=== design 1 ===
## src/rtl/regb_fifo_serial_tx.sv

```systemverilog
// regb_fifo_serial_tx
// Drains words from the head of the register-based FIFO and sends each one
// LSB first on a serial line, framed by a start bit (0) and a stop bit (1).
// Each serial bit lasts DIV clock cycles. Frames run back to back while
// enable is high and the FIFO holds data.
// Optional feature: define REGB_TX_PARITY_EN to insert an even-parity bit
// between the last data bit and the stop bit.
module regb_fifo_serial_tx #(
  parameter int WIDTH = 4,
  parameter int DIV   = 16
) (
  input  logic             clk,
  input  logic             res,
  input  logic [WIDTH-1:0] fifo_data,
  input  logic             fifo_empty_n,
  output logic             fifo_shift_out,
  input  logic             enable,
  output logic             tx,
  output logic             busy,
  output logic             frame_done
);

  localparam int BW = $clog2(DIV);
  localparam int DW = $clog2(WIDTH) + 1;
  localparam logic [BW-1:0] BCNT_LAST = BW'(DIV - 1);
  localparam logic [DW-1:0] DCNT_LAST = DW'(WIDTH - 1);

  localparam logic [2:0] IDLE   = 3'd0;
  localparam logic [2:0] START  = 3'd1;
  localparam logic [2:0] DATA   = 3'd2;
  localparam logic [2:0] STOP   = 3'd3;
`ifdef REGB_TX_PARITY_EN
  localparam logic [2:0] PARITY = 3'd4;
`endif

  logic [2:0]       state_q, state_d;
  logic [BW-1:0]    bcnt_q, bcnt_d;
  logic [DW-1:0]    dcnt_q, dcnt_d;
  logic [WIDTH-1:0] shreg_q, shreg_d;
  logic             tx_q, tx_d;
`ifdef REGB_TX_PARITY_EN
  logic             parity_q, parity_d;
`endif

  logic bit_last;
  logic last_stop;
  logic pop;

  assign bit_last  = (bcnt_q == BCNT_LAST);
  assign last_stop = (state_q == STOP) && bit_last;
  // Reset gates the pop so the FIFO is never shifted while the block is held.
  assign pop       = ~res & enable & fifo_empty_n & ((state_q == IDLE) | last_stop);

  assign fifo_shift_out = pop;
  assign tx             = tx_q;
  assign busy           = (state_q != IDLE);
  assign frame_done     = last_stop;

  // Next-state logic: bit timing, data shifting and frame sequencing.
  always_comb begin
    state_d = state_q;
    bcnt_d  = bcnt_q;
    dcnt_d  = dcnt_q;
    shreg_d = shreg_q;
`ifdef REGB_TX_PARITY_EN
    parity_d = parity_q;
`endif

    if (state_q != IDLE) begin
      bcnt_d = bit_last ? '0 : bcnt_q + 1'b1;
    end

    case (state_q)
      START: begin
        if (bit_last) begin
          state_d = DATA;
          dcnt_d  = '0;
        end
      end
      DATA: begin
        if (bit_last) begin
          shreg_d = shreg_q >> 1;
          dcnt_d  = dcnt_q + 1'b1;
          if (dcnt_q == DCNT_LAST) begin
`ifdef REGB_TX_PARITY_EN
            state_d = PARITY;
`else
            state_d = STOP;
`endif
          end
        end
      end
`ifdef REGB_TX_PARITY_EN
      PARITY: begin
        if (bit_last) state_d = STOP;
      end
`endif
      STOP: begin
        if (bit_last) state_d = IDLE;
      end
      default: state_d = IDLE;
    endcase

    // A pop overrides everything: in IDLE it starts a frame, at the last stop
    // cycle it chains the next frame with no idle gap.
    if (pop) begin
      shreg_d = fifo_data;
      state_d = START;
      bcnt_d  = '0;
`ifdef REGB_TX_PARITY_EN
      parity_d = ^fifo_data;
`endif
    end
  end

  // Serial line level for the upcoming cycle, derived from the next state so
  // that tx is a clean register output.
  always_comb begin
    tx_d = 1'b1;
    case (state_d)
      START:  tx_d = 1'b0;
      DATA:   tx_d = shreg_d[0];
`ifdef REGB_TX_PARITY_EN
      PARITY: tx_d = parity_d;
`endif
      default: tx_d = 1'b1;
    endcase
  end

  // State registers with asynchronous reset to an idle, line-high condition.
  always_ff @(posedge clk or posedge res) begin
    if (res) begin
      state_q  <= IDLE;
      bcnt_q   <= '0;
      dcnt_q   <= '0;
      shreg_q  <= '0;
      tx_q     <= 1'b1;
`ifdef REGB_TX_PARITY_EN
      parity_q <= 1'b0;
`endif
    end else begin
      state_q  <= state_d;
      bcnt_q   <= bcnt_d;
      dcnt_q   <= dcnt_d;
      shreg_q  <= shreg_d;
      tx_q     <= tx_d;
`ifdef REGB_TX_PARITY_EN
      parity_q <= parity_d;
`endif
    end
  end

endmodule

```

## config.mk

```make
export PLATFORM = sky130hd
export DESIGN_NAME = regb_fifo_serial_tx
export DESIGN_NICKNAME = d
export VERILOG_FILES = /design/src/rtl/regb_fifo_serial_tx.sv
export SDC_FILE = /design/constraint.sdc
export NUM_CORES = 1
export LEC_CHECK = 0
export CORE_MARGIN = 5
export CORE_UTILIZATION = 47
export DETAILED_ROUTE_END_ITERATION = 12
export PLACE_DENSITY = 0.73
export SETUP_SLACK_MARGIN = 0.2
export SYNTH_ARGS = -nofsm -noshare
export SYNTH_HDL_FRONTEND = slang
export SYNTH_SLANG_ARGS = --single-unit
```

## constraint.sdc

```tcl
create_clock -name clk -period 1.9 [get_ports clk]
set_input_delay 0.38 -clock clk [delete_from_list [all_inputs] [get_ports clk]]
set_output_delay 0.38 -clock clk [all_outputs]
set_load 0.02 [all_outputs]
```

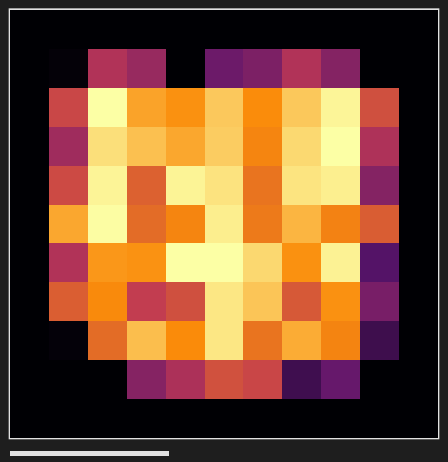
Design 1: local utilization
The bar under the picture is 20 um long. The die is cut into 11 by 11 equal tiles; black is low, pale yellow is high, 0 to 100% covered.
densest ninth of the die = center
fullest tile = 100%
nearly empty tiles = 39%
mean over tiles = 43%
tiles over 75% full = 29%

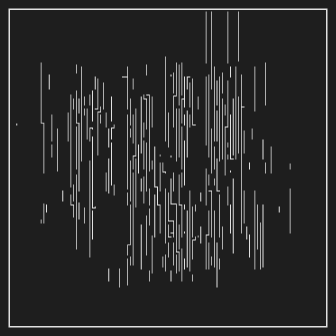
Design 1: the metal 2 layer
nets with wire on the layer = 129
longest straight run = 26.9 um
wire length on this layer = 1090 um

==> flow_metrics.py <==
# Metrics from the implementation run
metrics = {
    "sta": {
        "slew_viol_final": 0,
        "clock.fmax_ghz": 0.536,
        "holdWs_ns": 0.476,
        "rsz0062_at_grt": "true",
    },
    "logic_synthesis": {
        "synthArstFlopShare": 1.00,
        "synth.top_cell.area_share": 0.390,
        "netlist_instances": 97,
    },
    "critical_path": {
        "reg2reg_from": "bcnt_q[1]",
        "cp_data_required_time_ns": 1.52,
        "r2r-end": "tx",
    },
    "power": {
        "internal-power_mw": 0.756,
        "power.total_mw": 1.12,
        "p_switching_mw": 0.368,
    },
    "finish": {
        "stdcell_count": 156,
        "buffer_area_frac": 0.238,
        "lay_top_count": "buf_4",
    },
    "run_status": {
        "status": "finished clean",
    },
    "clock_network": {
        "post_cts_buffers": 3,
    },
    "global_routing": {
        "grt_pass1_vias": 886,
    },
    "die": {
        "die_area_sq_mm": 0.00289,
    },
    "place": {
        "dp_hpwl_um": 1600,
    },
}
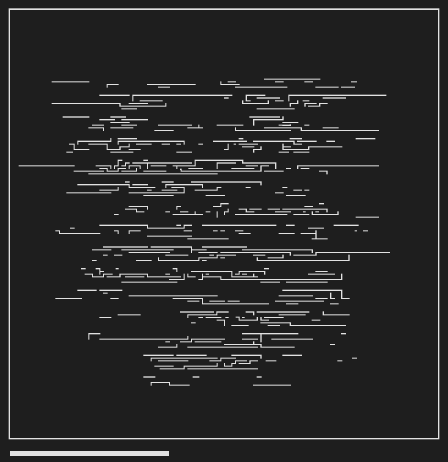
Design 1: the metal 1 layer
The bar under the picture is 20 um long.
main direction = horizontal
share of all routed wire = 43%

==> worst max path at each step <==
stage	to	depth (start not counted)	slack [ns]
after floorplan	shreg_q[2]	7	0.12
after global placement	fifo_shift_out	5	-0.40
after detailed placement	fifo_shift_out	5	-0.40
after CTS	fifo_shift_out	5	0.03
after global routing	fifo_shift_out	5	-0.02
final	fifo_shift_out	5	0.03
==> per-layer routing <==
layer,vias up,track usage,part of all wire
met5,-,0,0
met4,0,0.0468,0.015
met3,7,0.0609,0.056
met2,19,0.296,0.50
met1,428,0.199,0.43
li1,421,-,-
==> cell families (layout without fill, tap and decap cells) <==
logic type	Yosys count	after routing	share of synthesized area
and+or+nand+nor	37	37	0.228
AOI/OAI and AO/OA	27	27	0.217
DFF	15	15	0.419
buffers and inverters	12	46	0.0682
adders and majority gates	3	3	0.0418
other	1	1	0.00417
xor gates and xnor gates	1	1	0.00975
muxes	1	1	0.0111
==> worst max-delay path, stage by stage (launching register included) <==
cell	delay, ns
dfrtp_1	0.40
ha_2	0.20
and4_4	0.15
a21o_4	0.20
and2_4	0.14
buf_6	0.12
==> state kept, by name (all words and copies together) (netlist names) <==
signal,count
state_q,3
dcnt_q,3
bcnt_q,4
tx,1
shreg_q,4

=== design 2 ===
Design 2, the metal 1 layer:
The bar under the picture is 50 um long.
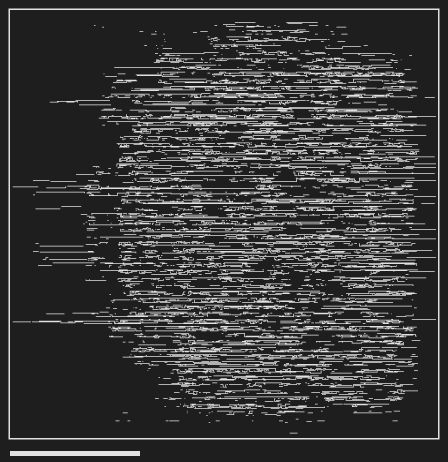
Design 2, wiring heat map:
The bar under the picture is 50 um long. The die is cut into 33 by 33 equal tiles; black is low, pale yellow is high, scaled to the fullest tile. Values are wire area over tile area, all layers added.
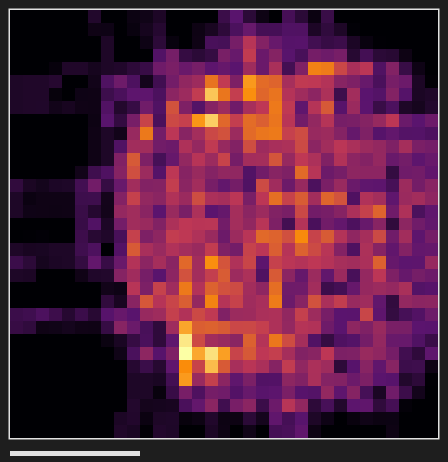
### src/rtl/hs32_div_pkg.sv
// rtl/hs32_div_pkg.sv - shared ALU ops constants for the divider (states, flag bits, div-by-zero quotient)
package hs32_div_pkg;

  typedef logic [1:0] div_state_t;

  localparam logic [1:0] ST_IDLE = 2'd0;
  localparam logic [1:0] ST_CALC = 2'd1;
  localparam logic [1:0] ST_FIX  = 2'd2;
  localparam logic [1:0] ST_DONE = 2'd3;

  localparam int FL_N = 3;
  localparam int FL_Z = 2;
  localparam int FL_C = 1;
  localparam int FL_V = 0;

  localparam logic [31:0] DIV0_Q = 32'hFFFF_FFFF;

  function automatic logic [3:0] mk_flags(input logic [31:0] q, input logic c, input logic v);
    logic [3:0] f;
    f       = 4'b0000;
    f[FL_N] = q[31];
    f[FL_Z] = (q == 32'd0);
    f[FL_C] = c;
    f[FL_V] = v;
    return f;
  endfunction

endpackage

### src/rtl/hs32_div_step.sv
// rtl/hs32_div_step.sv - one combinational restoring shift-subtract step
module hs32_div_step
  import hs32_div_pkg::*;
(
  input  logic [31:0] rem,
  input  logic        a_bit,
  input  logic [31:0] div,
  output logic [31:0] rem_next,
  output logic        q_bit
);

  logic [32:0] shifted;
  logic [32:0] trial;

  // 33-bit trial: the shifted remainder can exceed 32 bits when the divisor is >= 2^31
  always_comb begin
    shifted  = {rem, a_bit};
    trial    = shifted - {1'b0, div};
    q_bit    = ~trial[32];
    rem_next = q_bit ? trial[31:0] : shifted[31:0];
  end

endmodule

### src/rtl/hs32_div.sv
// rtl/hs32_div.sv - 32-bit iterative divider; signed support with HS32_DIV_SIGNED_EN
module hs32_div
  import hs32_div_pkg::*;
(
  input  logic        clk,
  input  logic        reset,
  input  logic [31:0] i_a,
  input  logic [31:0] i_b,
  input  logic        i_signed,
  input  logic        i_valid,
  output logic        o_ready,
  output logic [31:0] o_q,
  output logic [31:0] o_r,
  output logic [3:0]  o_fl,
  output logic        o_valid,
  input  logic        i_ready
);

  div_state_t  state;
  logic [4:0]  cnt;
  logic [31:0] a_sh;
  logic [31:0] b_hold;
  logic [31:0] rem;
  logic [31:0] q_res;
  logic [31:0] r_res;
  logic        dz;
  logic [31:0] a_mag;
  logic [31:0] b_mag;
  logic [31:0] rem_nx;
  logic        q_bit;
  logic [31:0] q_step;
  logic        v_flag;

`ifdef HS32_DIV_SIGNED_EN
  logic sgn;
  logic neg_q;
  logic neg_r;
  logic ovf;

  // 0x80000000 negates to itself, which is exactly its unsigned 2^31 magnitude
  assign a_mag  = (i_signed && i_a[31]) ? (~i_a + 32'd1) : i_a;
  assign b_mag  = (i_signed && i_b[31]) ? (~i_b + 32'd1) : i_b;
  assign v_flag = ovf;
`else
  logic unused_signed;
  assign unused_signed = i_signed;
  assign a_mag         = i_a;
  assign b_mag         = i_b;
  assign v_flag        = 1'b0;
`endif

  hs32_div_step u_step (
    .rem      (rem),
    .a_bit    (a_sh[31]),
    .div      (b_hold),
    .rem_next (rem_nx),
    .q_bit    (q_bit)
  );

  // dividend shifts out the top while quotient bits shift in at the bottom
  assign q_step = {a_sh[30:0], q_bit};

  always_ff @(posedge clk) begin
    if (reset) begin
      state  <= ST_IDLE;
      cnt    <= 5'd0;
      a_sh   <= 32'd0;
      b_hold <= 32'd0;
      rem    <= 32'd0;
      q_res  <= 32'd0;
      r_res  <= 32'd0;
      dz     <= 1'b0;
`ifdef HS32_DIV_SIGNED_EN
      sgn    <= 1'b0;
      neg_q  <= 1'b0;
      neg_r  <= 1'b0;
      ovf    <= 1'b0;
`endif
    end else begin
      case (state)
        ST_IDLE: begin
          if (i_valid) begin
            cnt    <= 5'd0;
            rem    <= 32'd0;
            a_sh   <= a_mag;
            b_hold <= b_mag;
`ifdef HS32_DIV_SIGNED_EN
            sgn    <= i_signed;
            neg_q  <= i_signed && (i_a[31] ^ i_b[31]);
            neg_r  <= i_signed && i_a[31];
            ovf    <= i_signed && (i_a == 32'h8000_0000) && (i_b == 32'hFFFF_FFFF);
`endif
            if (i_b == 32'd0) begin
              dz    <= 1'b1;
              q_res <= DIV0_Q;
              r_res <= i_a;
              state <= ST_DONE;
            end else begin
              dz    <= 1'b0;
              state <= ST_CALC;
            end
          end
        end
        ST_CALC: begin
          a_sh <= q_step;
          rem  <= rem_nx;
          cnt  <= cnt + 5'd1;
          if (cnt == 5'd31) begin
            q_res <= q_step;
            r_res <= rem_nx;
            state <= ST_DONE;
`ifdef HS32_DIV_SIGNED_EN
            if (sgn) state <= ST_FIX;
`endif
          end
        end
`ifdef HS32_DIV_SIGNED_EN
        ST_FIX: begin
          q_res <= neg_q ? (~a_sh + 32'd1) : a_sh;
          r_res <= neg_r ? (~rem + 32'd1) : rem;
          state <= ST_DONE;
        end
`endif
        ST_DONE: begin
          if (i_ready) state <= ST_IDLE;
        end
        default: state <= ST_IDLE;
      endcase
    end
  end

  assign o_ready = (state == ST_IDLE);
  assign o_valid = (state == ST_DONE);
  assign o_q     = q_res;
  assign o_r     = r_res;
  assign o_fl    = (state == ST_DONE) ? mk_flags(q_res, dz, v_flag) : 4'b0000;

endmodule

### config.mk
export PLATFORM = sky130hd
export DESIGN_NAME = hs32_div
export DESIGN_NICKNAME = d
export VERILOG_FILES = /design/src/rtl/hs32_div_pkg.sv /design/src/rtl/hs32_div_step.sv /design/src/rtl/hs32_div.sv
export SDC_FILE = /design/constraint.sdc
export NUM_CORES = 1
export LEC_CHECK = 0
export ABC_AREA = 1
export CAP_MARGIN = 30
export CORE_MARGIN = 4
export CORE_UTILIZATION = 40
export DETAILED_ROUTE_END_ITERATION = 12
export PLACE_DENSITY = 0.74
export SYNTH_ARGS = -nofsm -noshare
export SYNTH_HDL_FRONTEND = slang
export SYNTH_SLANG_ARGS = --single-unit
### constraint.sdc
create_clock -name clk -period 3.7 [get_ports clk]
set_input_delay 0.555 -clock clk [delete_from_list [all_inputs] [get_ports clk]]
set_output_delay 0.555 -clock clk [all_outputs]
set_load 0.03 [all_outputs]
==> flow_metrics.py <==
# Metrics from the implementation run
metrics = {
    "clock_network": {
        "htree_levels": 4,
    },
    "finish": {
        "lay_top_count": "nand2_1",
        "area_growth_pct": 22.3,
        "antenna_cells": 0,
        "largest_class": "logic gates",
        "nNetsFinal": 1790,
    },
    "sta": {
        "setup_slack_ns": 0.692,
    },
    "power": {
        "p_clk_mw": 1.79,
        "p_switching_mw": 5.91,
    },
    "run_status": {
        "status": "finished clean",
    },
    "die": {
        "ios": 139,
    },
    "critical_path": {
        "start_kind": "register",
        "endpoint_kind": "register",
    },
    "logic_synthesis": {
        "netlist_instances": 1587,
        "edf_count": 0,
    },
}
About 'the metal 1 layer' of design 2:
longest straight run = 43.2 um
main direction = horizontal
wire length on this layer = 13600 um
nets with wire on the layer = 1672
total number of vias: 10178
met1 Use GR: 0.291
drt total wl: 29300 um

About 'wiring heat map' of design 2:
nearly empty tiles = 20%
fullest tile = 0.68
mean over tiles = 0.17
densest ninth of the die = center
tiles over half the peak = 12%
drt wl/cell: 14.5 um
gr usage total: 0.215

==> metal layers <==
layer  part of all wire  routed length [um]  vias up
met5                  0                   0        -
met1               0.46               13600     4603
met3              0.061                1780       50
met4              0.022                 652        0
met2               0.45               13300      329
li1                   -                   -     5196
==> final timing paths <==
check / from / to / slack (ns) / depth (start not counted)
worst max-delay path: a_sh[31] / rem[29] / 0.69 / 19
worst min-delay path: a_sh[19] / o_q[20] / 0.47 / 2
worst max register to register: a_sh[31] / rem[29] / 0.69 / 19
worst min register to register: a_sh[19] / o_q[20] / 0.47 / 2
==> kinds of logic (layout without fill, tap and decap cells) <==
group,after synthesis,in the layout,synth area share
compound gates,220,220,0.126
xor+xnor,15,15,0.0133
fa+ha+maj,35,35,0.0453
buf+inv,387,499,0.151
flops,168,168,0.342
other cells,1,1,0.000381
simple gates,761,761,0.322
==> stage by stage <==
| stage | utilization | hold slack, ns |
|---|---|---|
| 2_1_floorplan | - | 0.444 |
| 3_3_place_gp | 0.472 | 0.453 |
| 3_5_place_dp | 0.472 | 0.461 |
| 4_1_cts | 0.496 | 0.469 |
| 5_1_grt | 0.496 | 0.491 |
| 6_report | 0.496 | 0.470 |

=== design 3 ===
--- src/rtl/branch_resolve_unit_if.sv ---
// Bus bundle between the pipeline front end and the branch resolve unit.
// The master side drives the fetch, decode and execute observations.
// The slave side (the resolve unit) returns the predictor update bus,
// the fetch redirect and squash controls, and the performance counters.
`timescale 1ns/1ps
interface branch_resolve_unit_if #(
    parameter int WORD_SIZE = 16
);
    // Fetch stage observation
    logic [WORD_SIZE-1:0] if_pc;
    logic [WORD_SIZE-1:0] if_pred_next;
    logic                 if_valid;
    // Hazard stall for IF/ID
    logic                 stall_id;
    // Decode stage jump
    logic                 id_is_jump;
    logic [WORD_SIZE-1:0] id_jump_target;
    // Execute stage branch
    logic                 ex_is_branch;
    logic                 ex_branch_cond;
    logic [WORD_SIZE-1:0] ex_branch_target;

    // Predictor update bus
    logic                 JumpResolved;
    logic                 BranchResolved;
    logic                 BranchTaken;
    logic [WORD_SIZE-1:0] ResolvedJumpPC;
    logic [WORD_SIZE-1:0] ResolvedBranchPC;
    logic [WORD_SIZE-1:0] ActualJumpTarget;
    logic [WORD_SIZE-1:0] ActualBranchTarget;
    // Fetch correction and squash
    logic                 redirect;
    logic [WORD_SIZE-1:0] redirect_pc;
    logic                 flush_if;
    logic                 flush_id;
    // Performance counters
    logic [15:0]          branch_count;
    logic [15:0]          mispredict_count;

    modport master (
        output if_pc, if_pred_next, if_valid, stall_id,
               id_is_jump, id_jump_target,
               ex_is_branch, ex_branch_cond, ex_branch_target,
        input  JumpResolved, BranchResolved, BranchTaken,
               ResolvedJumpPC, ResolvedBranchPC,
               ActualJumpTarget, ActualBranchTarget,
               redirect, redirect_pc, flush_if, flush_id,
               branch_count, mispredict_count
    );

    modport slave (
        input  if_pc, if_pred_next, if_valid, stall_id,
               id_is_jump, id_jump_target,
               ex_is_branch, ex_branch_cond, ex_branch_target,
        output JumpResolved, BranchResolved, BranchTaken,
               ResolvedJumpPC, ResolvedBranchPC,
               ActualJumpTarget, ActualBranchTarget,
               redirect, redirect_pc, flush_if, flush_id,
               branch_count, mispredict_count
    );
endinterface

--- src/rtl/branch_resolve_unit.sv ---
// Branch resolve unit.
// Tracks the instruction sitting in ID and in EX together with the next-PC
// the predictor guessed for it. An EX branch or an ID jump is checked
// against that guess; a wrong guess redirects fetch and squashes younger
// stages, and the outcome is published on the predictor update bus.
// EX-stage corrections always win over ID-stage ones because the EX
// instruction is older. Resolution outputs are combinational so fetch can
// be corrected in the same cycle; only the tracking entries and counters
// are state.
`timescale 1ns/1ps
module branch_resolve_unit #(
    parameter int WORD_SIZE = 16
) (
    input  logic                  clk,
    input  logic                  reset_n,
    branch_resolve_unit_if.slave  bus
);

    localparam logic [WORD_SIZE-1:0] PC_STEP  = {{(WORD_SIZE-1){1'b0}}, 1'b1};
    localparam logic [WORD_SIZE-1:0] PC_ZERO  = {WORD_SIZE{1'b0}};
    localparam logic [15:0]          CNT_MAX  = 16'hFFFF;
    localparam logic [15:0]          CNT_STEP = 16'd1;

    // Saturating counter increment: holds at all-ones instead of wrapping.
    function automatic logic [15:0] sat_inc(input logic [15:0] value);
        logic [15:0] result;
        if (value == CNT_MAX) begin
            result = value;
        end else begin
            result = value + CNT_STEP;
        end
        return result;
    endfunction

    // Tracking entries (ID and EX) and performance counters
    logic                 id_valid_q, id_valid_d;
    logic [WORD_SIZE-1:0] id_pc_q,    id_pc_d;
    logic [WORD_SIZE-1:0] id_pred_q,  id_pred_d;
    logic                 ex_valid_q, ex_valid_d;
    logic [WORD_SIZE-1:0] ex_pc_q,    ex_pc_d;
    logic [WORD_SIZE-1:0] ex_pred_q,  ex_pred_d;
    logic [15:0]          branch_count_q,     branch_count_d;
    logic [15:0]          mispredict_count_q, mispredict_count_d;

    // Combinational resolution results
    logic [WORD_SIZE-1:0] ex_actual_s;
    logic                 branch_resolved_s;
    logic                 ex_mispredict_s;
    logic                 jump_resolved_s;
    logic                 id_mispredict_s;
    logic                 redirect_s;
    logic [WORD_SIZE-1:0] redirect_pc_s;
    logic                 flush_if_s;
    logic                 flush_id_s;

    // Resolve the EX branch and the ID jump against their predicted next-PC.
    always_comb begin
        ex_actual_s       = PC_ZERO;
        branch_resolved_s = 1'b0;
        ex_mispredict_s   = 1'b0;
        jump_resolved_s   = 1'b0;
        id_mispredict_s   = 1'b0;

        if (bus.ex_branch_cond) begin
            ex_actual_s = bus.ex_branch_target;
        end else begin
            ex_actual_s = ex_pc_q + PC_STEP;
        end

        // Only a valid entry may resolve, so each instruction resolves once.
        branch_resolved_s = ex_valid_q & bus.ex_is_branch;
        ex_mispredict_s   = branch_resolved_s & (ex_actual_s != ex_pred_q);

        // A jump is not resolved while stalled or while an older branch
        // is squashing it.
        jump_resolved_s = id_valid_q & bus.id_is_jump & ~bus.stall_id & ~ex_mispredict_s;
        id_mispredict_s = jump_resolved_s & (bus.id_jump_target != id_pred_q);
    end

    // Choose the fetch correction; the older EX instruction takes priority.
    always_comb begin
        redirect_s    = 1'b0;
        redirect_pc_s = PC_ZERO;
        flush_if_s    = 1'b0;
        flush_id_s    = 1'b0;

        if (ex_mispredict_s) begin
            redirect_s    = 1'b1;
            redirect_pc_s = ex_actual_s;
            flush_if_s    = 1'b1;
            flush_id_s    = 1'b1;
        end else if (id_mispredict_s) begin
            redirect_s    = 1'b1;
            redirect_pc_s = bus.id_jump_target;
            flush_if_s    = 1'b1;
            flush_id_s    = 1'b0;
        end else begin
            redirect_s    = 1'b0;
            redirect_pc_s = PC_ZERO;
            flush_if_s    = 1'b0;
            flush_id_s    = 1'b0;
        end
    end

    // Advance the ID/EX tracking entries; a stall holds ID and bubbles EX.
    always_comb begin
        id_valid_d = id_valid_q;
        id_pc_d    = id_pc_q;
        id_pred_d  = id_pred_q;
        ex_valid_d = 1'b0;
        ex_pc_d    = ex_pc_q;
        ex_pred_d  = ex_pred_q;

        if (bus.stall_id) begin
            // ID keeps its instruction unless an older branch squashes it.
            id_valid_d = id_valid_q & ~flush_id_s;
            id_pc_d    = id_pc_q;
            id_pred_d  = id_pred_q;
            ex_valid_d = 1'b0;
            ex_pc_d    = id_pc_q;
            ex_pred_d  = id_pred_q;
        end else begin
            id_valid_d = bus.if_valid & ~flush_if_s;
            id_pc_d    = bus.if_pc;
            id_pred_d  = bus.if_pred_next;
            ex_valid_d = id_valid_q & ~flush_id_s;
            ex_pc_d    = id_pc_q;
            ex_pred_d  = id_pred_q;
        end
    end

    // Count resolved branches and mispredicts (at most one per cycle).
    always_comb begin
        branch_count_d     = branch_count_q;
        mispredict_count_d = mispredict_count_q;

        if (branch_resolved_s) begin
            branch_count_d = sat_inc(branch_count_q);
        end else begin
            branch_count_d = branch_count_q;
        end

        if (ex_mispredict_s | id_mispredict_s) begin
            mispredict_count_d = sat_inc(mispredict_count_q);
        end else begin
            mispredict_count_d = mispredict_count_q;
        end
    end

    // State register for tracking entries and counters.
    always_ff @(posedge clk or negedge reset_n) begin
        if (!reset_n) begin
            id_valid_q         <= 1'b0;
            id_pc_q            <= PC_ZERO;
            id_pred_q          <= PC_ZERO;
            ex_valid_q         <= 1'b0;
            ex_pc_q            <= PC_ZERO;
            ex_pred_q          <= PC_ZERO;
            branch_count_q     <= 16'd0;
            mispredict_count_q <= 16'd0;
        end else begin
            id_valid_q         <= id_valid_d;
            id_pc_q            <= id_pc_d;
            id_pred_q          <= id_pred_d;
            ex_valid_q         <= ex_valid_d;
            ex_pc_q            <= ex_pc_d;
            ex_pred_q          <= ex_pred_d;
            branch_count_q     <= branch_count_d;
            mispredict_count_q <= mispredict_count_d;
        end
    end

    // Drive the update bus; data fields read zero unless their strobe is set,
    // so nothing leaks from the raw inputs while entries are invalid.
    always_comb begin
        bus.BranchResolved     = branch_resolved_s;
        bus.BranchTaken        = branch_resolved_s & bus.ex_branch_cond;
        bus.ResolvedBranchPC   = branch_resolved_s ? ex_pc_q : PC_ZERO;
        bus.ActualBranchTarget = branch_resolved_s ? bus.ex_branch_target : PC_ZERO;
        bus.JumpResolved       = jump_resolved_s;
        bus.ResolvedJumpPC     = jump_resolved_s ? id_pc_q : PC_ZERO;
        bus.ActualJumpTarget   = jump_resolved_s ? bus.id_jump_target : PC_ZERO;
        bus.redirect           = redirect_s;
        bus.redirect_pc        = redirect_pc_s;
        bus.flush_if           = flush_if_s;
        bus.flush_id           = flush_id_s;
        bus.branch_count       = branch_count_q;
        bus.mispredict_count   = mispredict_count_q;
    end

endmodule

--- src/flat_wrapper.sv ---
// flat-port wrapper written by rule: the top's interface ports become plain ports
module branch_resolve_unit_flat 
#(
    parameter int WORD_SIZE = 16
)
  (clk, reset_n, bus_if_pc, bus_if_pred_next, bus_if_valid, bus_stall_id, bus_id_is_jump, bus_id_jump_target, bus_ex_is_branch, bus_ex_branch_cond, bus_ex_branch_target, bus_JumpResolved, bus_BranchResolved, bus_BranchTaken, bus_ResolvedJumpPC, bus_ResolvedBranchPC, bus_ActualJumpTarget, bus_ActualBranchTarget, bus_redirect, bus_redirect_pc, bus_flush_if, bus_flush_id, bus_branch_count, bus_mispredict_count);
  branch_resolve_unit_if #(.WORD_SIZE(WORD_SIZE)) bus_i ();
  input  logic clk;
  input  logic reset_n;
  input wire logic [$bits(bus_i.if_pc)-1:0] bus_if_pc;
  input wire logic [$bits(bus_i.if_pred_next)-1:0] bus_if_pred_next;
  input wire logic [$bits(bus_i.if_valid)-1:0] bus_if_valid;
  input wire logic [$bits(bus_i.stall_id)-1:0] bus_stall_id;
  input wire logic [$bits(bus_i.id_is_jump)-1:0] bus_id_is_jump;
  input wire logic [$bits(bus_i.id_jump_target)-1:0] bus_id_jump_target;
  input wire logic [$bits(bus_i.ex_is_branch)-1:0] bus_ex_is_branch;
  input wire logic [$bits(bus_i.ex_branch_cond)-1:0] bus_ex_branch_cond;
  input wire logic [$bits(bus_i.ex_branch_target)-1:0] bus_ex_branch_target;
  output wire logic [$bits(bus_i.JumpResolved)-1:0] bus_JumpResolved;
  output wire logic [$bits(bus_i.BranchResolved)-1:0] bus_BranchResolved;
  output wire logic [$bits(bus_i.BranchTaken)-1:0] bus_BranchTaken;
  output wire logic [$bits(bus_i.ResolvedJumpPC)-1:0] bus_ResolvedJumpPC;
  output wire logic [$bits(bus_i.ResolvedBranchPC)-1:0] bus_ResolvedBranchPC;
  output wire logic [$bits(bus_i.ActualJumpTarget)-1:0] bus_ActualJumpTarget;
  output wire logic [$bits(bus_i.ActualBranchTarget)-1:0] bus_ActualBranchTarget;
  output wire logic [$bits(bus_i.redirect)-1:0] bus_redirect;
  output wire logic [$bits(bus_i.redirect_pc)-1:0] bus_redirect_pc;
  output wire logic [$bits(bus_i.flush_if)-1:0] bus_flush_if;
  output wire logic [$bits(bus_i.flush_id)-1:0] bus_flush_id;
  output wire logic [$bits(bus_i.branch_count)-1:0] bus_branch_count;
  output wire logic [$bits(bus_i.mispredict_count)-1:0] bus_mispredict_count;
  assign bus_i.if_pc = bus_if_pc;
  assign bus_i.if_pred_next = bus_if_pred_next;
  assign bus_i.if_valid = bus_if_valid;
  assign bus_i.stall_id = bus_stall_id;
  assign bus_i.id_is_jump = bus_id_is_jump;
  assign bus_i.id_jump_target = bus_id_jump_target;
  assign bus_i.ex_is_branch = bus_ex_is_branch;
  assign bus_i.ex_branch_cond = bus_ex_branch_cond;
  assign bus_i.ex_branch_target = bus_ex_branch_target;
  assign bus_JumpResolved = bus_i.JumpResolved;
  assign bus_BranchResolved = bus_i.BranchResolved;
  assign bus_BranchTaken = bus_i.BranchTaken;
  assign bus_ResolvedJumpPC = bus_i.ResolvedJumpPC;
  assign bus_ResolvedBranchPC = bus_i.ResolvedBranchPC;
  assign bus_ActualJumpTarget = bus_i.ActualJumpTarget;
  assign bus_ActualBranchTarget = bus_i.ActualBranchTarget;
  assign bus_redirect = bus_i.redirect;
  assign bus_redirect_pc = bus_i.redirect_pc;
  assign bus_flush_if = bus_i.flush_if;
  assign bus_flush_id = bus_i.flush_id;
  assign bus_branch_count = bus_i.branch_count;
  assign bus_mispredict_count = bus_i.mispredict_count;
  branch_resolve_unit #(.WORD_SIZE(WORD_SIZE)) u_core (.clk(clk), .reset_n(reset_n), .bus(bus_i));
endmodule
--- config.mk ---
export PLATFORM = sky130hd
export DESIGN_NAME = branch_resolve_unit_flat
export DESIGN_NICKNAME = d
export VERILOG_FILES = /design/src/rtl/branch_resolve_unit_if.sv /design/src/rtl/branch_resolve_unit.sv /design/src/flat_wrapper.sv
export SDC_FILE = /design/constraint.sdc
export NUM_CORES = 1
export LEC_CHECK = 0
export CAP_MARGIN = 20
export CELL_PAD_IN_SITES_DETAIL_PLACEMENT = 0
export CELL_PAD_IN_SITES_GLOBAL_PLACEMENT = 2
export CORE_ASPECT_RATIO = 0.8
export CORE_UTILIZATION = 28
export DETAILED_ROUTE_END_ITERATION = 16
export PLACE_DENSITY_LB_ADDON = 0.05
export SLEW_MARGIN = 25
export SYNTH_ARGS = -nofsm -noshare
export SYNTH_HDL_FRONTEND = slang
export SYNTH_SLANG_ARGS = --single-unit
--- constraint.sdc ---
create_clock -name clk -period 6.4 [get_ports clk]
set_input_delay 1.6 -clock clk [delete_from_list [all_inputs] [get_ports clk]]
set_output_delay 1.6 -clock clk [all_outputs]
set_load 0.05 [all_outputs]
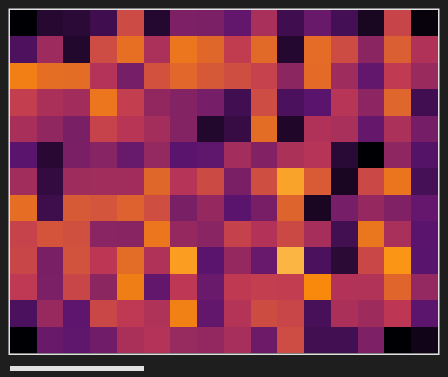
Design 3: local utilization
The bar under the picture is 50 um long. The die is cut into 16 by 13 equal tiles; black is low, pale yellow is high, 0 to 100% covered.
densest ninth of the die = bottom center
fullest tile = 84%
mean over tiles = 41%
fp util: 0.290
area of the core: 0.0193 sq mm
Finished Core Util: 0.453

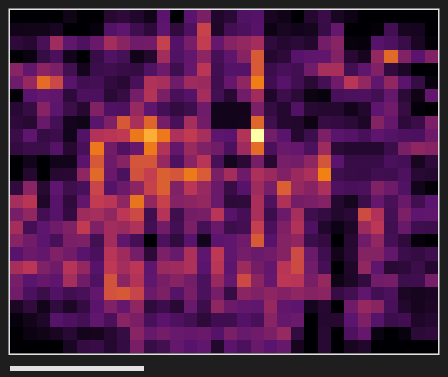
Design 3: wiring heat map
The bar under the picture is 50 um long. The die is cut into 32 by 26 equal tiles; black is low, pale yellow is high, scaled to the fullest tile. Values are wire area over tile area, all layers added.
tiles over half the peak = 6.5%
mean over tiles = 0.13
nearly empty tiles = 6.9%
fullest tile = 0.55
densest ninth of the die = center
total number of vias: 4804
drt total wl: 18000 um

==> flow_metrics.py <==
# Metrics from the implementation run
metrics = {
    "sta": {
        "holdWs_ns": 0.394,
        "min_period_ns": 6.24,
    },
    "critical_path": {
        "endpoint_kind": "output pin",
        "cp_max_fo": 8,
        "critPathArrivalTime_ns": 4.64,
        "cp_data_required_time_ns": 4.80,
        "cp_slowest_cell": "clkdlybuf4s50_1",
        "crit_type": "in -> out",
    },
    "power": {
        "power_frac_comb": 0.308,
        "clkPwrFrac": 0.292,
        "power.total_mw": 1.95,
        "p_switching_mw": 0.681,
    },
    "detailed_routing": {
        "wl_met2_um": 9030,
        "top_layer": "met4",
        "via_per_inst": 4.75,
    },
    "finish": {
        "fillers": 1861,
        "clkbuf_count": 10,
        "seq_share": 0.281,
        "final_area_sq_mm": 0.00874,
    },
    "run_status": {
        "status": "finished clean",
    },
    "logic_synthesis": {
        "flop_cell": "dfrtp_1",
        "ys_cells": 557,
        "ys.flops": 98,
        "syn_nets": 631,
        "synthAdderAreaFrac": 0.00669,
        "aoi_share": 0.0587,
    },
    "global_routing": {
        "grt_pass1_wl_um": 28100,
    },
    "place": {
        "pre_cts_ws_ns": 0.0453,
    },
    "clock_network": {
        "htree_levels": 3,
    },
}
==> power by group through the flow <==
stage	logic (mW)	registers [mW]	clock network, mW
after floorplan	0.270	0.855	0
after global routing	0.642	0.798	0.613
after global placement	0.593	0.791	0
final	0.602	0.782	0.570
after CTS	0.599	0.783	0.591
after detailed placement	0.597	0.795	0
==> worst register-to-register path, cell delays in order, from the launching register on <==
cell	delay, ns
dfrtp_1	0.57
ha_1	0.38
nand3_1	0.45
o21a_1	0.32
o31ai_1	0.39
o2bb2a_1	0.24
o2111ai_2	0.18
or4_1	0.44
and2_4	0.21
buf_4	0.15
o2111ai_2	0.19
mux2_1	0.33
==> final timing paths <==
| kind | start | to | slack (ns) |
|---|---|---|---|
| min | u_core.ex_pc_d[3] | u_core.ex_pc_q[3] | 0.39 |
| max in group asynchronous | reset_n | u_core.ex_pc_d[15] | 3.98 |
| min reg2reg | u_core.ex_pc_d[3] | u_core.ex_pc_q[3] | 0.39 |
| max | bus_ex_branch_target[10] | bus_ResolvedJumpPC[9] | 0.16 |
| max reg2reg | u_core.ex_pc_q[0] | u_core.bus.mispredict_count[12] | 2.44 |
| min in group asynchronous | reset_n | u_core.bus.mispredict_count[7] | 1.26 |

=== design 4 ===
Design 4, the metal 2 layer:
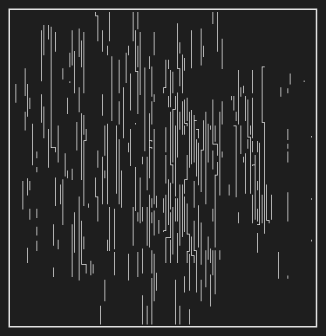
--- src/rtl/adder_pkg.sv ---
// rtl/adder_pkg.sv - shared digit width and FSM encodings for the digit-serial adder
package adder_pkg;

  localparam int DIGIT_W = 2;

  typedef enum logic [1:0] {
    ST_IDLE = 2'd0,
    ST_RUN  = 2'd1,
    ST_DONE = 2'd2
  } state_t;

endpackage

--- src/rtl/rca2_slice.sv ---
// rtl/rca2_slice.sv - combinational 2-bit ripple-carry adder slice
module rca2_slice (
  input  logic [1:0] x,
  input  logic [1:0] y,
  input  logic       ci,
  output logic [1:0] s,
  output logic       co
);

  logic c1;

  assign s[0] = x[0] ^ y[0] ^ ci;
  assign c1   = (x[0] & y[0]) | (x[0] & ci) | (y[0] & ci);
  assign s[1] = x[1] ^ y[1] ^ c1;
  assign co   = (x[1] & y[1]) | (x[1] & c1) | (y[1] & c1);

endmodule

--- src/rtl/digit_serial_adder.sv ---
// rtl/digit_serial_adder.sv - WIDTH-bit adder computed two bits per clock with valid/ready ports
module digit_serial_adder
  import adder_pkg::*;
#(
  parameter int WIDTH = 8
) (
  input  logic             clk,
  input  logic             rst_n,
  input  logic             in_valid,
  output logic             in_ready,
  input  logic [WIDTH-1:0] a,
  input  logic [WIDTH-1:0] b,
  input  logic             cin,
  output logic             out_valid,
  input  logic             out_ready,
  output logic [WIDTH-1:0] sum,
  output logic             cout,
  output logic             busy
);

  localparam int N     = WIDTH / DIGIT_W;
  localparam int CNT_W = (N > 1) ? $clog2(N) : 1;
  localparam logic [CNT_W-1:0] LAST = CNT_W'(N - 1);

  state_t             state;
  state_t             next_state;
  logic [CNT_W-1:0]   cnt;
  logic               carry;
  logic [WIDTH-1:0]   a_r;
  logic [WIDTH-1:0]   b_r;
  logic [WIDTH-1:0]   sum_r;
  logic               cout_r;

  // Digit i lives at bit 2i; appending a zero to the counter gives that offset.
  logic [CNT_W:0]     bit_idx;
  logic [1:0]         dig_a;
  logic [1:0]         dig_b;
  logic [1:0]         dig_s;
  logic               dig_co;

  assign bit_idx = {cnt, 1'b0};
  assign dig_a   = a_r[bit_idx +: DIGIT_W];
  assign dig_b   = b_r[bit_idx +: DIGIT_W];

  rca2_slice u_slice (
    .x  (dig_a),
    .y  (dig_b),
    .ci (carry),
    .s  (dig_s),
    .co (dig_co)
  );

  // State register; reset aborts any operation in flight.
  always_ff @(posedge clk or negedge rst_n) begin
    if (!rst_n) begin
      state <= ST_IDLE;
    end else begin
      state <= next_state;
    end
  end

  // Next-state logic; the spare encoding falls back to IDLE.
  always_comb begin
    next_state = state;
    case (state)
      ST_IDLE: if (in_valid)       next_state = ST_RUN;
      ST_RUN:  if (cnt == LAST)    next_state = ST_DONE;
      ST_DONE: if (out_ready)      next_state = ST_IDLE;
      default:                     next_state = ST_IDLE;
    endcase
  end

  // Handshake and status outputs decoded from the state register.
  always_comb begin
    in_ready  = (state == ST_IDLE);
    out_valid = (state == ST_DONE);
    busy      = (state == ST_RUN) || (state == ST_DONE);
  end

  // Operand capture, one digit per RUN cycle; the counter stops at the last digit.
  always_ff @(posedge clk or negedge rst_n) begin
    if (!rst_n) begin
      a_r    <= '0;
      b_r    <= '0;
      sum_r  <= '0;
      cout_r <= 1'b0;
      carry  <= 1'b0;
      cnt    <= '0;
    end else begin
      case (state)
        ST_IDLE: begin
          if (in_valid) begin
            a_r    <= a;
            b_r    <= b;
            carry  <= cin;
            cnt    <= '0;
            sum_r  <= '0;
            cout_r <= 1'b0;
          end
        end
        ST_RUN: begin
          sum_r[bit_idx +: DIGIT_W] <= dig_s;
          carry                     <= dig_co;
          if (cnt == LAST) begin
            cout_r <= dig_co;
          end else begin
            cnt <= cnt + CNT_W'(1);
          end
        end
        default: ;
      endcase
    end
  end

  assign sum  = sum_r;
  assign cout = cout_r;

endmodule

--- config.mk ---
export PLATFORM = sky130hd
export DESIGN_NAME = digit_serial_adder
export DESIGN_NICKNAME = d
export VERILOG_FILES = /design/src/rtl/adder_pkg.sv /design/src/rtl/rca2_slice.sv /design/src/rtl/digit_serial_adder.sv
export SDC_FILE = /design/constraint.sdc
export NUM_CORES = 1
export LEC_CHECK = 0
export ABC_CLOCK_PERIOD_IN_PS = 5500
export CORE_AREA = 2 2 58 60
export DETAILED_ROUTE_END_ITERATION = 8
export DIE_AREA = 0 0 60 62
export PLACE_DENSITY_LB_ADDON = 0.25
export SYNTH_ARGS = -nofsm -noshare
export SYNTH_HDL_FRONTEND = slang
export SYNTH_HIERARCHICAL = 1
export SYNTH_SLANG_ARGS = --single-unit
--- constraint.sdc ---
create_clock -name clk -period 5.5 [get_ports clk]
set_clock_uncertainty 0.1 [all_clocks]
set_input_delay 1.65 -clock clk [delete_from_list [all_inputs] [get_ports clk]]
set_output_delay 1.65 -clock clk [all_outputs]
set_load 0.01 [all_outputs]
==> flow_metrics.py <==
# Metrics from the implementation run
metrics = {
    "finish": {
        "fin_util": 0.653,
        "seq_area_sq_um": 751,
        "nNonClkInverters": 15,
    },
    "power": {
        "top_power_group": "combinational cells",
        "p_switching_mw": 0.485,
    },
    "sta": {
        "slew_headroom": 0.595,
        "hold_viol": 0,
    },
    "clock_network": {
        "postCtsHoldBufs": 0,
        "root_buffer": "clkbuf_4",
        "htree_levels": 2,
    },
    "critical_path": {
        "critPathArrivalTime_ns": 1.72,
    },
    "job": {
        "drv_cap": 0,
    },
    "run_status": {
        "status": "finished clean",
    },
    "detailed_routing": {
        "vias": 1095,
        "drt-wirelength-per-cell_um": 13.4,
    },
    "logic_synthesis": {
        "synth_area_leader_cell": "dfrtp_1",
        "ys_cells": 126,
    },
    "min_path": {
        "min_path_type": "reg -> reg",
    },
    "place": {
        "port_buffers": 32,
    },
}
About 'the metal 2 layer' of design 4:
longest straight run = 23.6 um
share of all routed wire = 52%

routing by layer:
metal,track usage,wire length (um)
met1,0.218,1210
met2,0.306,1450
met3,0.0683,138
met4,0.0698,14
met5,0,0
logic make-up (layout without fill, tap and decap cells):
| kind of cell | count (synthesis) | count (layout) | synth area share |
|---|---|---|---|
| compound gates | 20 | 20 | 0.0904 |
| fa+ha+maj | 11 | 11 | 0.0927 |
| buf+inv | 19 | 56 | 0.0555 |
| flops | 30 | 30 | 0.456 |
| mux | 25 | 25 | 0.203 |
| simple gates | 21 | 21 | 0.103 |
through the flow:
stage          hold WS (ns)  power [mW]  instance area (sq um)  std cells
2_1_floorplan         0.374       0.889                   1650        126
3_3_place_gp          0.378        1.05                   2000        201
3_5_place_dp          0.385        1.08                   2000        201
4_1_cts               0.406        1.24                   2080        209
5_1_grt               0.413        1.34                   2080        209
6_report              0.398        1.23                   2080        209
state kept, by name, summed over array words and instances (netlist names):
name / flops
cout: 1
sum: 8
state: 2
cnt: 2
b_r: 8
a_r: 8
carry: 1

=== design 5 ===
`src/rtl/bin2bcd.sv`:
```
// bin2bcd: sequential binary-to-BCD converter (double-dabble, one bit per cycle).
//
// Accepts one W-bit unsigned value through a valid/ready handshake. It shifts
// that value through a BCD accumulator for W cycles. It then presents the D-digit
// packed BCD result and its significant-digit count through a second
// valid/ready handshake.
//
// Ports:
//   clk          rising-edge clock for all state
//   rst          synchronous active-high reset
//   in_valid     in_data holds a value to convert
//   in_ready     converter is idle and can take a value
//   in_data      W-bit unsigned binary input
//   out_valid    out_bcd / out_ndigits hold a finished result
//   out_ready    downstream accepts the result
//   out_bcd      packed BCD, digit 0 (units) in [3:0]
//   out_ndigits  number of significant decimal digits (1 for zero)
module bin2bcd #(
  parameter int W = 96,
  parameter int D = 29
) (
  input  logic                     clk,
  input  logic                     rst,
  input  logic                     in_valid,
  output logic                     in_ready,
  input  logic [W-1:0]             in_data,
  output logic                     out_valid,
  input  logic                     out_ready,
  output logic [4*D-1:0]           out_bcd,
  output logic [$clog2(D+1)-1:0]   out_ndigits
);

  localparam int CW = $clog2(W + 1);
  localparam int NW = $clog2(D + 1);

  localparam logic [1:0] S_IDLE  = 2'd0;
  localparam logic [1:0] S_SHIFT = 2'd1;
  localparam logic [1:0] S_DONE  = 2'd2;

  // Per-digit correction ahead of the shift. Each digit >= 5 gets +3, so that
  // after doubling it carries cleanly into the next digit. No carry between digits.
  function automatic logic [4*D-1:0] add3_digits(input logic [4*D-1:0] acc);
    logic [4*D-1:0] r;
    r = '0;
    for (int i = 0; i < D; i++) begin
      if (acc[4*i +: 4] >= 4'd5) begin
        r[4*i +: 4] = acc[4*i +: 4] + 4'd3;
      end else begin
        r[4*i +: 4] = acc[4*i +: 4];
      end
    end
    return r;
  endfunction

  // One plus the index of the most-significant nonzero digit; a zero value
  // still reports one digit.
  function automatic logic [NW-1:0] count_digits(input logic [4*D-1:0] acc);
    logic [NW-1:0] n;
    n = NW'(1);
    for (int i = 0; i < D; i++) begin
      if (acc[4*i +: 4] != 4'd0) begin
        n = NW'(i + 1);
      end else begin
        n = n;
      end
    end
    return n;
  endfunction

  logic [1:0]     state_q,       state_d;
  logic [W-1:0]   sr_q,          sr_d;
  logic [4*D-1:0] acc_q,         acc_d;
  logic [CW-1:0]  cnt_q,         cnt_d;
  logic           in_ready_q,    in_ready_d;
  logic           out_valid_q,   out_valid_d;
  logic [4*D-1:0] out_bcd_q,     out_bcd_d;
  logic [NW-1:0]  out_ndigits_q, out_ndigits_d;

  logic [4*D-1:0] acc_adj;
  logic [4*D-1:0] acc_shl;

  // Double-dabble datapath: correct digits, then shift in the next binary MSB.
  always_comb begin
    acc_adj = add3_digits(acc_q);
    acc_shl = (acc_adj << 1) | {{(4*D-1){1'b0}}, sr_q[W-1]};
  end

  // Next-state logic for the three-state controller and its datapath registers.
  always_comb begin
    state_d       = state_q;
    sr_d          = sr_q;
    acc_d         = acc_q;
    cnt_d         = cnt_q;
    in_ready_d    = in_ready_q;
    out_valid_d   = out_valid_q;
    out_bcd_d     = out_bcd_q;
    out_ndigits_d = out_ndigits_q;
    case (state_q)
      S_IDLE: begin
        if (in_valid) begin
          state_d    = S_SHIFT;
          sr_d       = in_data;
          acc_d      = '0;
          cnt_d      = CW'(W);
          in_ready_d = 1'b0;
        end else begin
          state_d = S_IDLE;
        end
      end
      S_SHIFT: begin
        acc_d = acc_shl;
        sr_d  = sr_q << 1;
        cnt_d = cnt_q - CW'(1);
        // Last bit shifts in on this edge: publish the result as DONE is entered.
        if (cnt_q == CW'(1)) begin
          state_d       = S_DONE;
          out_valid_d   = 1'b1;
          out_bcd_d     = acc_shl;
          out_ndigits_d = count_digits(acc_shl);
        end else begin
          state_d = S_SHIFT;
        end
      end
      S_DONE: begin
        // Hand-off returns to IDLE; the next accept happens on a later edge.
        if (out_ready) begin
          state_d     = S_IDLE;
          out_valid_d = 1'b0;
          in_ready_d  = 1'b1;
        end else begin
          state_d = S_DONE;
        end
      end
      default: begin
        state_d     = S_IDLE;
        in_ready_d  = 1'b1;
        out_valid_d = 1'b0;
      end
    endcase
  end

  // State and output registers; reset overrides everything.
  always_ff @(posedge clk) begin
    if (rst) begin
      state_q       <= S_IDLE;
      sr_q          <= '0;
      acc_q         <= '0;
      cnt_q         <= '0;
      in_ready_q    <= 1'b1;
      out_valid_q   <= 1'b0;
      out_bcd_q     <= '0;
      out_ndigits_q <= '0;
    end else begin
      state_q       <= state_d;
      sr_q          <= sr_d;
      acc_q         <= acc_d;
      cnt_q         <= cnt_d;
      in_ready_q    <= in_ready_d;
      out_valid_q   <= out_valid_d;
      out_bcd_q     <= out_bcd_d;
      out_ndigits_q <= out_ndigits_d;
    end
  end

  assign in_ready    = in_ready_q;
  assign out_valid   = out_valid_q;
  assign out_bcd     = out_bcd_q;
  assign out_ndigits = out_ndigits_q;

endmodule

```
`config.mk`:
```
export PLATFORM = sky130hd
export DESIGN_NAME = bin2bcd
export DESIGN_NICKNAME = d
export VERILOG_FILES = /design/src/rtl/bin2bcd.sv
export SDC_FILE = /design/constraint.sdc
export NUM_CORES = 1
export LEC_CHECK = 0
export CAP_MARGIN = 40
export CELL_PAD_IN_SITES_DETAIL_PLACEMENT = 1
export CELL_PAD_IN_SITES_GLOBAL_PLACEMENT = 2
export CORE_MARGIN = 5
export CORE_UTILIZATION = 36
export CTS_BUF_LIST = sky130_fd_sc_hd__clkbuf_8
export CTS_CLUSTER_DIAMETER = 50
export DETAILED_ROUTE_END_ITERATION = 7
export GPL_TIMING_DRIVEN = 1
export HOLD_SLACK_MARGIN = 0.05
export PLACE_DENSITY = 0.95
export SKIP_LAST_GASP = 1
export SLEW_MARGIN = 20
export SYNTH_ARGS = -nofsm -noshare
export SYNTH_HDL_FRONTEND = slang
export SYNTH_SLANG_ARGS = --single-unit
```
`constraint.sdc`:
```
create_clock -name clk -period 7.2 [get_ports clk]
set_input_delay 1.44 -clock clk [delete_from_list [all_inputs] [get_ports clk]]
set_output_delay 1.44 -clock clk [all_outputs]
set_load 0.05 [all_outputs]
```
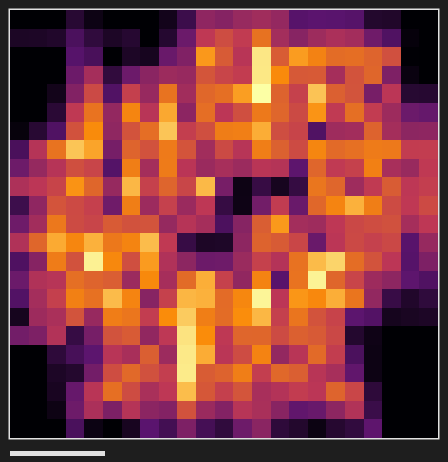
Design 5: wiring heat map
The bar under the picture is 50 um long. The die is cut into 23 by 23 equal tiles; black is low, pale yellow is high, scaled to the fullest tile. Values are wire area over tile area, all layers added.
nearly empty tiles = 11%
tiles over half the peak = 44%
mean over tiles = 0.16
fullest tile = 0.38

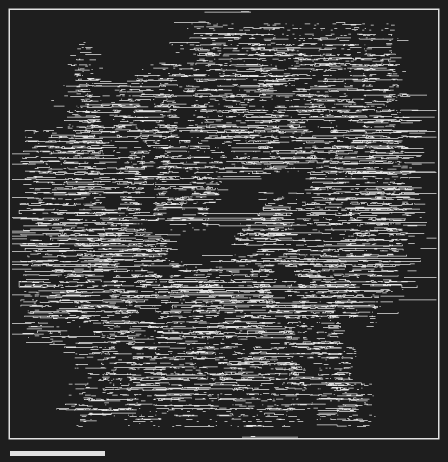
Design 5: the metal 1 layer
The bar under the picture is 50 um long.
share of all routed wire = 45%
longest straight run = 45.5 um
wire length on this layer = 23.5 mm
drt total wl: 52700 um
met1 Use GR: 0.249
total number of vias: 15897

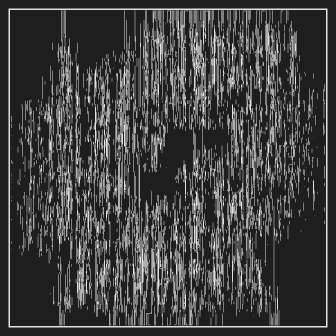
Design 5: the metal 2 layer
wire length on this layer = 25.8 mm
main direction = vertical
longest straight run = 75.0 um
share of all routed wire = 49%
nets with wire on the layer = 2191

==> flow_metrics.py <==
# Metrics from the implementation run
metrics = {
    "run_status": {
        "status": "finished clean",
    },
    "sta": {
        "tightest_slew_ns": 1.03,
        "setup_viol": 0,
        "rsz0062_at_grt": "false",
        "slew_viol_final": 0,
    },
    "critical_path": {
        "r2r-end": "out_ndigits[0]",
        "start_kind": "input pin",
    },
    "power": {
        "seq_power_share": 0.461,
        "powerSeq_mw": 2.02,
        "power_frac_comb": 0.106,
    },
    "detailed_routing": {
        "wl_met3_um": 2170,
        "drt-wirelength-per-cell_um": 17.3,
        "wl_met1_um": 23500,
        "final_antenna_net_count": 0,
        "drc": 0,
    },
    "clock_network": {
        "postCtsHoldBufs": 0,
        "htree_levels": 2,
    },
    "die": {
        "fp_util": 0.363,
    },
    "logic_synthesis": {
        "synth_area_leader_cell": "dfxtp_1",
        "ys_sh_simple": 0.277,
        "synthAdderAreaFrac": 0.0447,
        "ys_sh_xor": 0.0151,
        "yosysChipArea_sq_mm": 0.0168,
    },
    "finish": {
        "clock_cell_area_share": 0.0623,
        "final_cell_mix": "399 x nor2_1, 342 x dfxtp_1, 274 x a21oi_1",
        "nNetsFinal": 2546,
        "clkbuf_count": 80,
    },
    "global_routing": {
        "grt_util_all_layers": 0.200,
        "grt.met3_usage": 0.0378,
        "top_usage_layer": "met2",
    },
}
-- registers in the layout (all words and copies together) (netlist names) --
signal       count
sr_q            96
state_q          2
cnt_q            7
out_bcd        116
out_ndigits      5
out_valid        1
in_ready         1
acc_q          116
-- worst max path at each step --
stage | cells past startpoint | to | slack [ns] | from
6_report | 8 | acc_q[28] | 3.65 | in_valid
5_1_grt | 8 | acc_q[28] | 3.54 | in_valid
4_1_cts | 7 | acc_q[35] | 3.58 | in_valid
3_5_place_dp | 7 | acc_q[35] | 2.86 | in_valid
3_3_place_gp | 7 | acc_q[55] | 2.98 | in_valid
2_1_floorplan | 7 | acc_q[30] | 4.57 | in_valid
-- cells by family after synthesis --
kind of cell / Yosys count
AOI/OAI and AO/OA: 525
and+or+nand+nor: 1008
adders and majority gates: 60
xor gates and xnor gates: 29
muxes: 33
buffers and inverters: 227
DFF: 344
-- critical path: stages --
cell     delay (ns)
buf_2          0.10
buf_4          0.35
nor2_1         0.35
or2_4          0.69
buf_4          0.48
buf_12         0.29
a22oi_1        0.13
nor2_1         0.15

=== design 6 ===
Design 6, routing congestion map:
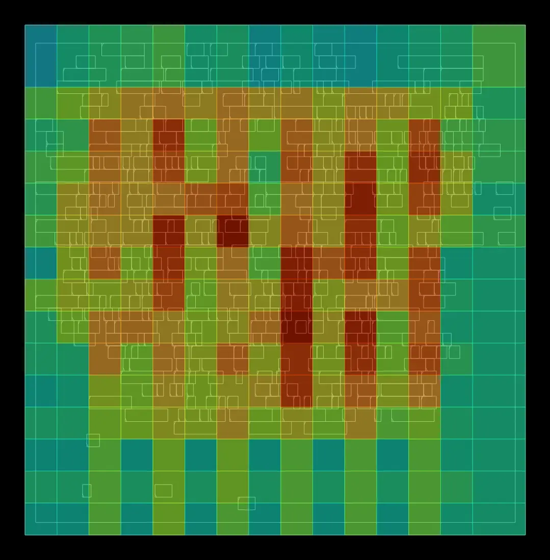
Design 6, the metal 2 layer:
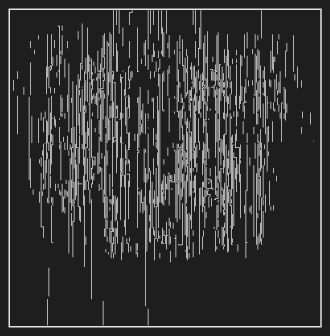
===== src/rtl/clock_divider_pkg.sv =====
// Shared types and helpers for the programmable clock divider.
package clock_divider_pkg;

  typedef enum logic [1:0] {
    STOPPED = 2'd0,
    RUN     = 2'd1,
    PENDING = 2'd2
  } div_state_e;

  localparam int MIN_DIV = 2;

  // High-phase length: odd ratios put the extra cycle in the low phase.
  function automatic logic [31:0] half_period(input logic [31:0] n);
    return n >> 1;
  endfunction

endpackage


===== src/rtl/prog_clock_divider.sv =====
// Runtime-programmable clock divider with glitch-free ratio updates
// through a load/ack handshake; also emits a last-cycle tick strobe.
module prog_clock_divider
  import clock_divider_pkg::*;
#(
  parameter int DIV_W       = 16,
  parameter int DEFAULT_DIV = 2
) (
  input  logic             clk_in,
  input  logic             rst_n,
  input  logic             enable,
  input  logic [DIV_W-1:0] div_val,
  input  logic             div_load,
  output logic             div_ack,
  output logic             busy,
  output logic             clk_out,
  output logic             tick
);

  localparam logic [DIV_W-1:0] MIN_N = DIV_W'(MIN_DIV);
  localparam logic [DIV_W-1:0] DEF_N = DIV_W'(DEFAULT_DIV);
  localparam logic [DIV_W-1:0] ONE   = DIV_W'(1);

  div_state_e       r_state, w_state_nxt;
  logic [DIV_W-1:0] r_cnt, w_cnt_nxt;
  logic [DIV_W-1:0] r_ratio, w_ratio_nxt;
  logic [DIV_W-1:0] r_pend, w_pend_nxt;
  logic             r_clk, r_tick, r_ack, r_busy;
  logic             w_clk_nxt, w_tick_nxt, w_ack_nxt, w_busy_nxt;
  logic             w_run, w_last, w_accept;
  logic [DIV_W-1:0] w_cnt_inc, w_load_n;

  assign w_last    = (r_cnt == r_ratio - ONE);
  assign w_cnt_inc = w_last ? '0 : r_cnt + ONE;
  assign w_load_n  = (div_val < MIN_N) ? MIN_N : div_val;
  assign w_accept  = div_load && !r_busy;

  always_comb begin
    w_state_nxt = r_state;
    w_cnt_nxt   = r_cnt;
    w_ratio_nxt = r_ratio;
    w_pend_nxt  = r_pend;
    w_ack_nxt   = 1'b0;
    w_busy_nxt  = r_busy;
    w_run       = 1'b0;
    w_clk_nxt   = 1'b0;
    w_tick_nxt  = 1'b0;

    case (r_state)
      STOPPED: begin
        w_cnt_nxt = '0;
        if (w_accept) begin
          w_ratio_nxt = w_load_n;
          w_ack_nxt   = 1'b1;
        end
        if (enable) begin
          w_state_nxt = RUN;
          w_run       = 1'b1;
        end
      end
      RUN: begin
        if (!enable) begin
          // A load racing the stop commits straight away, as in STOPPED.
          w_state_nxt = STOPPED;
          w_cnt_nxt   = '0;
          if (w_accept) begin
            w_ratio_nxt = w_load_n;
            w_ack_nxt   = 1'b1;
          end
        end else begin
          w_cnt_nxt = w_cnt_inc;
          w_run     = 1'b1;
          if (w_accept) begin
            w_pend_nxt  = w_load_n;
            w_busy_nxt  = 1'b1;
            w_state_nxt = PENDING;
          end
        end
      end
      PENDING: begin
        if (!enable) begin
          w_ratio_nxt = r_pend;
          w_ack_nxt   = 1'b1;
          w_busy_nxt  = 1'b0;
          w_cnt_nxt   = '0;
          w_state_nxt = STOPPED;
        end else if (w_last) begin
          w_ratio_nxt = r_pend;
          w_ack_nxt   = 1'b1;
          w_busy_nxt  = 1'b0;
          w_cnt_nxt   = '0;
          w_state_nxt = RUN;
          w_run       = 1'b1;
        end else begin
          w_cnt_nxt = w_cnt_inc;
          w_run     = 1'b1;
        end
      end
      default: begin
        w_state_nxt = STOPPED;
        w_cnt_nxt   = '0;
        w_busy_nxt  = 1'b0;
      end
    endcase

    // Outputs are derived from the next index/ratio so they register in step.
    if (w_run) begin
      w_clk_nxt  = 32'(w_cnt_nxt) < half_period(32'(w_ratio_nxt));
      w_tick_nxt = (w_cnt_nxt == w_ratio_nxt - ONE);
    end
  end

  always_ff @(posedge clk_in or negedge rst_n) begin
    if (!rst_n) begin
      r_state <= STOPPED;
      r_cnt   <= '0;
      r_ratio <= DEF_N;
      r_pend  <= '0;
      r_clk   <= 1'b0;
      r_tick  <= 1'b0;
      r_ack   <= 1'b0;
      r_busy  <= 1'b0;
    end else begin
      r_state <= w_state_nxt;
      r_cnt   <= w_cnt_nxt;
      r_ratio <= w_ratio_nxt;
      r_pend  <= w_pend_nxt;
      r_clk   <= w_clk_nxt;
      r_tick  <= w_tick_nxt;
      r_ack   <= w_ack_nxt;
      r_busy  <= w_busy_nxt;
    end
  end

  assign clk_out = r_clk;
  assign tick    = r_tick;
  assign div_ack = r_ack;
  assign busy    = r_busy;

endmodule


===== config.mk =====
export PLATFORM = sky130hd
export DESIGN_NAME = prog_clock_divider
export DESIGN_NICKNAME = d
export VERILOG_FILES = /design/src/rtl/clock_divider_pkg.sv /design/src/rtl/prog_clock_divider.sv
export SDC_FILE = /design/constraint.sdc
export NUM_CORES = 1
export LEC_CHECK = 0
export CORE_AREA = 2 2 106 108
export CTS_CLUSTER_DIAMETER = 150
export DETAILED_ROUTE_END_ITERATION = 6
export DIE_AREA = 0 0 108 110
export HOLD_SLACK_MARGIN = 0.12
export SLEW_MARGIN = 40
export SYNTH_ARGS = -nofsm -noshare
export SYNTH_HDL_FRONTEND = slang
export SYNTH_SLANG_ARGS = --single-unit

===== constraint.sdc =====
create_clock -name clk_in -period 10.9 [get_ports clk_in]
set_input_delay 2.18 -clock clk_in [delete_from_list [all_inputs] [get_ports clk_in]]
set_output_delay 2.18 -clock clk_in [all_outputs]
set_load 0.02 [all_outputs]

==> flow_metrics.py <==
# Metrics from the implementation run
metrics = {
    "run_status": {
        "status": "finished clean",
    },
    "finish": {
        "fillers": 1092,
        "area_growth_pct": 11.0,
        "nNetsFinal": 518,
    },
    "critical_path": {
        "endpoint_kind": "register",
        "crit_type": "in -> reg",
        "cp_data_required_time_ns": 11.12,
    },
    "sta": {
        "min_period_ns": 6.04,
        "finalCritPeriodShare": 0.554,
        "hold_viol": 0,
    },
    "power": {
        "swShare": 0.489,
    },
    "min_path": {
        "hold_depth": 2,
        "hold_start": "r_pend[0]",
    },
    "logic_synthesis": {
        "netlist_instances": 457,
        "synthAdderAreaFrac": 0.0642,
        "yosysUniqueCellTypes": 64,
        "synth.top_cell.area_share": 0.324,
        "syn_nets": 498,
        "synth_seq_share": 0.331,
        "synthArstFlopShare": 1.00,
        "edf_count": 0,
    },
    "place": {
        "port_buffers": 23,
    },
    "detailed_routing": {
        "drc": 0,
    },
    "clock_network": {
        "postCtsHoldBufs": 0,
    },
    "die": {
        "fp_util": 0.382,
    },
    "global_routing": {
        "grt_overflow_total": 0,
    },
}
About 'routing congestion map' of design 6:
M3 GR Usage: 0.0241
drt wl/cell: 17.6 um
most used routing layer: met2

About 'the metal 2 layer' of design 6:
nets with wire on the layer = 437
share of all routed wire = 48%
longest straight run = 47.9 um
wire length on this layer = 5200 um

## metrics by stage
stage | setup WS, ns | hold slack [ns]
2_1_floorplan | 5.46 | 0.451
3_3_place_gp | 4.63 | 0.484
3_5_place_dp | 4.46 | 0.481
4_1_cts | 4.78 | 0.506
5_1_grt | 4.52 | 0.533
6_report | 4.86 | 0.502
## area by class of cell
type / instances / area (sq um) / area share
clock buffers: 5 / 68.8 / 0.0152
clock inverters: 3 / 25.0 / 0.00551
inverters: 36 / 135 / 0.0298
multi-input cells: 351 / 2530 / 0.556
flip-flops and latches: 54 / 1350 / 0.298
well taps: 140 / 175 / 0.0386
repair buffers: 29 / 259 / 0.0570
## worst max-delay path, delay by kind of cell
family	cells	cell delay (ns)
and+or+nand+nor	5	1.46
buffers and inverters	1	0.69
AOI/OAI and AO/OA	7	1.93
## routing by layer
metal,part of all wire,routed length [um],track usage,up-vias
met5,0,0,0,-
met4,0.016,172,0.0421,0
met3,0.048,519,0.0241,16
met2,0.48,5200,0.317,96
met1,0.46,4970,0.263,1678
li1,-,-,-,1689

=== design 7 ===
Design 7, the metal 1 layer:
The bar under the picture is 10 um long.
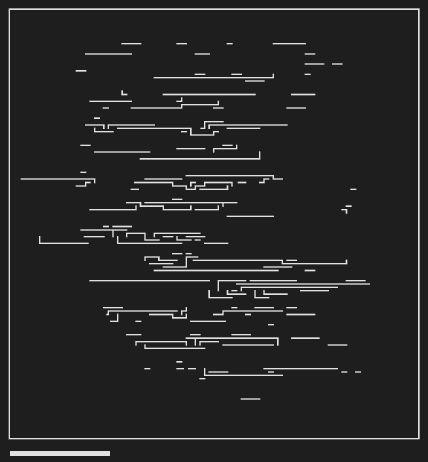
Design 7, local utilization:
The bar under the picture is 10 um long. The die is cut into 8 by 9 equal tiles; black is low, pale yellow is high, 0 to 100% covered.
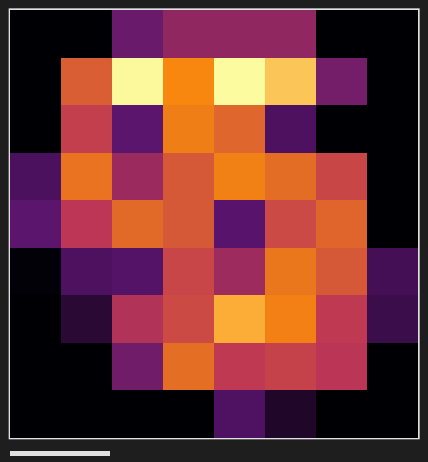
[src/rtl/ring_counter_param_if.sv]
`default_nettype none
// ============================================================================
//  Module   : ring_counter_param_if
//  Purpose  : Control/status bundle for the ring_counter_param sequencer.
//             The master drives step control and load data. The slave
//             (the sequencer) returns its state, the wrap pulse and the
//             illegal-state flag.
//  Signals  : en, mode, dir, load, load_val   master -> slave
//             q, wrap, err                    slave  -> master
//  Revision : 1.0  initial release
// ============================================================================
interface ring_counter_param_if #(
    parameter int WIDTH = 4
);
    logic             en;
    logic             mode;
    logic             dir;
    logic             load;
    logic [WIDTH-1:0] load_val;
    logic [WIDTH-1:0] q;
    logic             wrap;
    logic             err;

    modport master (
        output en, mode, dir, load, load_val,
        input  q, wrap, err
    );

    modport slave (
        input  en, mode, dir, load, load_val,
        output q, wrap, err
    );
endinterface
`default_nettype wire

[src/rtl/ring_counter_param.sv]
`default_nettype none
// ============================================================================
//  Module   : ring_counter_param
//  Purpose  : WIDTH-bit shift-ring sequencer. The mode is selectable at run
//             time: ring (one-hot circulate) or Johnson (twisted ring). The
//             direction is also selectable (left or right). The block has a
//             count enable and a synchronous load. It emits a wrap pulse once
//             per period and flags states that are illegal for the current
//             mode. It can optionally force an illegal state back to SEED.
//  Ports    : clk        rising-edge clock
//             rst_n      asynchronous active-low reset
//             bus.en     advance one step
//             bus.mode   0 = ring, 1 = Johnson
//             bus.dir    0 = left (toward MSB), 1 = right (toward LSB)
//             bus.load   synchronous load of bus.load_val, overrides en
//             bus.q      registered state
//             bus.wrap   registered pulse: q has returned to SEED by a shift
//             bus.err    combinational: q is illegal for the current mode
//  Revision : 1.0  initial release
// ============================================================================
module ring_counter_param #(
    parameter int               WIDTH       = 4,
    parameter logic [WIDTH-1:0] SEED        = {1'b1, {(WIDTH-1){1'b0}}},
    parameter bit               AUTOCORRECT = 1'b1
) (
    input  logic                  clk,
    input  logic                  rst_n,
    ring_counter_param_if.slave   bus
);

    // The counter must hold values up to WIDTH (a popcount).
    localparam int c_CW = $clog2(WIDTH + 1);

    logic [WIDTH-1:0] r_q;
    logic             r_wrap;
    logic [WIDTH-1:0] w_shift;
    logic [c_CW-1:0]  w_ones;
    logic [c_CW-1:0]  w_edges;
    logic             w_err;

    // Ring legality needs exactly one set bit.
    // Johnson legality allows at most one 0/1 boundary between adjacent
    // bits. All-zeros and all-ones have no boundary, so both are legal.
    always_comb begin
        w_ones  = '0;
        w_edges = '0;
        for (int i = 0; i < WIDTH; i++) begin
            w_ones = w_ones + c_CW'(r_q[i]);
        end
        for (int i = 0; i < WIDTH - 1; i++) begin
            w_edges = w_edges + c_CW'(r_q[i] ^ r_q[i+1]);
        end
    end

    assign w_err = bus.mode ? (w_edges > c_CW'(1)) : (w_ones != c_CW'(1));

    always_comb begin
        w_shift = r_q;
        case ({bus.mode, bus.dir})
            2'b00:   w_shift = {r_q[WIDTH-2:0], r_q[WIDTH-1]};
            2'b01:   w_shift = {r_q[0], r_q[WIDTH-1:1]};
            2'b10:   w_shift = {r_q[WIDTH-2:0], ~r_q[WIDTH-1]};
            default: w_shift = {~r_q[0], r_q[WIDTH-1:1]};
        endcase
    end

    // Only a genuine shift may raise wrap. A load or a correction that
    // lands on SEED leaves it low.
    always_ff @(posedge clk or negedge rst_n) begin
        if (!rst_n) begin
            r_q    <= SEED;
            r_wrap <= 1'b0;
        end else if (bus.load) begin
            r_q    <= bus.load_val;
            r_wrap <= 1'b0;
        end else if (!bus.en) begin
            r_wrap <= 1'b0;
        end else if (w_err && AUTOCORRECT) begin
            r_q    <= SEED;
            r_wrap <= 1'b0;
        end else begin
            r_q    <= w_shift;
            r_wrap <= (w_shift == SEED);
        end
    end

    assign bus.q    = r_q;
    assign bus.wrap = r_wrap;
    assign bus.err  = w_err;

endmodule
`default_nettype wire

[src/flat_wrapper.sv]
// flat-port wrapper written by rule: the top's interface ports become plain ports
module ring_counter_param_flat 
#(
    parameter int               WIDTH       = 4,
    parameter logic [WIDTH-1:0] SEED        = {1'b1, {(WIDTH-1){1'b0}}},
    parameter bit               AUTOCORRECT = 1'b1
)
  (clk, rst_n, bus_en, bus_mode, bus_dir, bus_load, bus_load_val, bus_q, bus_wrap, bus_err);
  ring_counter_param_if #(.WIDTH(WIDTH)) bus_i ();
  input  logic clk;
  input  logic rst_n;
  input wire logic [$bits(bus_i.en)-1:0] bus_en;
  input wire logic [$bits(bus_i.mode)-1:0] bus_mode;
  input wire logic [$bits(bus_i.dir)-1:0] bus_dir;
  input wire logic [$bits(bus_i.load)-1:0] bus_load;
  input wire logic [$bits(bus_i.load_val)-1:0] bus_load_val;
  output wire logic [$bits(bus_i.q)-1:0] bus_q;
  output wire logic [$bits(bus_i.wrap)-1:0] bus_wrap;
  output wire logic [$bits(bus_i.err)-1:0] bus_err;
  assign bus_i.en = bus_en;
  assign bus_i.mode = bus_mode;
  assign bus_i.dir = bus_dir;
  assign bus_i.load = bus_load;
  assign bus_i.load_val = bus_load_val;
  assign bus_q = bus_i.q;
  assign bus_wrap = bus_i.wrap;
  assign bus_err = bus_i.err;
  ring_counter_param #(.WIDTH(WIDTH), .SEED(SEED), .AUTOCORRECT(AUTOCORRECT)) u_core (.clk(clk), .rst_n(rst_n), .bus(bus_i));
endmodule
[config.mk]
export PLATFORM = sky130hd
export DESIGN_NAME = ring_counter_param_flat
export DESIGN_NICKNAME = d
export VERILOG_FILES = /design/src/rtl/ring_counter_param_if.sv /design/src/rtl/ring_counter_param.sv /design/src/flat_wrapper.sv
export SDC_FILE = /design/constraint.sdc
export NUM_CORES = 1
export LEC_CHECK = 0
export ABC_AREA = 1
export ABC_CLOCK_PERIOD_IN_PS = 6700
export CORE_AREA = 2 2 39 41
export CTS_CLUSTER_SIZE = 12
export DETAILED_ROUTE_END_ITERATION = 10
export DIE_AREA = 0 0 41 43
export PLACE_DENSITY = 0.62
export SYNTH_ARGS = -nofsm -noshare
export SYNTH_HDL_FRONTEND = slang
export SYNTH_SLANG_ARGS = --single-unit
[constraint.sdc]
create_clock -name clk -period 6.7 [get_ports clk]
set_input_delay 1.675 -clock clk [delete_from_list [all_inputs] [get_ports clk]]
set_output_delay 1.675 -clock clk [all_outputs]
set_load 0.03 [all_outputs]
==> flow_metrics.py <==
# Metrics from the implementation run
metrics = {
    "critical_path": {
        "start_kind": "input pin",
        "endpoint_kind": "output pin",
        "reg2reg_from": "u_core.bus.q[0]",
    },
    "power": {
        "powerSeq_mw": 0.0407,
        "seq_power_share": 0.285,
        "clkPwrFrac": 0.238,
        "power_density_mw_per_mm2": 229,
    },
    "logic_synthesis": {
        "netlist_instances": 61,
        "synthArstFlopShare": 1.00,
        "area_leaders": "dfrtp_1 23%, nand2_1 15%, ha_1 8.6%",
    },
    "min_path": {
        "min_path_type": "reg -> reg",
    },
    "clock_network": {
        "clkSlewWorstSetupHoldPaths_ns": 0.04,
    },
    "sta": {
        "slew_headroom": 0.794,
    },
    "run_status": {
        "status": "finished clean",
    },
    "finish": {
        "antenna_cells": 0,
    },
    "die": {
        "coreArea_sq_mm": 0.00138,
    },
    "place": {
        "pre_cts_ws_ns": 1.87,
    },
    "detailed_routing": {
        "drtIter0Drc": 4,
    },
}
Notes on 'the metal 1 layer' of design 7 above:
wire length on this layer = 437 um
nets with wire on the layer = 85
drt total wl: 944 um
total number of vias: 423
met1 Use GR: 0.195

Notes on 'local utilization' of design 7 above:
nearly empty tiles = 31%
mean over tiles = 34%
fullest tile = 99%
densest ninth of the die = top center
emptiest ninth of the die = lower left
tiles over 75% full = 5.6%

-- cell type report --
class,instances,area [sq um],share of cell area
tap,16,20.0,0.0321
timing repair buffer,15,150,0.241
clock buffer,4,26.3,0.0422
sequential,5,126,0.203
inverter,7,26.3,0.0422
multi-input combinational,48,274,0.440
-- stage by stage --
| stage | power, mW | instances | instance area [sq um] |
|---|---|---|---|
| 6_report | 0.143 | 95 | 623 |
| 5_1_grt | 0.158 | 95 | 623 |
| 4_1_cts | 0.145 | 95 | 623 |
| 3_5_place_dp | 0.109 | 91 | 597 |
| 3_3_place_gp | 0.109 | 91 | 597 |
| 2_1_floorplan | 0.0839 | 61 | 434 |
-- metal layers --
metal | track usage | vias to the layer above | wire length, um
li1 | - | 233 | -
met1 | 0.195 | 185 | 436
met2 | 0.213 | 5 | 490
met3 | 0.0314 | 0 | 16
met4 | 0.0400 | 0 | 0
met5 | 0 | - | 0
-- worst register-to-register path: cells and delay by family (launching register included) --
family | cells | cell delay [ns]
flops | 1 | 0.42
compound gates | 1 | 0.14
fa+ha+maj | 3 | 0.99
simple gates | 4 | 0.36
-- sequential cells by signal (all words and copies together), names as in the netlist --
| name | cells |
|---|---|
| u_core.bus.q | 4 |
| u_core.bus.wrap | 1 |

=== design 8 ===
Design 8, routing congestion map:
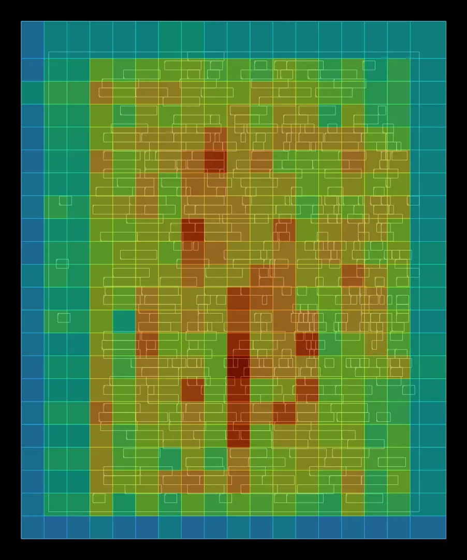
Design 8, the metal 2 layer:
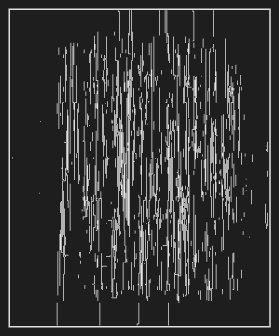
Design 8, the metal 1 layer:
The bar under the picture is 50 um long.
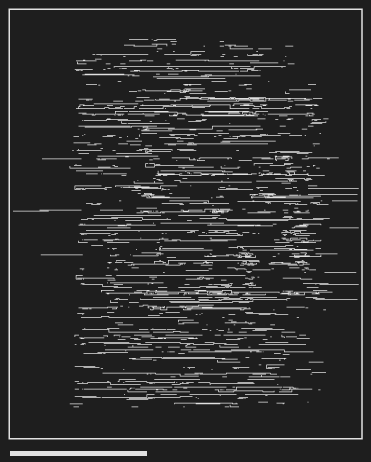
### config.mk
export PLATFORM = sky130hd
export DESIGN_NAME = ghr_ckpt
export DESIGN_NICKNAME = d
export VERILOG_FILES = /design/src/rtl/ghr_ckpt_pkg.sv /design/src/rtl/ghr_ckpt_ram.sv /design/src/rtl/ghr_ckpt.sv
export SDC_FILE = /design/constraint.sdc
export NUM_CORES = 1
export LEC_CHECK = 0
export CORE_ASPECT_RATIO = 1.25
export CORE_MARGIN = 8
export CORE_UTILIZATION = 35
export CTS_CLUSTER_SIZE = 28
export DETAILED_ROUTE_END_ITERATION = 8
export GPL_ROUTABILITY_DRIVEN = 0
export PLACE_DENSITY_LB_ADDON = 0.1
export SYNTH_ARGS = -nofsm -noshare
export SYNTH_HDL_FRONTEND = slang
export SYNTH_HIERARCHICAL = 1
export SYNTH_SLANG_ARGS = --single-unit
### constraint.sdc
create_clock -name i_clk -period 5.4 [get_ports i_clk]
set_clock_uncertainty 0.1 [all_clocks]
set_input_delay 1.08 -clock i_clk [delete_from_list [all_inputs] [get_ports i_clk]]
set_output_delay 1.08 -clock i_clk [all_outputs]
set_load 0.005 [all_outputs]
### src/rtl/ghr_ckpt_pkg.sv
// ghr_ckpt_pkg -- shared defaults and width helpers for the global-history
// register with checkpoint ring (ghr_ckpt).
//
// Contents:
//   DEFAULT_HIST_W      default GHR width
//   DEFAULT_CKPT_DEPTH  default number of checkpoint slots
//   DEFAULT_FOLD_W      default folded-history width (used with GHR_FOLD_EN)
//   ptr_w(depth)        width of a slot pointer / checkpoint tag
//   cnt_w(depth)        width of the live-slot counter (must hold 0..depth)
package ghr_ckpt_pkg;

    localparam int DEFAULT_HIST_W     = 14;
    localparam int DEFAULT_CKPT_DEPTH = 8;
    localparam int DEFAULT_FOLD_W     = 10;

    function automatic int ptr_w(input int depth);
        return (depth > 1) ? $clog2(depth) : 1;
    endfunction

    // One extra bit so a completely full ring (cnt == depth) is representable.
    function automatic int cnt_w(input int depth);
        return ptr_w(depth) + 1;
    endfunction

endpackage

### src/rtl/ghr_ckpt_ram.sv
// ghr_ckpt_ram -- DEPTH x WIDTH register array holding GHR checkpoints.
//
// Ports:
//   i_clk     clock, rising edge
//   i_we      write enable (one checkpoint saved this cycle)
//   i_waddr   write slot (ring tail)
//   i_wdata   pre-shift GHR value to save
//   i_raddr   read slot (recovery tag), asynchronous read
//   o_rdata   saved GHR at i_raddr
//
// No reset: slot contents are only meaningful while the slot is live, and a
// slot always gets written before it becomes live.
module ghr_ckpt_ram
    import ghr_ckpt_pkg::*;
#(
    parameter int DEPTH = DEFAULT_CKPT_DEPTH,
    parameter int WIDTH = DEFAULT_HIST_W,
    parameter int AW    = ptr_w(DEFAULT_CKPT_DEPTH)
) (
    input  logic             i_clk,
    input  logic             i_we,
    input  logic [AW-1:0]    i_waddr,
    input  logic [WIDTH-1:0] i_wdata,
    input  logic [AW-1:0]    i_raddr,
    output logic [WIDTH-1:0] o_rdata
);

    logic [WIDTH-1:0] r_mem [DEPTH];

    always_ff @(posedge i_clk) begin
        if (i_we) begin
            r_mem[i_waddr] <= i_wdata;
        end
    end

    assign o_rdata = r_mem[i_raddr];

endmodule

### src/rtl/ghr_ckpt.sv
// ghr_ckpt -- global-history register for the branch predictor with a
// checkpoint ring used for misprediction recovery.
//
// Each accepted speculative branch saves the pre-shift GHR into the slot at
// the ring tail (tag returned on o_ckpt_id) and shifts its predicted
// direction in. A recovery restores the tagged slot, shifts in the actual
// direction and squashes every younger slot. Retire frees the oldest slot.
//
// Build option: define GHR_FOLD_EN to add the FOLD_W parameter and the
// o_fold_hist port (XOR-fold of the GHR in FOLD_W-bit chunks, registered).
//
// Ports:
//   i_clk            clock, rising edge
//   i_reset          synchronous, active-low reset
//   i_spec_en        speculative shift request
//   i_spec_taken     predicted direction
//   o_ckpt_id        tag allocated to a spec request (== ring tail)
//   o_ckpt_full      all slots live; spec requests refused
//   o_ckpt_empty     no live slots
//   o_ckpt_cnt       number of live slots
//   i_retire_en      free the oldest slot
//   i_recover_en     misprediction recovery request
//   i_recover_id     tag of the mispredicted branch
//   i_recover_taken  actual direction
//   o_recover_err    1-cycle pulse: recovery tag was not live, ignored
//   o_fold_hist      folded GHR (GHR_FOLD_EN only)
//   o_hist           current GHR
//
// Handshake: requests are single-cycle strobes with no ready; a spec request
// is taken only when o_ckpt_full is low and no recovery is requested in the
// same cycle, so upstream must hold off while o_ckpt_full is high.
module ghr_ckpt
    import ghr_ckpt_pkg::*;
#(
`ifdef GHR_FOLD_EN
    parameter int FOLD_W     = DEFAULT_FOLD_W,
`endif
    parameter int HIST_W     = DEFAULT_HIST_W,
    parameter int CKPT_DEPTH = DEFAULT_CKPT_DEPTH
) (
    input  logic                          i_clk,
    input  logic                          i_reset,
    input  logic                          i_spec_en,
    input  logic                          i_spec_taken,
    output logic [ptr_w(CKPT_DEPTH)-1:0]  o_ckpt_id,
    output logic                          o_ckpt_full,
    output logic                          o_ckpt_empty,
    output logic [cnt_w(CKPT_DEPTH)-1:0]  o_ckpt_cnt,
    input  logic                          i_retire_en,
    input  logic                          i_recover_en,
    input  logic [ptr_w(CKPT_DEPTH)-1:0]  i_recover_id,
    input  logic                          i_recover_taken,
    output logic                          o_recover_err,
`ifdef GHR_FOLD_EN
    output logic [FOLD_W-1:0]             o_fold_hist,
`endif
    output logic [HIST_W-1:0]             o_hist
);

    localparam int PTR_W = ptr_w(CKPT_DEPTH);
    localparam int CNT_W = cnt_w(CKPT_DEPTH);

    logic [PTR_W-1:0]  r_head;
    logic [PTR_W-1:0]  r_tail;
    logic [CNT_W-1:0]  r_cnt;
    logic [HIST_W-1:0] r_hist;
    logic              r_recover_err;

    logic              w_full;
    logic              w_empty;
    logic [PTR_W-1:0]  w_off;
    logic              w_live;
    logic              w_rec_ok;
    logic              w_rec_bad;
    logic              w_spec_ok;
    logic              w_ret_ok;
    logic [HIST_W-1:0] w_slot;
    logic [HIST_W-1:0] w_hist_nxt;
    logic [PTR_W-1:0]  w_tail_nxt;
    logic [PTR_W-1:0]  w_head_nxt;
    logic [CNT_W-1:0]  w_cnt_base;
    logic [CNT_W-1:0]  w_cnt_nxt;

    assign w_full  = (r_cnt == CNT_W'(CKPT_DEPTH));
    assign w_empty = (r_cnt == '0);

    // Age of the recovery tag relative to the oldest live slot; the modulo
    // comes for free from the PTR_W-bit subtraction (depth is a power of 2).
    assign w_off  = i_recover_id - r_head;
    assign w_live = (CNT_W'(w_off) < r_cnt);

    assign w_rec_ok  = i_recover_en && w_live;
    assign w_rec_bad = i_recover_en && !w_live;
    assign w_spec_ok = i_spec_en && !w_full && !i_recover_en;
    assign w_ret_ok  = i_retire_en && !w_empty;

    ghr_ckpt_ram #(
        .DEPTH (CKPT_DEPTH),
        .WIDTH (HIST_W),
        .AW    (PTR_W)
    ) u_ram (
        .i_clk   (i_clk),
        .i_we    (w_spec_ok && i_reset),
        .i_waddr (r_tail),
        .i_wdata (r_hist),
        .i_raddr (i_recover_id),
        .o_rdata (w_slot)
    );

    always_comb begin
        w_hist_nxt = r_hist;
        w_tail_nxt = r_tail;
        w_cnt_base = r_cnt;
        if (w_rec_ok) begin
            w_hist_nxt = {w_slot[HIST_W-2:0], i_recover_taken};
            w_tail_nxt = i_recover_id + PTR_W'(1);
            // Recovered slot stays live: everything up to and including it.
            w_cnt_base = CNT_W'(w_off) + CNT_W'(1);
        end else if (w_spec_ok) begin
            w_hist_nxt = {r_hist[HIST_W-2:0], i_spec_taken};
            w_tail_nxt = r_tail + PTR_W'(1);
            w_cnt_base = r_cnt + CNT_W'(1);
        end
        // A concurrent retire removes the oldest slot on top of the above;
        // it was judged against the registered count, so this cannot underflow.
        w_cnt_nxt = w_ret_ok ? (w_cnt_base - CNT_W'(1)) : w_cnt_base;
    end

    assign w_head_nxt = w_ret_ok ? (r_head + PTR_W'(1)) : r_head;

    always_ff @(posedge i_clk) begin
        if (!i_reset) begin
            r_head        <= '0;
            r_tail        <= '0;
            r_cnt         <= '0;
            r_hist        <= '0;
            r_recover_err <= 1'b0;
        end else begin
            r_head        <= w_head_nxt;
            r_tail        <= w_tail_nxt;
            r_cnt         <= w_cnt_nxt;
            r_hist        <= w_hist_nxt;
            r_recover_err <= w_rec_bad;
        end
    end

`ifdef GHR_FOLD_EN
    localparam int NCHUNK = (HIST_W + FOLD_W - 1) / FOLD_W;

    logic [NCHUNK*FOLD_W-1:0] w_pad;
    logic [FOLD_W-1:0]        w_fold_nxt;
    logic [FOLD_W-1:0]        r_fold;

    // Fold the next-state history so the registered result lines up with
    // r_hist in the same cycle. The zero-extension pads the last chunk.
    assign w_pad = (NCHUNK*FOLD_W)'(w_hist_nxt);

    always_comb begin
        w_fold_nxt = '0;
        for (int c = 0; c < NCHUNK; c++) begin
            w_fold_nxt = w_fold_nxt ^ w_pad[c*FOLD_W +: FOLD_W];
        end
    end

    always_ff @(posedge i_clk) begin
        if (!i_reset) begin
            r_fold <= '0;
        end else begin
            r_fold <= w_fold_nxt;
        end
    end

    assign o_fold_hist = r_fold;
`endif

    assign o_ckpt_id     = r_tail;
    assign o_ckpt_full   = w_full;
    assign o_ckpt_empty  = w_empty;
    assign o_ckpt_cnt    = r_cnt;
    assign o_recover_err = r_recover_err;
    assign o_hist        = r_hist;

endmodule

==> flow_metrics.py <==
# Metrics from the implementation run
metrics = {
    "min_path": {
        "min_path_type": "reg -> reg",
        "hold_depth": 2,
    },
    "logic_synthesis": {
        "synth_area_per_cell_sq_um": 16.8,
        "netlist_instances": 327,
    },
    "critical_path": {
        "worst-path-stages": 15,
        "critical_path.top_delay_family": "adder cells",
        "r2r_slack_ns": 1.51,
    },
    "power": {
        "power_frac_comb": 0.197,
        "power_density_mw_per_mm2": 456,
    },
    "global_routing": {
        "antenna_found_initial": 0,
        "grt_overflow_total": 0,
    },
    "die": {
        "fp.dieW_um": 128,
    },
    "sta": {
        "min_period_ns": 4.64,
    },
    "clock_network": {
        "htree_levels": 4,
    },
    "run_status": {
        "status": "finished clean",
    },
    "finish": {
        "area_growth_pct": 22.1,
        "stdcell_count": 604,
    },
    "job": {
        "tool_warnings": 27,
    },
}
## Picture notes: 'routing congestion map' of design 8
drt wl/cell: 20.3 um
gr usage total: 0.130
GR Util met2: 0.219
most used routing layer: met2
Finished Core Util: 0.433

## Picture notes: 'the metal 2 layer' of design 8
nets with wire on the layer = 341
main direction = vertical
longest straight run = 57.6 um
wire length on this layer = 6200 um
drt total wl: 12300 um
total number of vias: 3013

## Picture notes: 'the metal 1 layer' of design 8
wire length on this layer = 5570 um
nets with wire on the layer = 373
share of all routed wire = 45%
longest straight run = 49.7 um

area by class of cell:
type                            instances  area share
Timing Repair Buffer                   49      0.0671
Sequential cell                       129       0.540
Inverter                                8     0.00448
Tap cell                              212      0.0395
Multi-Input combinational cell        174       0.262
Clock inverter                         15      0.0235
Clock buffer                           17      0.0634
registers in the layout (all words and copies together), names as in the netlist:
signal and cells:
o_ckpt_cnt 4, o_ckpt_id 3, o_hist 14, o_recover_err 1, r_head 3, u_ram/r_mem 104
placed cells by master (no fill, tap or decap), types with 4 or more instances in the layout:
master	count
a22oi_1	15
nand2_1	27
a21oi_1	7
edfxtp_1	104
mux2_2	14
nand2b_1	6
clkbuf_16	17
and2_1	4
buf_4	16
a21boi_1	9
inv_6	5
xnor2_1	9
mux4_1	24
nor2_1	10
clkdlybuf4s50_1	33
ha_1	9
inv_1	8
dfxtp_1	25
a21boi_0	7
tightest hold or removal path: cells and delay by family (launching register included):
kind             cells  cell delay [ns]
AND-OR/OR-AND        1             0.06
flip-flops           1             0.32
AND/OR/NAND/NOR      1             0.05
per-layer routing:
metal	wire (um)	vias up	global-route usage
li1	-	1393	-
met1	5570	1565	0.158
met2	6200	46	0.219
met3	350	9	0.0308
met4	133	0	0.0443
met5	0	-	0

=== design 9 ===
Design 9, the metal 1 layer:
The bar under the picture is 50 um long.
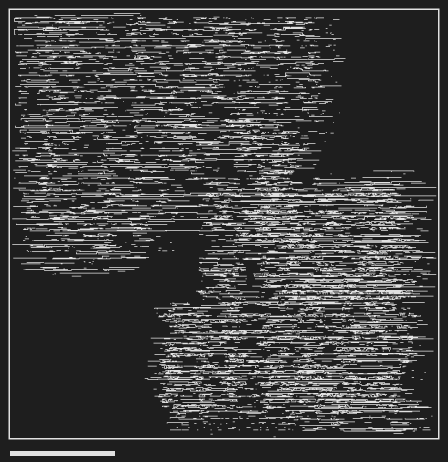
Design 9, routing congestion map:
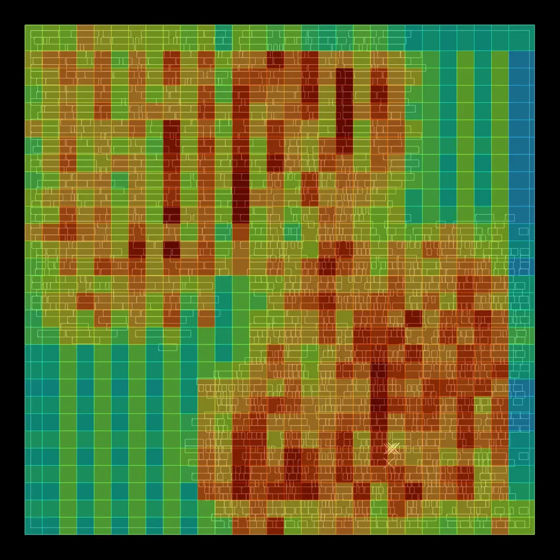
`src/rtl/codma_pkg.sv`:
```
// rtl/codma_pkg.sv - shared types and burst constants for the CODMA sequencer
package codma_pkg;

    typedef enum logic [1:0] {
        RD_IDLE    = 2'd0,
        RD_ASK     = 2'd1,
        RD_GRANTED = 2'd2
    } rd_state_t;

    typedef enum logic [1:0] {
        WR_IDLE    = 2'd0,
        WR_ASK     = 2'd1,
        WR_GRANTED = 2'd2
    } wr_state_t;

    typedef enum logic [2:0] {
        ST_IDLE  = 3'd0,
        ST_READ  = 3'd1,
        ST_WRITE = 3'd2,
        ST_DONE  = 3'd3,
        ST_ERROR = 3'd4
    } seq_state_t;

    localparam int BURST_WORDS = 8;
    localparam int BURST_BYTES = 32;

    // Beat counter that stops at a full burst so surplus beats are dropped.
    function automatic logic [3:0] beat_count_next(input logic [3:0] cnt,
                                                   input logic       hit,
                                                   input logic [3:0] full);
        return (hit && cnt < full) ? cnt + 4'd1 : cnt;
    endfunction

endpackage

```
`src/rtl/codma_burst_buffer.sv`:
```
// rtl/codma_burst_buffer.sv - burst-deep register file, one write port, one combinational read port
module codma_burst_buffer #(
    parameter int DEPTH  = 8,
    parameter int DATA_W = 32,
    localparam int AW    = $clog2(DEPTH)
) (
    input  logic              clk,
    input  logic              we,
    input  logic [AW-1:0]     waddr,
    input  logic [DATA_W-1:0] wdata,
    input  logic [AW-1:0]     raddr,
    output logic [DATA_W-1:0] rdata
);

    logic [DATA_W-1:0] mem [DEPTH];

    always_ff @(posedge clk) begin
        if (we) begin
            mem[waddr] <= wdata;
        end
    end

    assign rdata = mem[raddr];

endmodule

```
`src/rtl/codma_xfer_sequencer.sv`:
```
// rtl/codma_xfer_sequencer.sv - splits a copy task into read/write bursts for the CODMA bus machines
// Optional cycle counter output perf_cycles_o is built when CODMA_SEQ_PERF_EN is defined.
module codma_xfer_sequencer
    import codma_pkg::*;
#(
    parameter int BURST_WORDS = 8,
    parameter int DATA_W      = 32,
    parameter int ADDR_W      = 32
) (
    input  logic              clk_i,
    input  logic              reset_n_i,
    input  logic              start_i,
    input  logic [ADDR_W-1:0] src_addr_i,
    input  logic [ADDR_W-1:0] dst_addr_i,
    input  logic [ADDR_W-1:0] len_i,
    output logic              busy_o,
    output logic              done_o,
    output logic              error_o,
    output logic              need_read_o,
    output logic              need_write_o,
    input  rd_state_t         rd_state_i,
    input  wr_state_t         wr_state_i,
    output logic [3:0]        word_count_rd_o,
    output logic [3:0]        word_count_wr_o,
    output logic [ADDR_W-1:0] bus_addr_o,
    input  logic [DATA_W-1:0] bus_rdata_i,
    input  logic              bus_rvalid_i,
    output logic [DATA_W-1:0] bus_wdata_o,
    input  logic              bus_wready_i,
`ifdef CODMA_SEQ_PERF_EN
    output logic [31:0]       perf_cycles_o,
`endif
    input  logic              bus_error_i
);

    localparam int AW = $clog2(BURST_WORDS);
    localparam logic [3:0]        FULL_CNT = 4'(BURST_WORDS);
    localparam logic [ADDR_W-1:0] STEP     = ADDR_W'(BURST_BYTES);

    seq_state_t        state;
    logic [ADDR_W-1:0] src_q;
    logic [ADDR_W-1:0] dst_q;
    logic [ADDR_W-1:0] remaining_q;
    logic [ADDR_W-1:0] bus_addr_q;
    logic              busy_q;
    logic              done_q;
    logic              error_q;
    logic              need_read_q;
    logic              need_write_q;
    logic [3:0]        wc_rd;
    logic [3:0]        wc_wr;

    logic              start_bad;
    logic              rd_hit;
    logic              wr_hit;
    logic [DATA_W-1:0] buf_rdata;

    assign start_bad = (src_addr_i[4:0] != 5'd0) || (dst_addr_i[4:0] != 5'd0) ||
                       (len_i[4:0] != 5'd0);

    // A beat coinciding with bus_error_i is dropped: the error takes priority.
    assign rd_hit = (state == ST_READ) && bus_rvalid_i && (rd_state_i == RD_GRANTED) &&
                    !bus_error_i && (wc_rd < FULL_CNT);
    assign wr_hit = (state == ST_WRITE) && bus_wready_i && (wr_state_i == WR_GRANTED) &&
                    !bus_error_i && (wc_wr < FULL_CNT);

    codma_burst_buffer #(
        .DEPTH  (BURST_WORDS),
        .DATA_W (DATA_W)
    ) u_buf (
        .clk   (clk_i),
        .we    (rd_hit),
        .waddr (wc_rd[AW-1:0]),
        .wdata (bus_rdata_i),
        .raddr (wc_wr[AW-1:0]),
        .rdata (buf_rdata)
    );

    always_ff @(posedge clk_i) begin
        if (!reset_n_i) begin
            state        <= ST_IDLE;
            src_q        <= '0;
            dst_q        <= '0;
            remaining_q  <= '0;
            bus_addr_q   <= '0;
            busy_q       <= 1'b0;
            done_q       <= 1'b0;
            error_q      <= 1'b0;
            need_read_q  <= 1'b0;
            need_write_q <= 1'b0;
            wc_rd        <= 4'd0;
            wc_wr        <= 4'd0;
        end else begin
            done_q <= 1'b0;
            case (state)
                ST_IDLE: begin
                    if (start_i) begin
                        error_q <= 1'b0;
                        wc_rd   <= 4'd0;
                        wc_wr   <= 4'd0;
                        if (start_bad) begin
                            state   <= ST_ERROR;
                            error_q <= 1'b1;
                        end else if (len_i == '0) begin
                            state  <= ST_DONE;
                            done_q <= 1'b1;
                        end else begin
                            state       <= ST_READ;
                            src_q       <= src_addr_i;
                            dst_q       <= dst_addr_i;
                            remaining_q <= len_i;
                            bus_addr_q  <= src_addr_i;
                            busy_q      <= 1'b1;
                            need_read_q <= 1'b1;
                        end
                    end
                end
                ST_READ: begin
                    if (bus_error_i) begin
                        state        <= ST_ERROR;
                        error_q      <= 1'b1;
                        busy_q       <= 1'b0;
                        need_read_q  <= 1'b0;
                        need_write_q <= 1'b0;
                        wc_rd        <= 4'd0;
                        wc_wr        <= 4'd0;
                    end else begin
                        if (rd_state_i == RD_ASK) begin
                            need_read_q <= 1'b0;
                        end
                        wc_rd <= beat_count_next(wc_rd, rd_hit, FULL_CNT);
                        if (wc_rd == FULL_CNT && rd_state_i == RD_IDLE) begin
                            state        <= ST_WRITE;
                            wc_wr        <= 4'd0;
                            need_read_q  <= 1'b0;
                            need_write_q <= 1'b1;
                            bus_addr_q   <= dst_q;
                        end
                    end
                end
                ST_WRITE: begin
                    if (bus_error_i) begin
                        state        <= ST_ERROR;
                        error_q      <= 1'b1;
                        busy_q       <= 1'b0;
                        need_read_q  <= 1'b0;
                        need_write_q <= 1'b0;
                        wc_rd        <= 4'd0;
                        wc_wr        <= 4'd0;
                    end else begin
                        if (wr_state_i == WR_ASK) begin
                            need_write_q <= 1'b0;
                        end
                        wc_wr <= beat_count_next(wc_wr, wr_hit, FULL_CNT);
                        if (wc_wr == FULL_CNT && wr_state_i == WR_IDLE) begin
                            src_q        <= src_q + STEP;
                            dst_q        <= dst_q + STEP;
                            remaining_q  <= remaining_q - STEP;
                            wc_rd        <= 4'd0;
                            need_write_q <= 1'b0;
                            if (remaining_q == STEP) begin
                                state  <= ST_DONE;
                                done_q <= 1'b1;
                                busy_q <= 1'b0;
                            end else begin
                                state       <= ST_READ;
                                need_read_q <= 1'b1;
                                bus_addr_q  <= src_q + STEP;
                            end
                        end
                    end
                end
                ST_DONE:  state <= ST_IDLE;
                ST_ERROR: state <= ST_IDLE;
                default:  state <= ST_IDLE;
            endcase
        end
    end

`ifdef CODMA_SEQ_PERF_EN
    logic [31:0] perf_q;

    // busy_q is never set in IDLE, so the clear and the increment cannot collide.
    always_ff @(posedge clk_i) begin
        if (!reset_n_i) begin
            perf_q <= 32'd0;
        end else if (state == ST_IDLE && start_i) begin
            perf_q <= 32'd0;
        end else if (busy_q && perf_q != 32'hFFFF_FFFF) begin
            perf_q <= perf_q + 32'd1;
        end
    end

    assign perf_cycles_o = perf_q;
`endif

    assign busy_o          = busy_q;
    assign done_o          = done_q;
    assign error_o         = error_q;
    assign need_read_o     = need_read_q & ~bus_error_i;
    assign need_write_o    = need_write_q & ~bus_error_i;
    assign word_count_rd_o = wc_rd;
    assign word_count_wr_o = wc_wr;
    assign bus_addr_o      = bus_addr_q;
    assign bus_wdata_o     = (state == ST_WRITE) ? buf_rdata : '0;

endmodule

```
`config.mk`:
```
export PLATFORM = sky130hd
export DESIGN_NAME = codma_xfer_sequencer
export DESIGN_NICKNAME = d
export VERILOG_FILES = /design/src/rtl/codma_pkg.sv /design/src/rtl/codma_burst_buffer.sv /design/src/rtl/codma_xfer_sequencer.sv
export SDC_FILE = /design/constraint.sdc
export NUM_CORES = 1
export LEC_CHECK = 0
export CAP_MARGIN = 20
export CORE_MARGIN = 2
export CORE_UTILIZATION = 46
export DETAILED_ROUTE_END_ITERATION = 8
export PLACE_DENSITY = 0.77
export SETUP_SLACK_MARGIN = 0.05
export SYNTH_ARGS = -nofsm -noshare
export SYNTH_HDL_FRONTEND = slang
export SYNTH_SLANG_ARGS = --single-unit
```
`constraint.sdc`:
```
create_clock -name clk_i -period 4.2 [get_ports clk_i]
set_input_delay 0.42 -clock clk_i [delete_from_list [all_inputs] [get_ports clk_i]]
set_output_delay 0.42 -clock clk_i [all_outputs]
set_load 0.02 [all_outputs]
```
==> flow_metrics.py <==
# Metrics from the implementation run
metrics = {
    "run_status": {
        "status": "finished with violations",
        "violations": "design-rule violations",
    },
    "global_routing": {
        "grt_pass1_vias": 13725,
    },
    "place": {
        "gp_congestion": 0.906,
    },
    "detailed_routing": {
        "drc": 13,
    },
    "sta": {
        "finalCritPeriodShare": 0.851,
    },
    "critical_path": {
        "ff2ff_path_depth": 6,
    },
    "logic_synthesis": {
        "ys_sh_xor": 0.0105,
        "synthAdderAreaFrac": 0.00478,
        "area_leaders": "edfxtp_1 42%, dfxtp_1 16%, mux4_2 7.9%",
    },
    "clock_network": {
        "cts_made_buffers": 42,
        "cts_tree": "done",
    },
    "power": {
        "vdd_drop_max_uv": 353,
        "power_frac_comb": 0.062,
    },
    "die": {
        "die_area_sq_mm": 0.0414,
    },
    "min_path": {
        "holdPathEnd": "dst_q[6]",
        "min_path_type": "in -> reg",
    },
    "finish": {
        "area_growth_pct": 22.6,
    },
}
Notes on 'the metal 1 layer' of design 9 above:
longest straight run = 58.9 um
wire length on this layer = 20.1 mm
main direction = horizontal
nets with wire on the layer = 1774
share of all routed wire = 39%

Notes on 'routing congestion map' of design 9 above:
Finished Core Util: 0.567
gr usage total: 0.246
most used routing layer: met2
drt wl/cell: 22.3 um
GR Util met2: 0.393

how the worst max path moves through the flow:
| stage | to | start | slack (ns) |
|---|---|---|---|
| 3_3_place_gp | dst_q[25] | len_i[5] | 0.75 |
| 2_1_floorplan | u_buf.mem[0][0] | state[0] | 0.19 |
| 6_report | bus_wdata_o[25] | register | 0.63 |
| 5_1_grt | bus_wdata_o[25] | register | 0.42 |
| 4_1_cts | bus_wdata_o[8] | register | 0.53 |
| 3_5_place_dp | dst_q[25] | len_i[5] | 0.74 |
logic make-up (layout without fill, tap and decap cells):
group	Yosys count	after routing
simple gates	521	521
flops	403	403
compound gates	392	392
buf+inv	138	350
mux	103	103
xor+xnor	22	22
fa+ha+maj	7	7
other cells	0	2
layout make-up:
type | instances | area, sq um | share of cell area
Clock buffer | 54 | 1130 | 0.0502
Timing Repair Buffer | 255 | 2510 | 0.112
Sequential cell | 403 | 10600 | 0.474
Multi-Input combinational cell | 1045 | 7180 | 0.320
Antenna cell | 2 | 5.00 | 0.000223
Tap cell | 525 | 657 | 0.0293
Clock inverter | 24 | 262 | 0.0117
Inverter | 17 | 65.1 | 0.00290

=== design 10 ===
--- config.mk ---
export PLATFORM = sky130hd
export DESIGN_NAME = mem_arbiter
export DESIGN_NICKNAME = d
export VERILOG_FILES = /design/src/rtl/mem_arbiter.sv
export SDC_FILE = /design/constraint.sdc
export NUM_CORES = 1
export LEC_CHECK = 0
export ABC_CLOCK_PERIOD_IN_PS = 6850
export CORE_MARGIN = 4
export CORE_UTILIZATION = 40
export CTS_BUF_LIST = sky130_fd_sc_hd__clkbuf_2
export DETAILED_ROUTE_END_ITERATION = 8
export GPL_ROUTABILITY_DRIVEN = 0
export PLACE_DENSITY = 0.79
export SYNTH_ARGS = -nofsm -noshare
export SYNTH_HDL_FRONTEND = slang
export SYNTH_SLANG_ARGS = --single-unit
--- constraint.sdc ---
create_clock -name clk -period 6.85 [get_ports clk]
set_clock_uncertainty 0.15 [all_clocks]
set_input_delay 1.37 -clock clk [delete_from_list [all_inputs] [get_ports clk]]
set_output_delay 1.37 -clock clk [all_outputs]
set_load 0.005 [all_outputs]
--- src/rtl/mem_arbiter.sv ---
// Round-robin arbiter between instruction-fetch and load/store ports sharing
// one single-ported, registered-read memory; one access in flight at a time.
module mem_arbiter #(
  parameter int ADDR_WIDTH = 14
) (
  input  logic        clk,
  input  logic        rst,
  input  logic        i_req,
  input  logic [31:0] i_addr,
  output logic        i_ack,
  output logic [31:0] i_rdata,
  output logic        i_err,
  input  logic        d_req,
  input  logic [31:0] d_addr,
  input  logic        d_we,
  input  logic [3:0]  d_wstrb,
  input  logic [31:0] d_wdata,
  output logic        d_ack,
  output logic [31:0] d_rdata,
  output logic        d_err,
  output logic [31:0] mem_addr,
  output logic [3:0]  mem_we,
  output logic [31:0] mem_wdata,
  input  logic [31:0] mem_rdata,
  output logic        busy,
  output logic [1:0]  dbg_state
);

  // Handshake: a requester holds req and its payload stable until its ack
  // pulse; ack is a one-cycle strobe qualifying that port's rdata/err.
  typedef enum logic [1:0] {
    S_IDLE   = 2'd0,
    S_ACCESS = 2'd1,
    S_RESP   = 2'd2
  } state_t;

  state_t      state_q, state_d;
  logic        last_gnt_d_q, last_gnt_d_d;
  logic        gnt_d_q, gnt_d_d;
  logic        err_q, err_d;
  logic        wr_q, wr_d;
  logic [31:0] mem_addr_q, mem_addr_d;
  logic [3:0]  mem_we_q, mem_we_d;
  logic [31:0] mem_wdata_q, mem_wdata_d;
  logic        i_ack_q, i_ack_d;
  logic [31:0] i_rdata_q, i_rdata_d;
  logic        i_err_q, i_err_d;
  logic        d_ack_q, d_ack_d;
  logic [31:0] d_rdata_q, d_rdata_d;
  logic        d_err_q, d_err_d;

  logic        elig_i, elig_d, pick_d, sel_err;
  logic [31:0] sel_addr, resp_data;

  // A port's request is ignored in the cycle its ack is showing, since the
  // requester has not yet had a chance to drop or update it.
  assign elig_i    = i_req & ~i_ack_q;
  assign elig_d    = d_req & ~d_ack_q;
  assign pick_d    = elig_d & (~elig_i | ~last_gnt_d_q);
  assign sel_addr  = pick_d ? d_addr : i_addr;
  assign sel_err   = (sel_addr[1:0] != 2'b00) | (|sel_addr[31:ADDR_WIDTH]);
  assign resp_data = (err_q | wr_q) ? 32'h0 : mem_rdata;

  always_comb begin
    state_d      = state_q;
    last_gnt_d_d = last_gnt_d_q;
    gnt_d_d      = gnt_d_q;
    err_d        = err_q;
    wr_d         = wr_q;
    mem_addr_d   = mem_addr_q;
    mem_we_d     = mem_we_q;
    mem_wdata_d  = mem_wdata_q;
    i_ack_d      = 1'b0;
    i_rdata_d    = i_rdata_q;
    i_err_d      = i_err_q;
    d_ack_d      = 1'b0;
    d_rdata_d    = d_rdata_q;
    d_err_d      = d_err_q;
    case (state_q)
      S_IDLE: begin
        if (elig_i | elig_d) begin
          gnt_d_d      = pick_d;
          last_gnt_d_d = pick_d;
          err_d        = sel_err;
          wr_d         = pick_d & d_we;
          mem_we_d     = 4'b0000;
          if (!sel_err) begin
            mem_addr_d  = sel_addr;
            mem_we_d    = (pick_d & d_we) ? d_wstrb : 4'b0000;
            mem_wdata_d = d_wdata;
          end
          state_d = S_ACCESS;
        end
      end
      S_ACCESS: begin
        mem_we_d = 4'b0000;
        state_d  = S_RESP;
      end
      S_RESP: begin
        if (gnt_d_q) begin
          d_ack_d   = 1'b1;
          d_rdata_d = resp_data;
          d_err_d   = err_q;
        end else begin
          i_ack_d   = 1'b1;
          i_rdata_d = resp_data;
          i_err_d   = err_q;
        end
        state_d = S_IDLE;
      end
      default: state_d = S_IDLE;
    endcase
  end

  always_ff @(posedge clk or posedge rst) begin
    if (rst) begin
      state_q      <= S_IDLE;
      last_gnt_d_q <= 1'b1;
      gnt_d_q      <= 1'b0;
      err_q        <= 1'b0;
      wr_q         <= 1'b0;
      mem_addr_q   <= 32'h0;
      mem_we_q     <= 4'b0000;
      mem_wdata_q  <= 32'h0;
      i_ack_q      <= 1'b0;
      i_rdata_q    <= 32'h0;
      i_err_q      <= 1'b0;
      d_ack_q      <= 1'b0;
      d_rdata_q    <= 32'h0;
      d_err_q      <= 1'b0;
    end else begin
      state_q      <= state_d;
      last_gnt_d_q <= last_gnt_d_d;
      gnt_d_q      <= gnt_d_d;
      err_q        <= err_d;
      wr_q         <= wr_d;
      mem_addr_q   <= mem_addr_d;
      mem_we_q     <= mem_we_d;
      mem_wdata_q  <= mem_wdata_d;
      i_ack_q      <= i_ack_d;
      i_rdata_q    <= i_rdata_d;
      i_err_q      <= i_err_d;
      d_ack_q      <= d_ack_d;
      d_rdata_q    <= d_rdata_d;
      d_err_q      <= d_err_d;
    end
  end

  assign i_ack     = i_ack_q;
  assign i_rdata   = i_rdata_q;
  assign i_err     = i_err_q;
  assign d_ack     = d_ack_q;
  assign d_rdata   = d_rdata_q;
  assign d_err     = d_err_q;
  assign mem_addr  = mem_addr_q;
  assign mem_we    = mem_we_q;
  assign mem_wdata = mem_wdata_q;
  assign busy      = (state_q != S_IDLE);
  assign dbg_state = state_q;

endmodule

==> flow_metrics.py <==
# Metrics from the implementation run
metrics = {
    "run_status": {
        "status": "finished clean",
    },
    "job": {
        "drv_cap": 0,
    },
    "die": {
        "coreArea_sq_mm": 0.0139,
    },
    "min_path": {
        "min_path_type": "reg -> reg",
        "holdPathEnd": "i_rdata[0]",
    },
    "detailed_routing": {
        "via_per_inst": 4.81,
        "first_pass_iters": 4,
        "drc": 0,
    },
    "logic_synthesis": {
        "synthesis.area_sq_mm": 0.00568,
        "netlist_logic_family_top": "simple AND/OR/NAND/NOR gates",
    },
    "critical_path": {
        "endpoint_kind": "register",
        "worst-path-stages": 7,
        "start_kind": "input pin",
    },
    "power": {
        "internal-power_mw": 1.42,
    },
    "clock_network": {
        "cts_resized": 0,
    },
}
[synthesized netlist by cell type]
master / instances
o31ai_1: 1
nor4_1: 6
buf_6: 6
a21oi_2: 1
and2b_1: 1
inv_1: 6
dfrtp_1: 141
nor2b_4: 1
dfstp_2: 1
nand4_1: 6
clkbuf_1: 20
or2_1: 1
o21bai_4: 1
o21ai_0: 69
nor3_4: 1
nand3_1: 2
mux2_4: 44
nor2_1: 4
nand2b_1: 1
nor3_2: 1
or3_1: 1
a21o_1: 3
o2bb2ai_4: 1
nand2_1: 145
o21a_1: 1
nor3_1: 4
and2_1: 20
nand3b_1: 1
[stage by stage]
step	std cells	util	setup WS, ns	hold WS (ns)	cell area (sq um)
after global placement	923	0.616	2.31	0.311	8560
after floorplan	490	-	1.52	0.301	5680
after global routing	955	0.632	2.80	0.380	8780
after detailed placement	923	0.616	2.27	0.320	8560
after CTS	955	0.632	3.02	0.360	8780
final	955	0.632	2.93	0.355	8780
[area by class of cell]
cell class              count  area, sq um  area share
well taps                 180          225      0.0257
clock inverters            15          136      0.0155
repair buffers            279         2780       0.317
flip-flops and latches    142         3550       0.405
clock buffers              17         85.1     0.00969
multi-input cells         316         1970       0.224
inverters                   6         27.5     0.00314
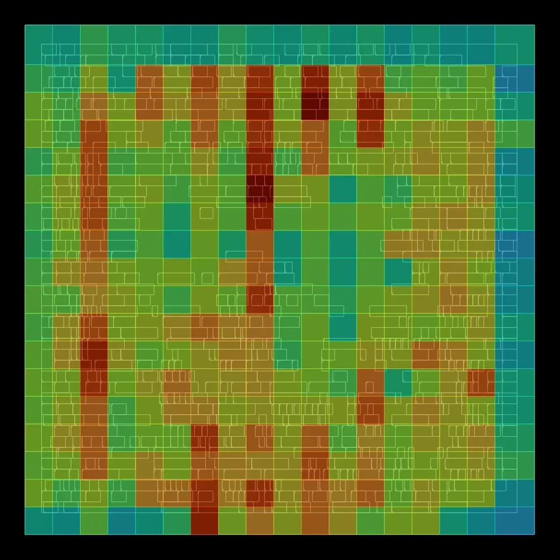
Design 10: routing congestion map
met1 Use GR: 0.226
drt wl/cell: 16.5 um

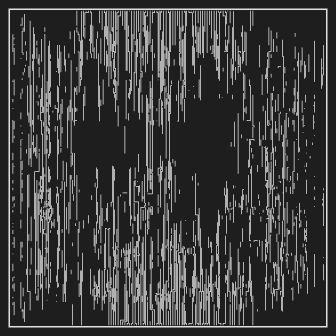
Design 10: the metal 2 layer
nets with wire on the layer = 779
main direction = vertical
longest straight run = 48.3 um
wire length on this layer = 8250 um
share of all routed wire = 52%


=== design 11 ===
Design 11, the metal 1 layer:
The bar under the picture is 20 um long.
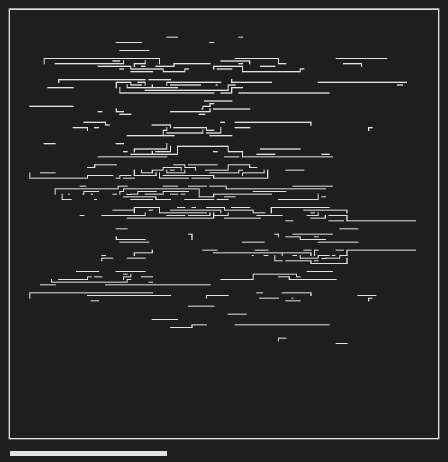
Design 11, routing congestion map:
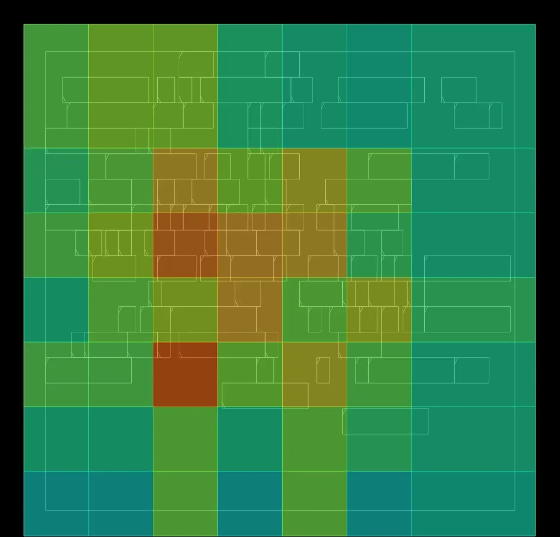
File: config.mk
export PLATFORM = sky130hd
export DESIGN_NAME = rcv_bit_ctrl_flat
export DESIGN_NICKNAME = d
export VERILOG_FILES = /design/src/rtl/rcv_bit_ctrl_if.sv /design/src/rtl/rcv_bit_ctrl.sv /design/src/flat_wrapper.sv
export SDC_FILE = /design/constraint.sdc
export NUM_CORES = 1
export LEC_CHECK = 0
export CAP_MARGIN = 20
export CORE_MARGIN = 2
export CORE_UTILIZATION = 35
export DETAILED_ROUTE_END_ITERATION = 10
export MAX_ROUTING_LAYER = met4
export PLACE_DENSITY = 0.62
export SLEW_MARGIN = 10
export SYNTH_ARGS = -nofsm -noshare
export SYNTH_HDL_FRONTEND = slang
export SYNTH_SLANG_ARGS = --single-unit
File: constraint.sdc
create_clock -name clk -period 2.95 [get_ports clk]
set_input_delay 0.59 -clock clk [delete_from_list [all_inputs] [get_ports clk]]
set_output_delay 0.59 -clock clk [all_outputs]
set_load 0.02 [all_outputs]
File: src/rtl/rcv_bit_ctrl_if.sv
// UART receive bit-timing bus: raw line in, synchronised line and
// shift/load/status strobes out toward the shift register and RX buffer.
interface rcv_bit_ctrl_if;
   logic serial_in;
   logic serial_sync;
   logic shift_enable;
   logic load_buffer;
   logic framing_error;
   logic busy;

   modport master (
      output serial_in,
      input  serial_sync,
      input  shift_enable,
      input  load_buffer,
      input  framing_error,
      input  busy
   );

   modport slave (
      input  serial_in,
      output serial_sync,
      output shift_enable,
      output load_buffer,
      output framing_error,
      output busy
   );
endinterface

File: src/rtl/rcv_bit_ctrl.sv
// UART receive bit-timing controller: start detect, mid-bit shift
// strobes, stop-bit check with load pulse or framing error.
module rcv_bit_ctrl #(
   parameter int CLKS_PER_BIT = 10,
   parameter int DATA_BITS    = 8
) (
   input logic          clk,
   input logic          rst,
   rcv_bit_ctrl_if.slave rx
);

   localparam int H  = CLKS_PER_BIT / 2;
   localparam int CW = $clog2(CLKS_PER_BIT);
   localparam int BW = $clog2(DATA_BITS + 1);

   localparam logic [CW-1:0] CNT_HALF = CW'(H - 1);
   localparam logic [CW-1:0] CNT_PRE  = CW'(CLKS_PER_BIT - 2);
   localparam logic [CW-1:0] CNT_LAST = CW'(CLKS_PER_BIT - 1);
   localparam logic [BW-1:0] BCNT_END = BW'(DATA_BITS);

   typedef enum logic [2:0] {
      IDLE,
      START,
      DATA,
      STOP,
      LOAD
   } state_t;

   state_t        state_q, state_d;
   logic [CW-1:0] cnt_q, cnt_d;
   logic [BW-1:0] bcnt_q, bcnt_d;
   logic          sync1_q, sync1_d;
   logic          sync2_q, sync2_d;
   logic          prev_q, prev_d;
   logic          shift_q, shift_d;
   logic          load_q, load_d;
   logic          fe_q, fe_d;
   logic          busy_q, busy_d;

   // Synchroniser and edge history run in every state.
   always_comb begin
      sync1_d = rx.serial_in;
      sync2_d = sync1_q;
      prev_d  = sync2_q;
   end

   // Next-state and registered-output logic; counters restart on
   // each state entry so every sample point is a fixed cnt value.
   always_comb begin
      state_d = state_q;
      cnt_d   = cnt_q + 1'b1;
      bcnt_d  = bcnt_q;
      shift_d = 1'b0;
      load_d  = 1'b0;
      fe_d    = fe_q;
      busy_d  = 1'b1;
      unique case (state_q)
         IDLE: begin
            cnt_d  = '0;
            busy_d = 1'b0;
            if (!sync2_q && prev_q) begin
               state_d = START;
               busy_d  = 1'b1;
            end
         end
         START: begin
            if (cnt_q == CNT_HALF) begin
               cnt_d = '0;
               if (sync2_q) begin
                  state_d = IDLE;
                  busy_d  = 1'b0;
               end else begin
                  state_d = DATA;
                  bcnt_d  = '0;
                  fe_d    = 1'b0;
               end
            end
         end
         DATA: begin
            if (cnt_q == CNT_PRE) begin
               shift_d = 1'b1;
               bcnt_d  = bcnt_q + 1'b1;
            end else if (cnt_q == CNT_LAST) begin
               cnt_d = '0;
               if (bcnt_q == BCNT_END) begin
                  state_d = STOP;
               end
            end
         end
         STOP: begin
            if (cnt_q == CNT_LAST) begin
               cnt_d = '0;
               if (sync2_q) begin
                  state_d = LOAD;
                  load_d  = 1'b1;
               end else begin
                  state_d = IDLE;
                  fe_d    = 1'b1;
                  busy_d  = 1'b0;
               end
            end
         end
         LOAD: begin
            state_d = IDLE;
            cnt_d   = '0;
            busy_d  = 1'b0;
         end
         default: begin
            state_d = IDLE;
            cnt_d   = '0;
            busy_d  = 1'b0;
         end
      endcase
   end

   // State, counter and output registers; sync flops idle high.
   always_ff @(posedge clk or posedge rst) begin
      if (rst) begin
         state_q <= IDLE;
         cnt_q   <= '0;
         bcnt_q  <= '0;
         sync1_q <= 1'b1;
         sync2_q <= 1'b1;
         prev_q  <= 1'b1;
         shift_q <= 1'b0;
         load_q  <= 1'b0;
         fe_q    <= 1'b0;
         busy_q  <= 1'b0;
      end else begin
         state_q <= state_d;
         cnt_q   <= cnt_d;
         bcnt_q  <= bcnt_d;
         sync1_q <= sync1_d;
         sync2_q <= sync2_d;
         prev_q  <= prev_d;
         shift_q <= shift_d;
         load_q  <= load_d;
         fe_q    <= fe_d;
         busy_q  <= busy_d;
      end
   end

   assign rx.serial_sync   = sync2_q;
   assign rx.shift_enable  = shift_q;
   assign rx.load_buffer   = load_q;
   assign rx.framing_error = fe_q;
   assign rx.busy          = busy_q;

endmodule

File: src/flat_wrapper.sv
// flat-port wrapper written by rule: the top's interface ports become plain ports
module rcv_bit_ctrl_flat 
#(
   parameter int CLKS_PER_BIT = 10,
   parameter int DATA_BITS    = 8
)
  (clk, rst, rx_serial_in, rx_serial_sync, rx_shift_enable, rx_load_buffer, rx_framing_error, rx_busy);
  rcv_bit_ctrl_if rx_i ();
  input logic clk;
  input logic rst;
  input wire logic [$bits(rx_i.serial_in)-1:0] rx_serial_in;
  output wire logic [$bits(rx_i.serial_sync)-1:0] rx_serial_sync;
  output wire logic [$bits(rx_i.shift_enable)-1:0] rx_shift_enable;
  output wire logic [$bits(rx_i.load_buffer)-1:0] rx_load_buffer;
  output wire logic [$bits(rx_i.framing_error)-1:0] rx_framing_error;
  output wire logic [$bits(rx_i.busy)-1:0] rx_busy;
  assign rx_i.serial_in = rx_serial_in;
  assign rx_serial_sync = rx_i.serial_sync;
  assign rx_shift_enable = rx_i.shift_enable;
  assign rx_load_buffer = rx_i.load_buffer;
  assign rx_framing_error = rx_i.framing_error;
  assign rx_busy = rx_i.busy;
  rcv_bit_ctrl #(.CLKS_PER_BIT(CLKS_PER_BIT), .DATA_BITS(DATA_BITS)) u_core (.clk(clk), .rst(rst), .rx(rx_i));
endmodule
==> flow_metrics.py <==
# Metrics from the implementation run
metrics = {
    "run_status": {
        "status": "finished clean",
    },
    "logic_synthesis": {
        "synth_area_per_cell_sq_um": 10.4,
        "synthArstFlopShare": 1.00,
        "ys_cells": 86,
    },
    "finish": {
        "area_growth_pct": 14.4,
        "antenna_cells": 0,
        "drive_above_1_share": 0.149,
    },
    "critical_path": {
        "crit_type": "reg -> out",
        "cp_max_fo": 8,
    },
    "detailed_routing": {
        "drtIter0Drc": 2,
    },
    "die": {
        "fp.dieW_um": 54.6,
        "die_area_sq_mm": 0.00298,
    },
    "place": {
        "placed_cell_area_sq_um": 990,
    },
    "power": {
        "power_density_mw_per_mm2": 763,
        "p_leak_nw": 0.446,
    },
    "clock_network": {
        "cts_sinks": 18,
        "cts_tree": "done",
        "postCtsHoldBufs": 0,
        "root_buffer": "clkbuf_4",
    },
    "min_path": {
        "holdPathEnd": "u_core.rx.serial_sync",
    },
    "global_routing": {
        "grt_pass1_wl_um": 2500,
    },
}
About 'the metal 1 layer' of design 11:
wire length on this layer = 826 um
share of all routed wire = 53%
nets with wire on the layer = 90
main direction = horizontal
longest straight run = 15.6 um
met1 Use GR: 0.174
drt total wl: 1550 um
total number of vias: 633

About 'routing congestion map' of design 11:
GR Util met2: 0.165
most used routing layer: met1

==> final cells by class <==
| type | instances | area [sq um] |
|---|---|---|
| flip-flops and latches | 18 | 454 |
| repair buffers | 7 | 70.1 |
| inverters | 10 | 37.5 |
| multi-input cells | 55 | 390 |
| fillers | 244 | 1430 |
| clock buffers | 4 | 36.3 |
| well taps | 30 | 37.5 |
==> report_power, final <==
group | switching [mW] | internal, mW | leakage (nW) | total (mW)
Combinational | 0.129 | 0.123 | 0.197 | 0.251
Clock | 0.0795 | 0.0753 | 0.0210 | 0.155
Sequential | 0.0775 | 0.300 | 0.228 | 0.377
==> registers in the layout, summed over array words and instances (netlist names) <==
signal,cells
u_core.rx.shift_enable,1
u_core.cnt_q,4
u_core.state_q,3
u_core.bcnt_q,4
u_core.sync1_q,1
u_core.rx.busy,1
u_core.rx.serial_sync,1
u_core.prev_q,1
u_core.rx.load_buffer,1
u_core.rx.framing_error,1
==> kinds of logic (layout without fill, tap and decap cells) <==
logic type      count (synthesis)  count (layout)  synth area share
fa+ha+maj                       5               5            0.0697
simple gates                   31              31             0.219
compound gates                 17              17             0.127
flops                          18              18             0.506
xor+xnor                        2               2            0.0195
buf+inv                        13              21            0.0586


==> notes/layouts.md <==
Pictures saved along the way, in no particular order.

Local utilization.
panel A
The bar under the picture is 20 um long. The die is cut into 11 by 11 equal tiles; black is low, pale yellow is high, 0 to 100% covered.
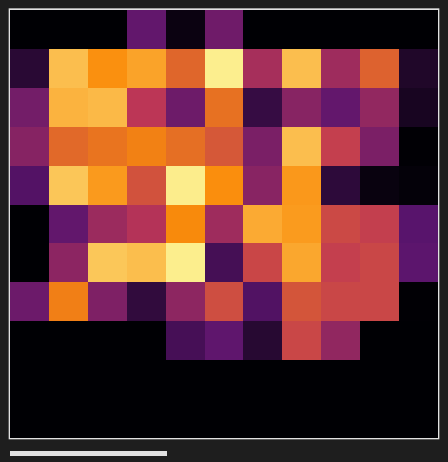
panel B
The bar under the picture is 20 um long. The die is cut into 6 by 6 equal tiles; black is low, pale yellow is high, 0 to 100% covered.
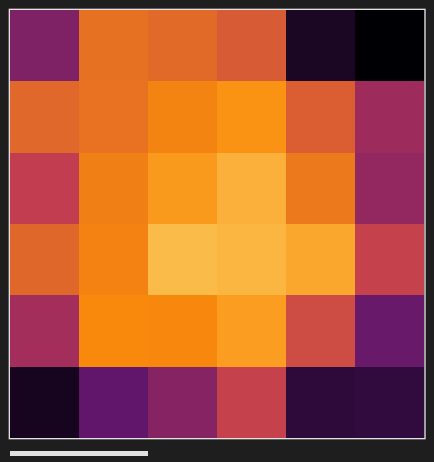
panel C
The bar under the picture is 50 um long. The die is cut into 23 by 23 equal tiles; black is low, pale yellow is high, 0 to 100% covered.
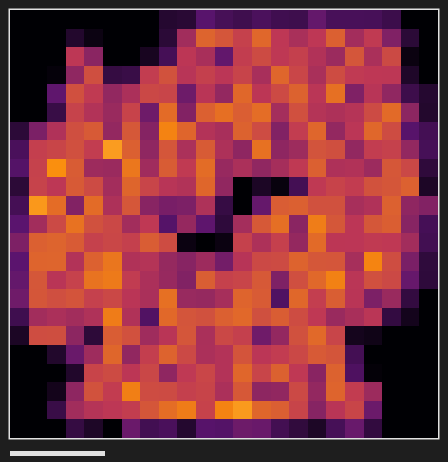
panel D
The bar under the picture is 50 um long. The die is cut into 13 by 16 equal tiles; black is low, pale yellow is high, 0 to 100% covered.
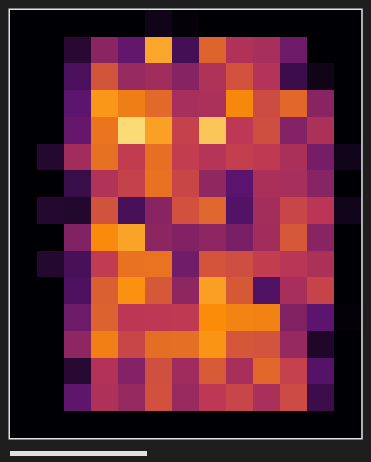
panel E
The bar under the picture is 50 um long. The die is cut into 20 by 20 equal tiles; black is low, pale yellow is high, 0 to 100% covered.
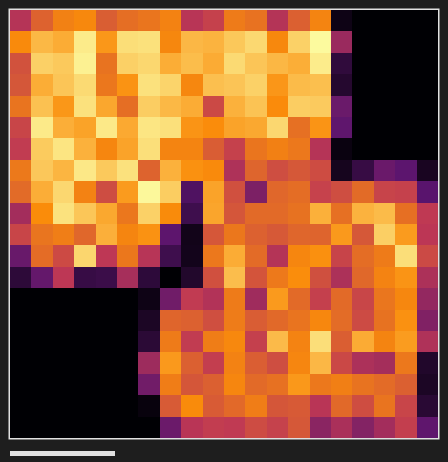
panel F
The bar under the picture is 20 um long. The die is cut into 11 by 11 equal tiles; black is low, pale yellow is high, 0 to 100% covered.
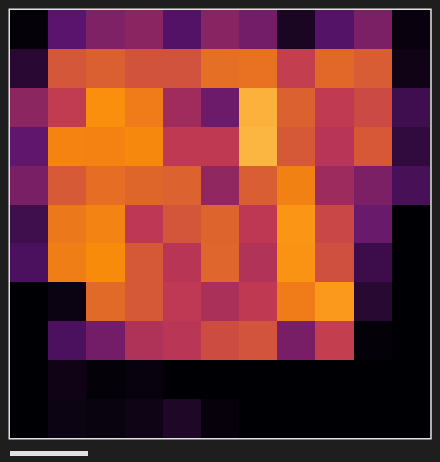
- panel E = design 9
- panel D = design 8
- panel C = design 5
- panel A = design 11
- panel B = design 4
- panel F = design 6
Of these, highest utilization: panel B

Key to panel C:
nearly empty tiles = 13%
mean over tiles = 39%
fullest tile = 79%
tiles over 75% full = 0.80%


==> notes/layouts.md <==
Pictures saved along the way, in no particular order.

Wiring heat map.
picture 1
The bar under the picture is 10 um long. The die is cut into 8 by 9 equal tiles; black is low, pale yellow is high, scaled to the fullest tile. Values are wire area over tile area, all layers added.
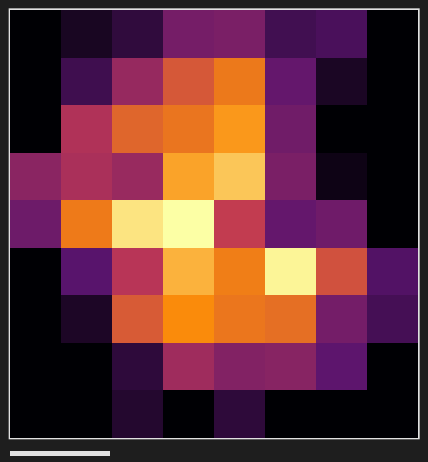
picture 2
The bar under the picture is 20 um long. The die is cut into 11 by 11 equal tiles; black is low, pale yellow is high, scaled to the fullest tile. Values are wire area over tile area, all layers added.
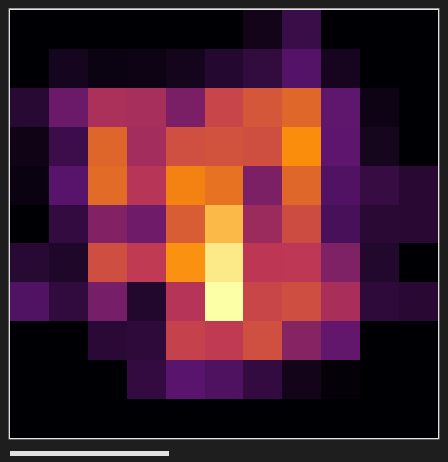
picture 3
The bar under the picture is 20 um long. The die is cut into 22 by 22 equal tiles; black is low, pale yellow is high, scaled to the fullest tile. Values are wire area over tile area, all layers added.
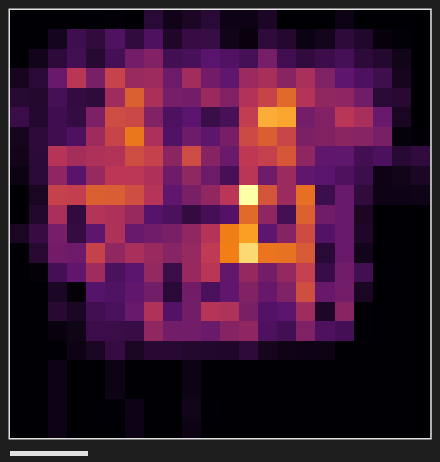
picture 4
The bar under the picture is 50 um long. The die is cut into 26 by 31 equal tiles; black is low, pale yellow is high, scaled to the fullest tile. Values are wire area over tile area, all layers added.
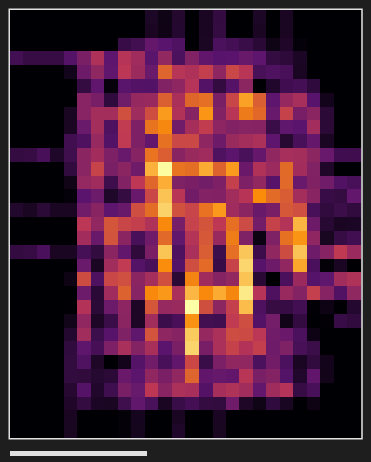
picture 5
The bar under the picture is 20 um long. The die is cut into 12 by 12 equal tiles; black is low, pale yellow is high, scaled to the fullest tile. Values are wire area over tile area, all layers added.
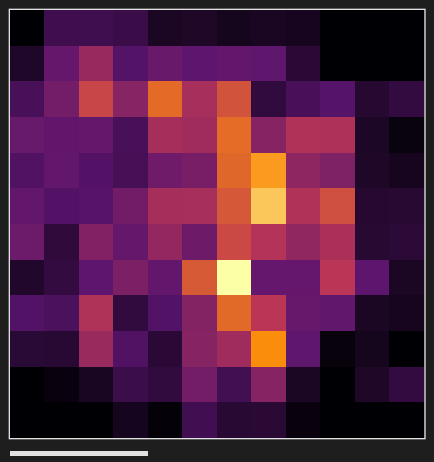
picture 6
The bar under the picture is 50 um long. The die is cut into 20 by 20 equal tiles; black is low, pale yellow is high, scaled to the fullest tile. Values are wire area over tile area, all layers added.
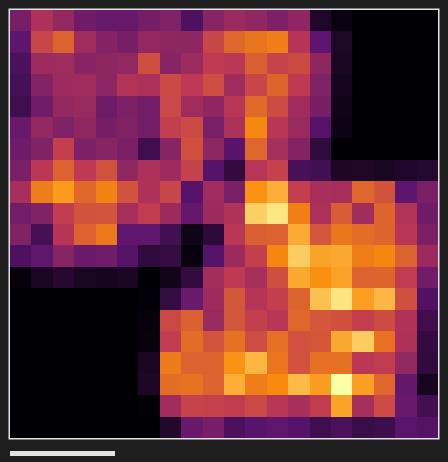
Picture 4 comes from design 8.
Picture 1 comes from design 7.
Picture 6 comes from design 9.
Picture 5 comes from design 4.
Picture 2 comes from design 1.
Picture 3 comes from design 6.

Key to picture 1:
mean over tiles = 0.081
nearly empty tiles = 28%
fullest tile = 0.26
tiles over half the peak = 26%
densest ninth of the die = center
emptiest ninth of the die = lower left

Power is estimated from default activity; no workload was simulated.
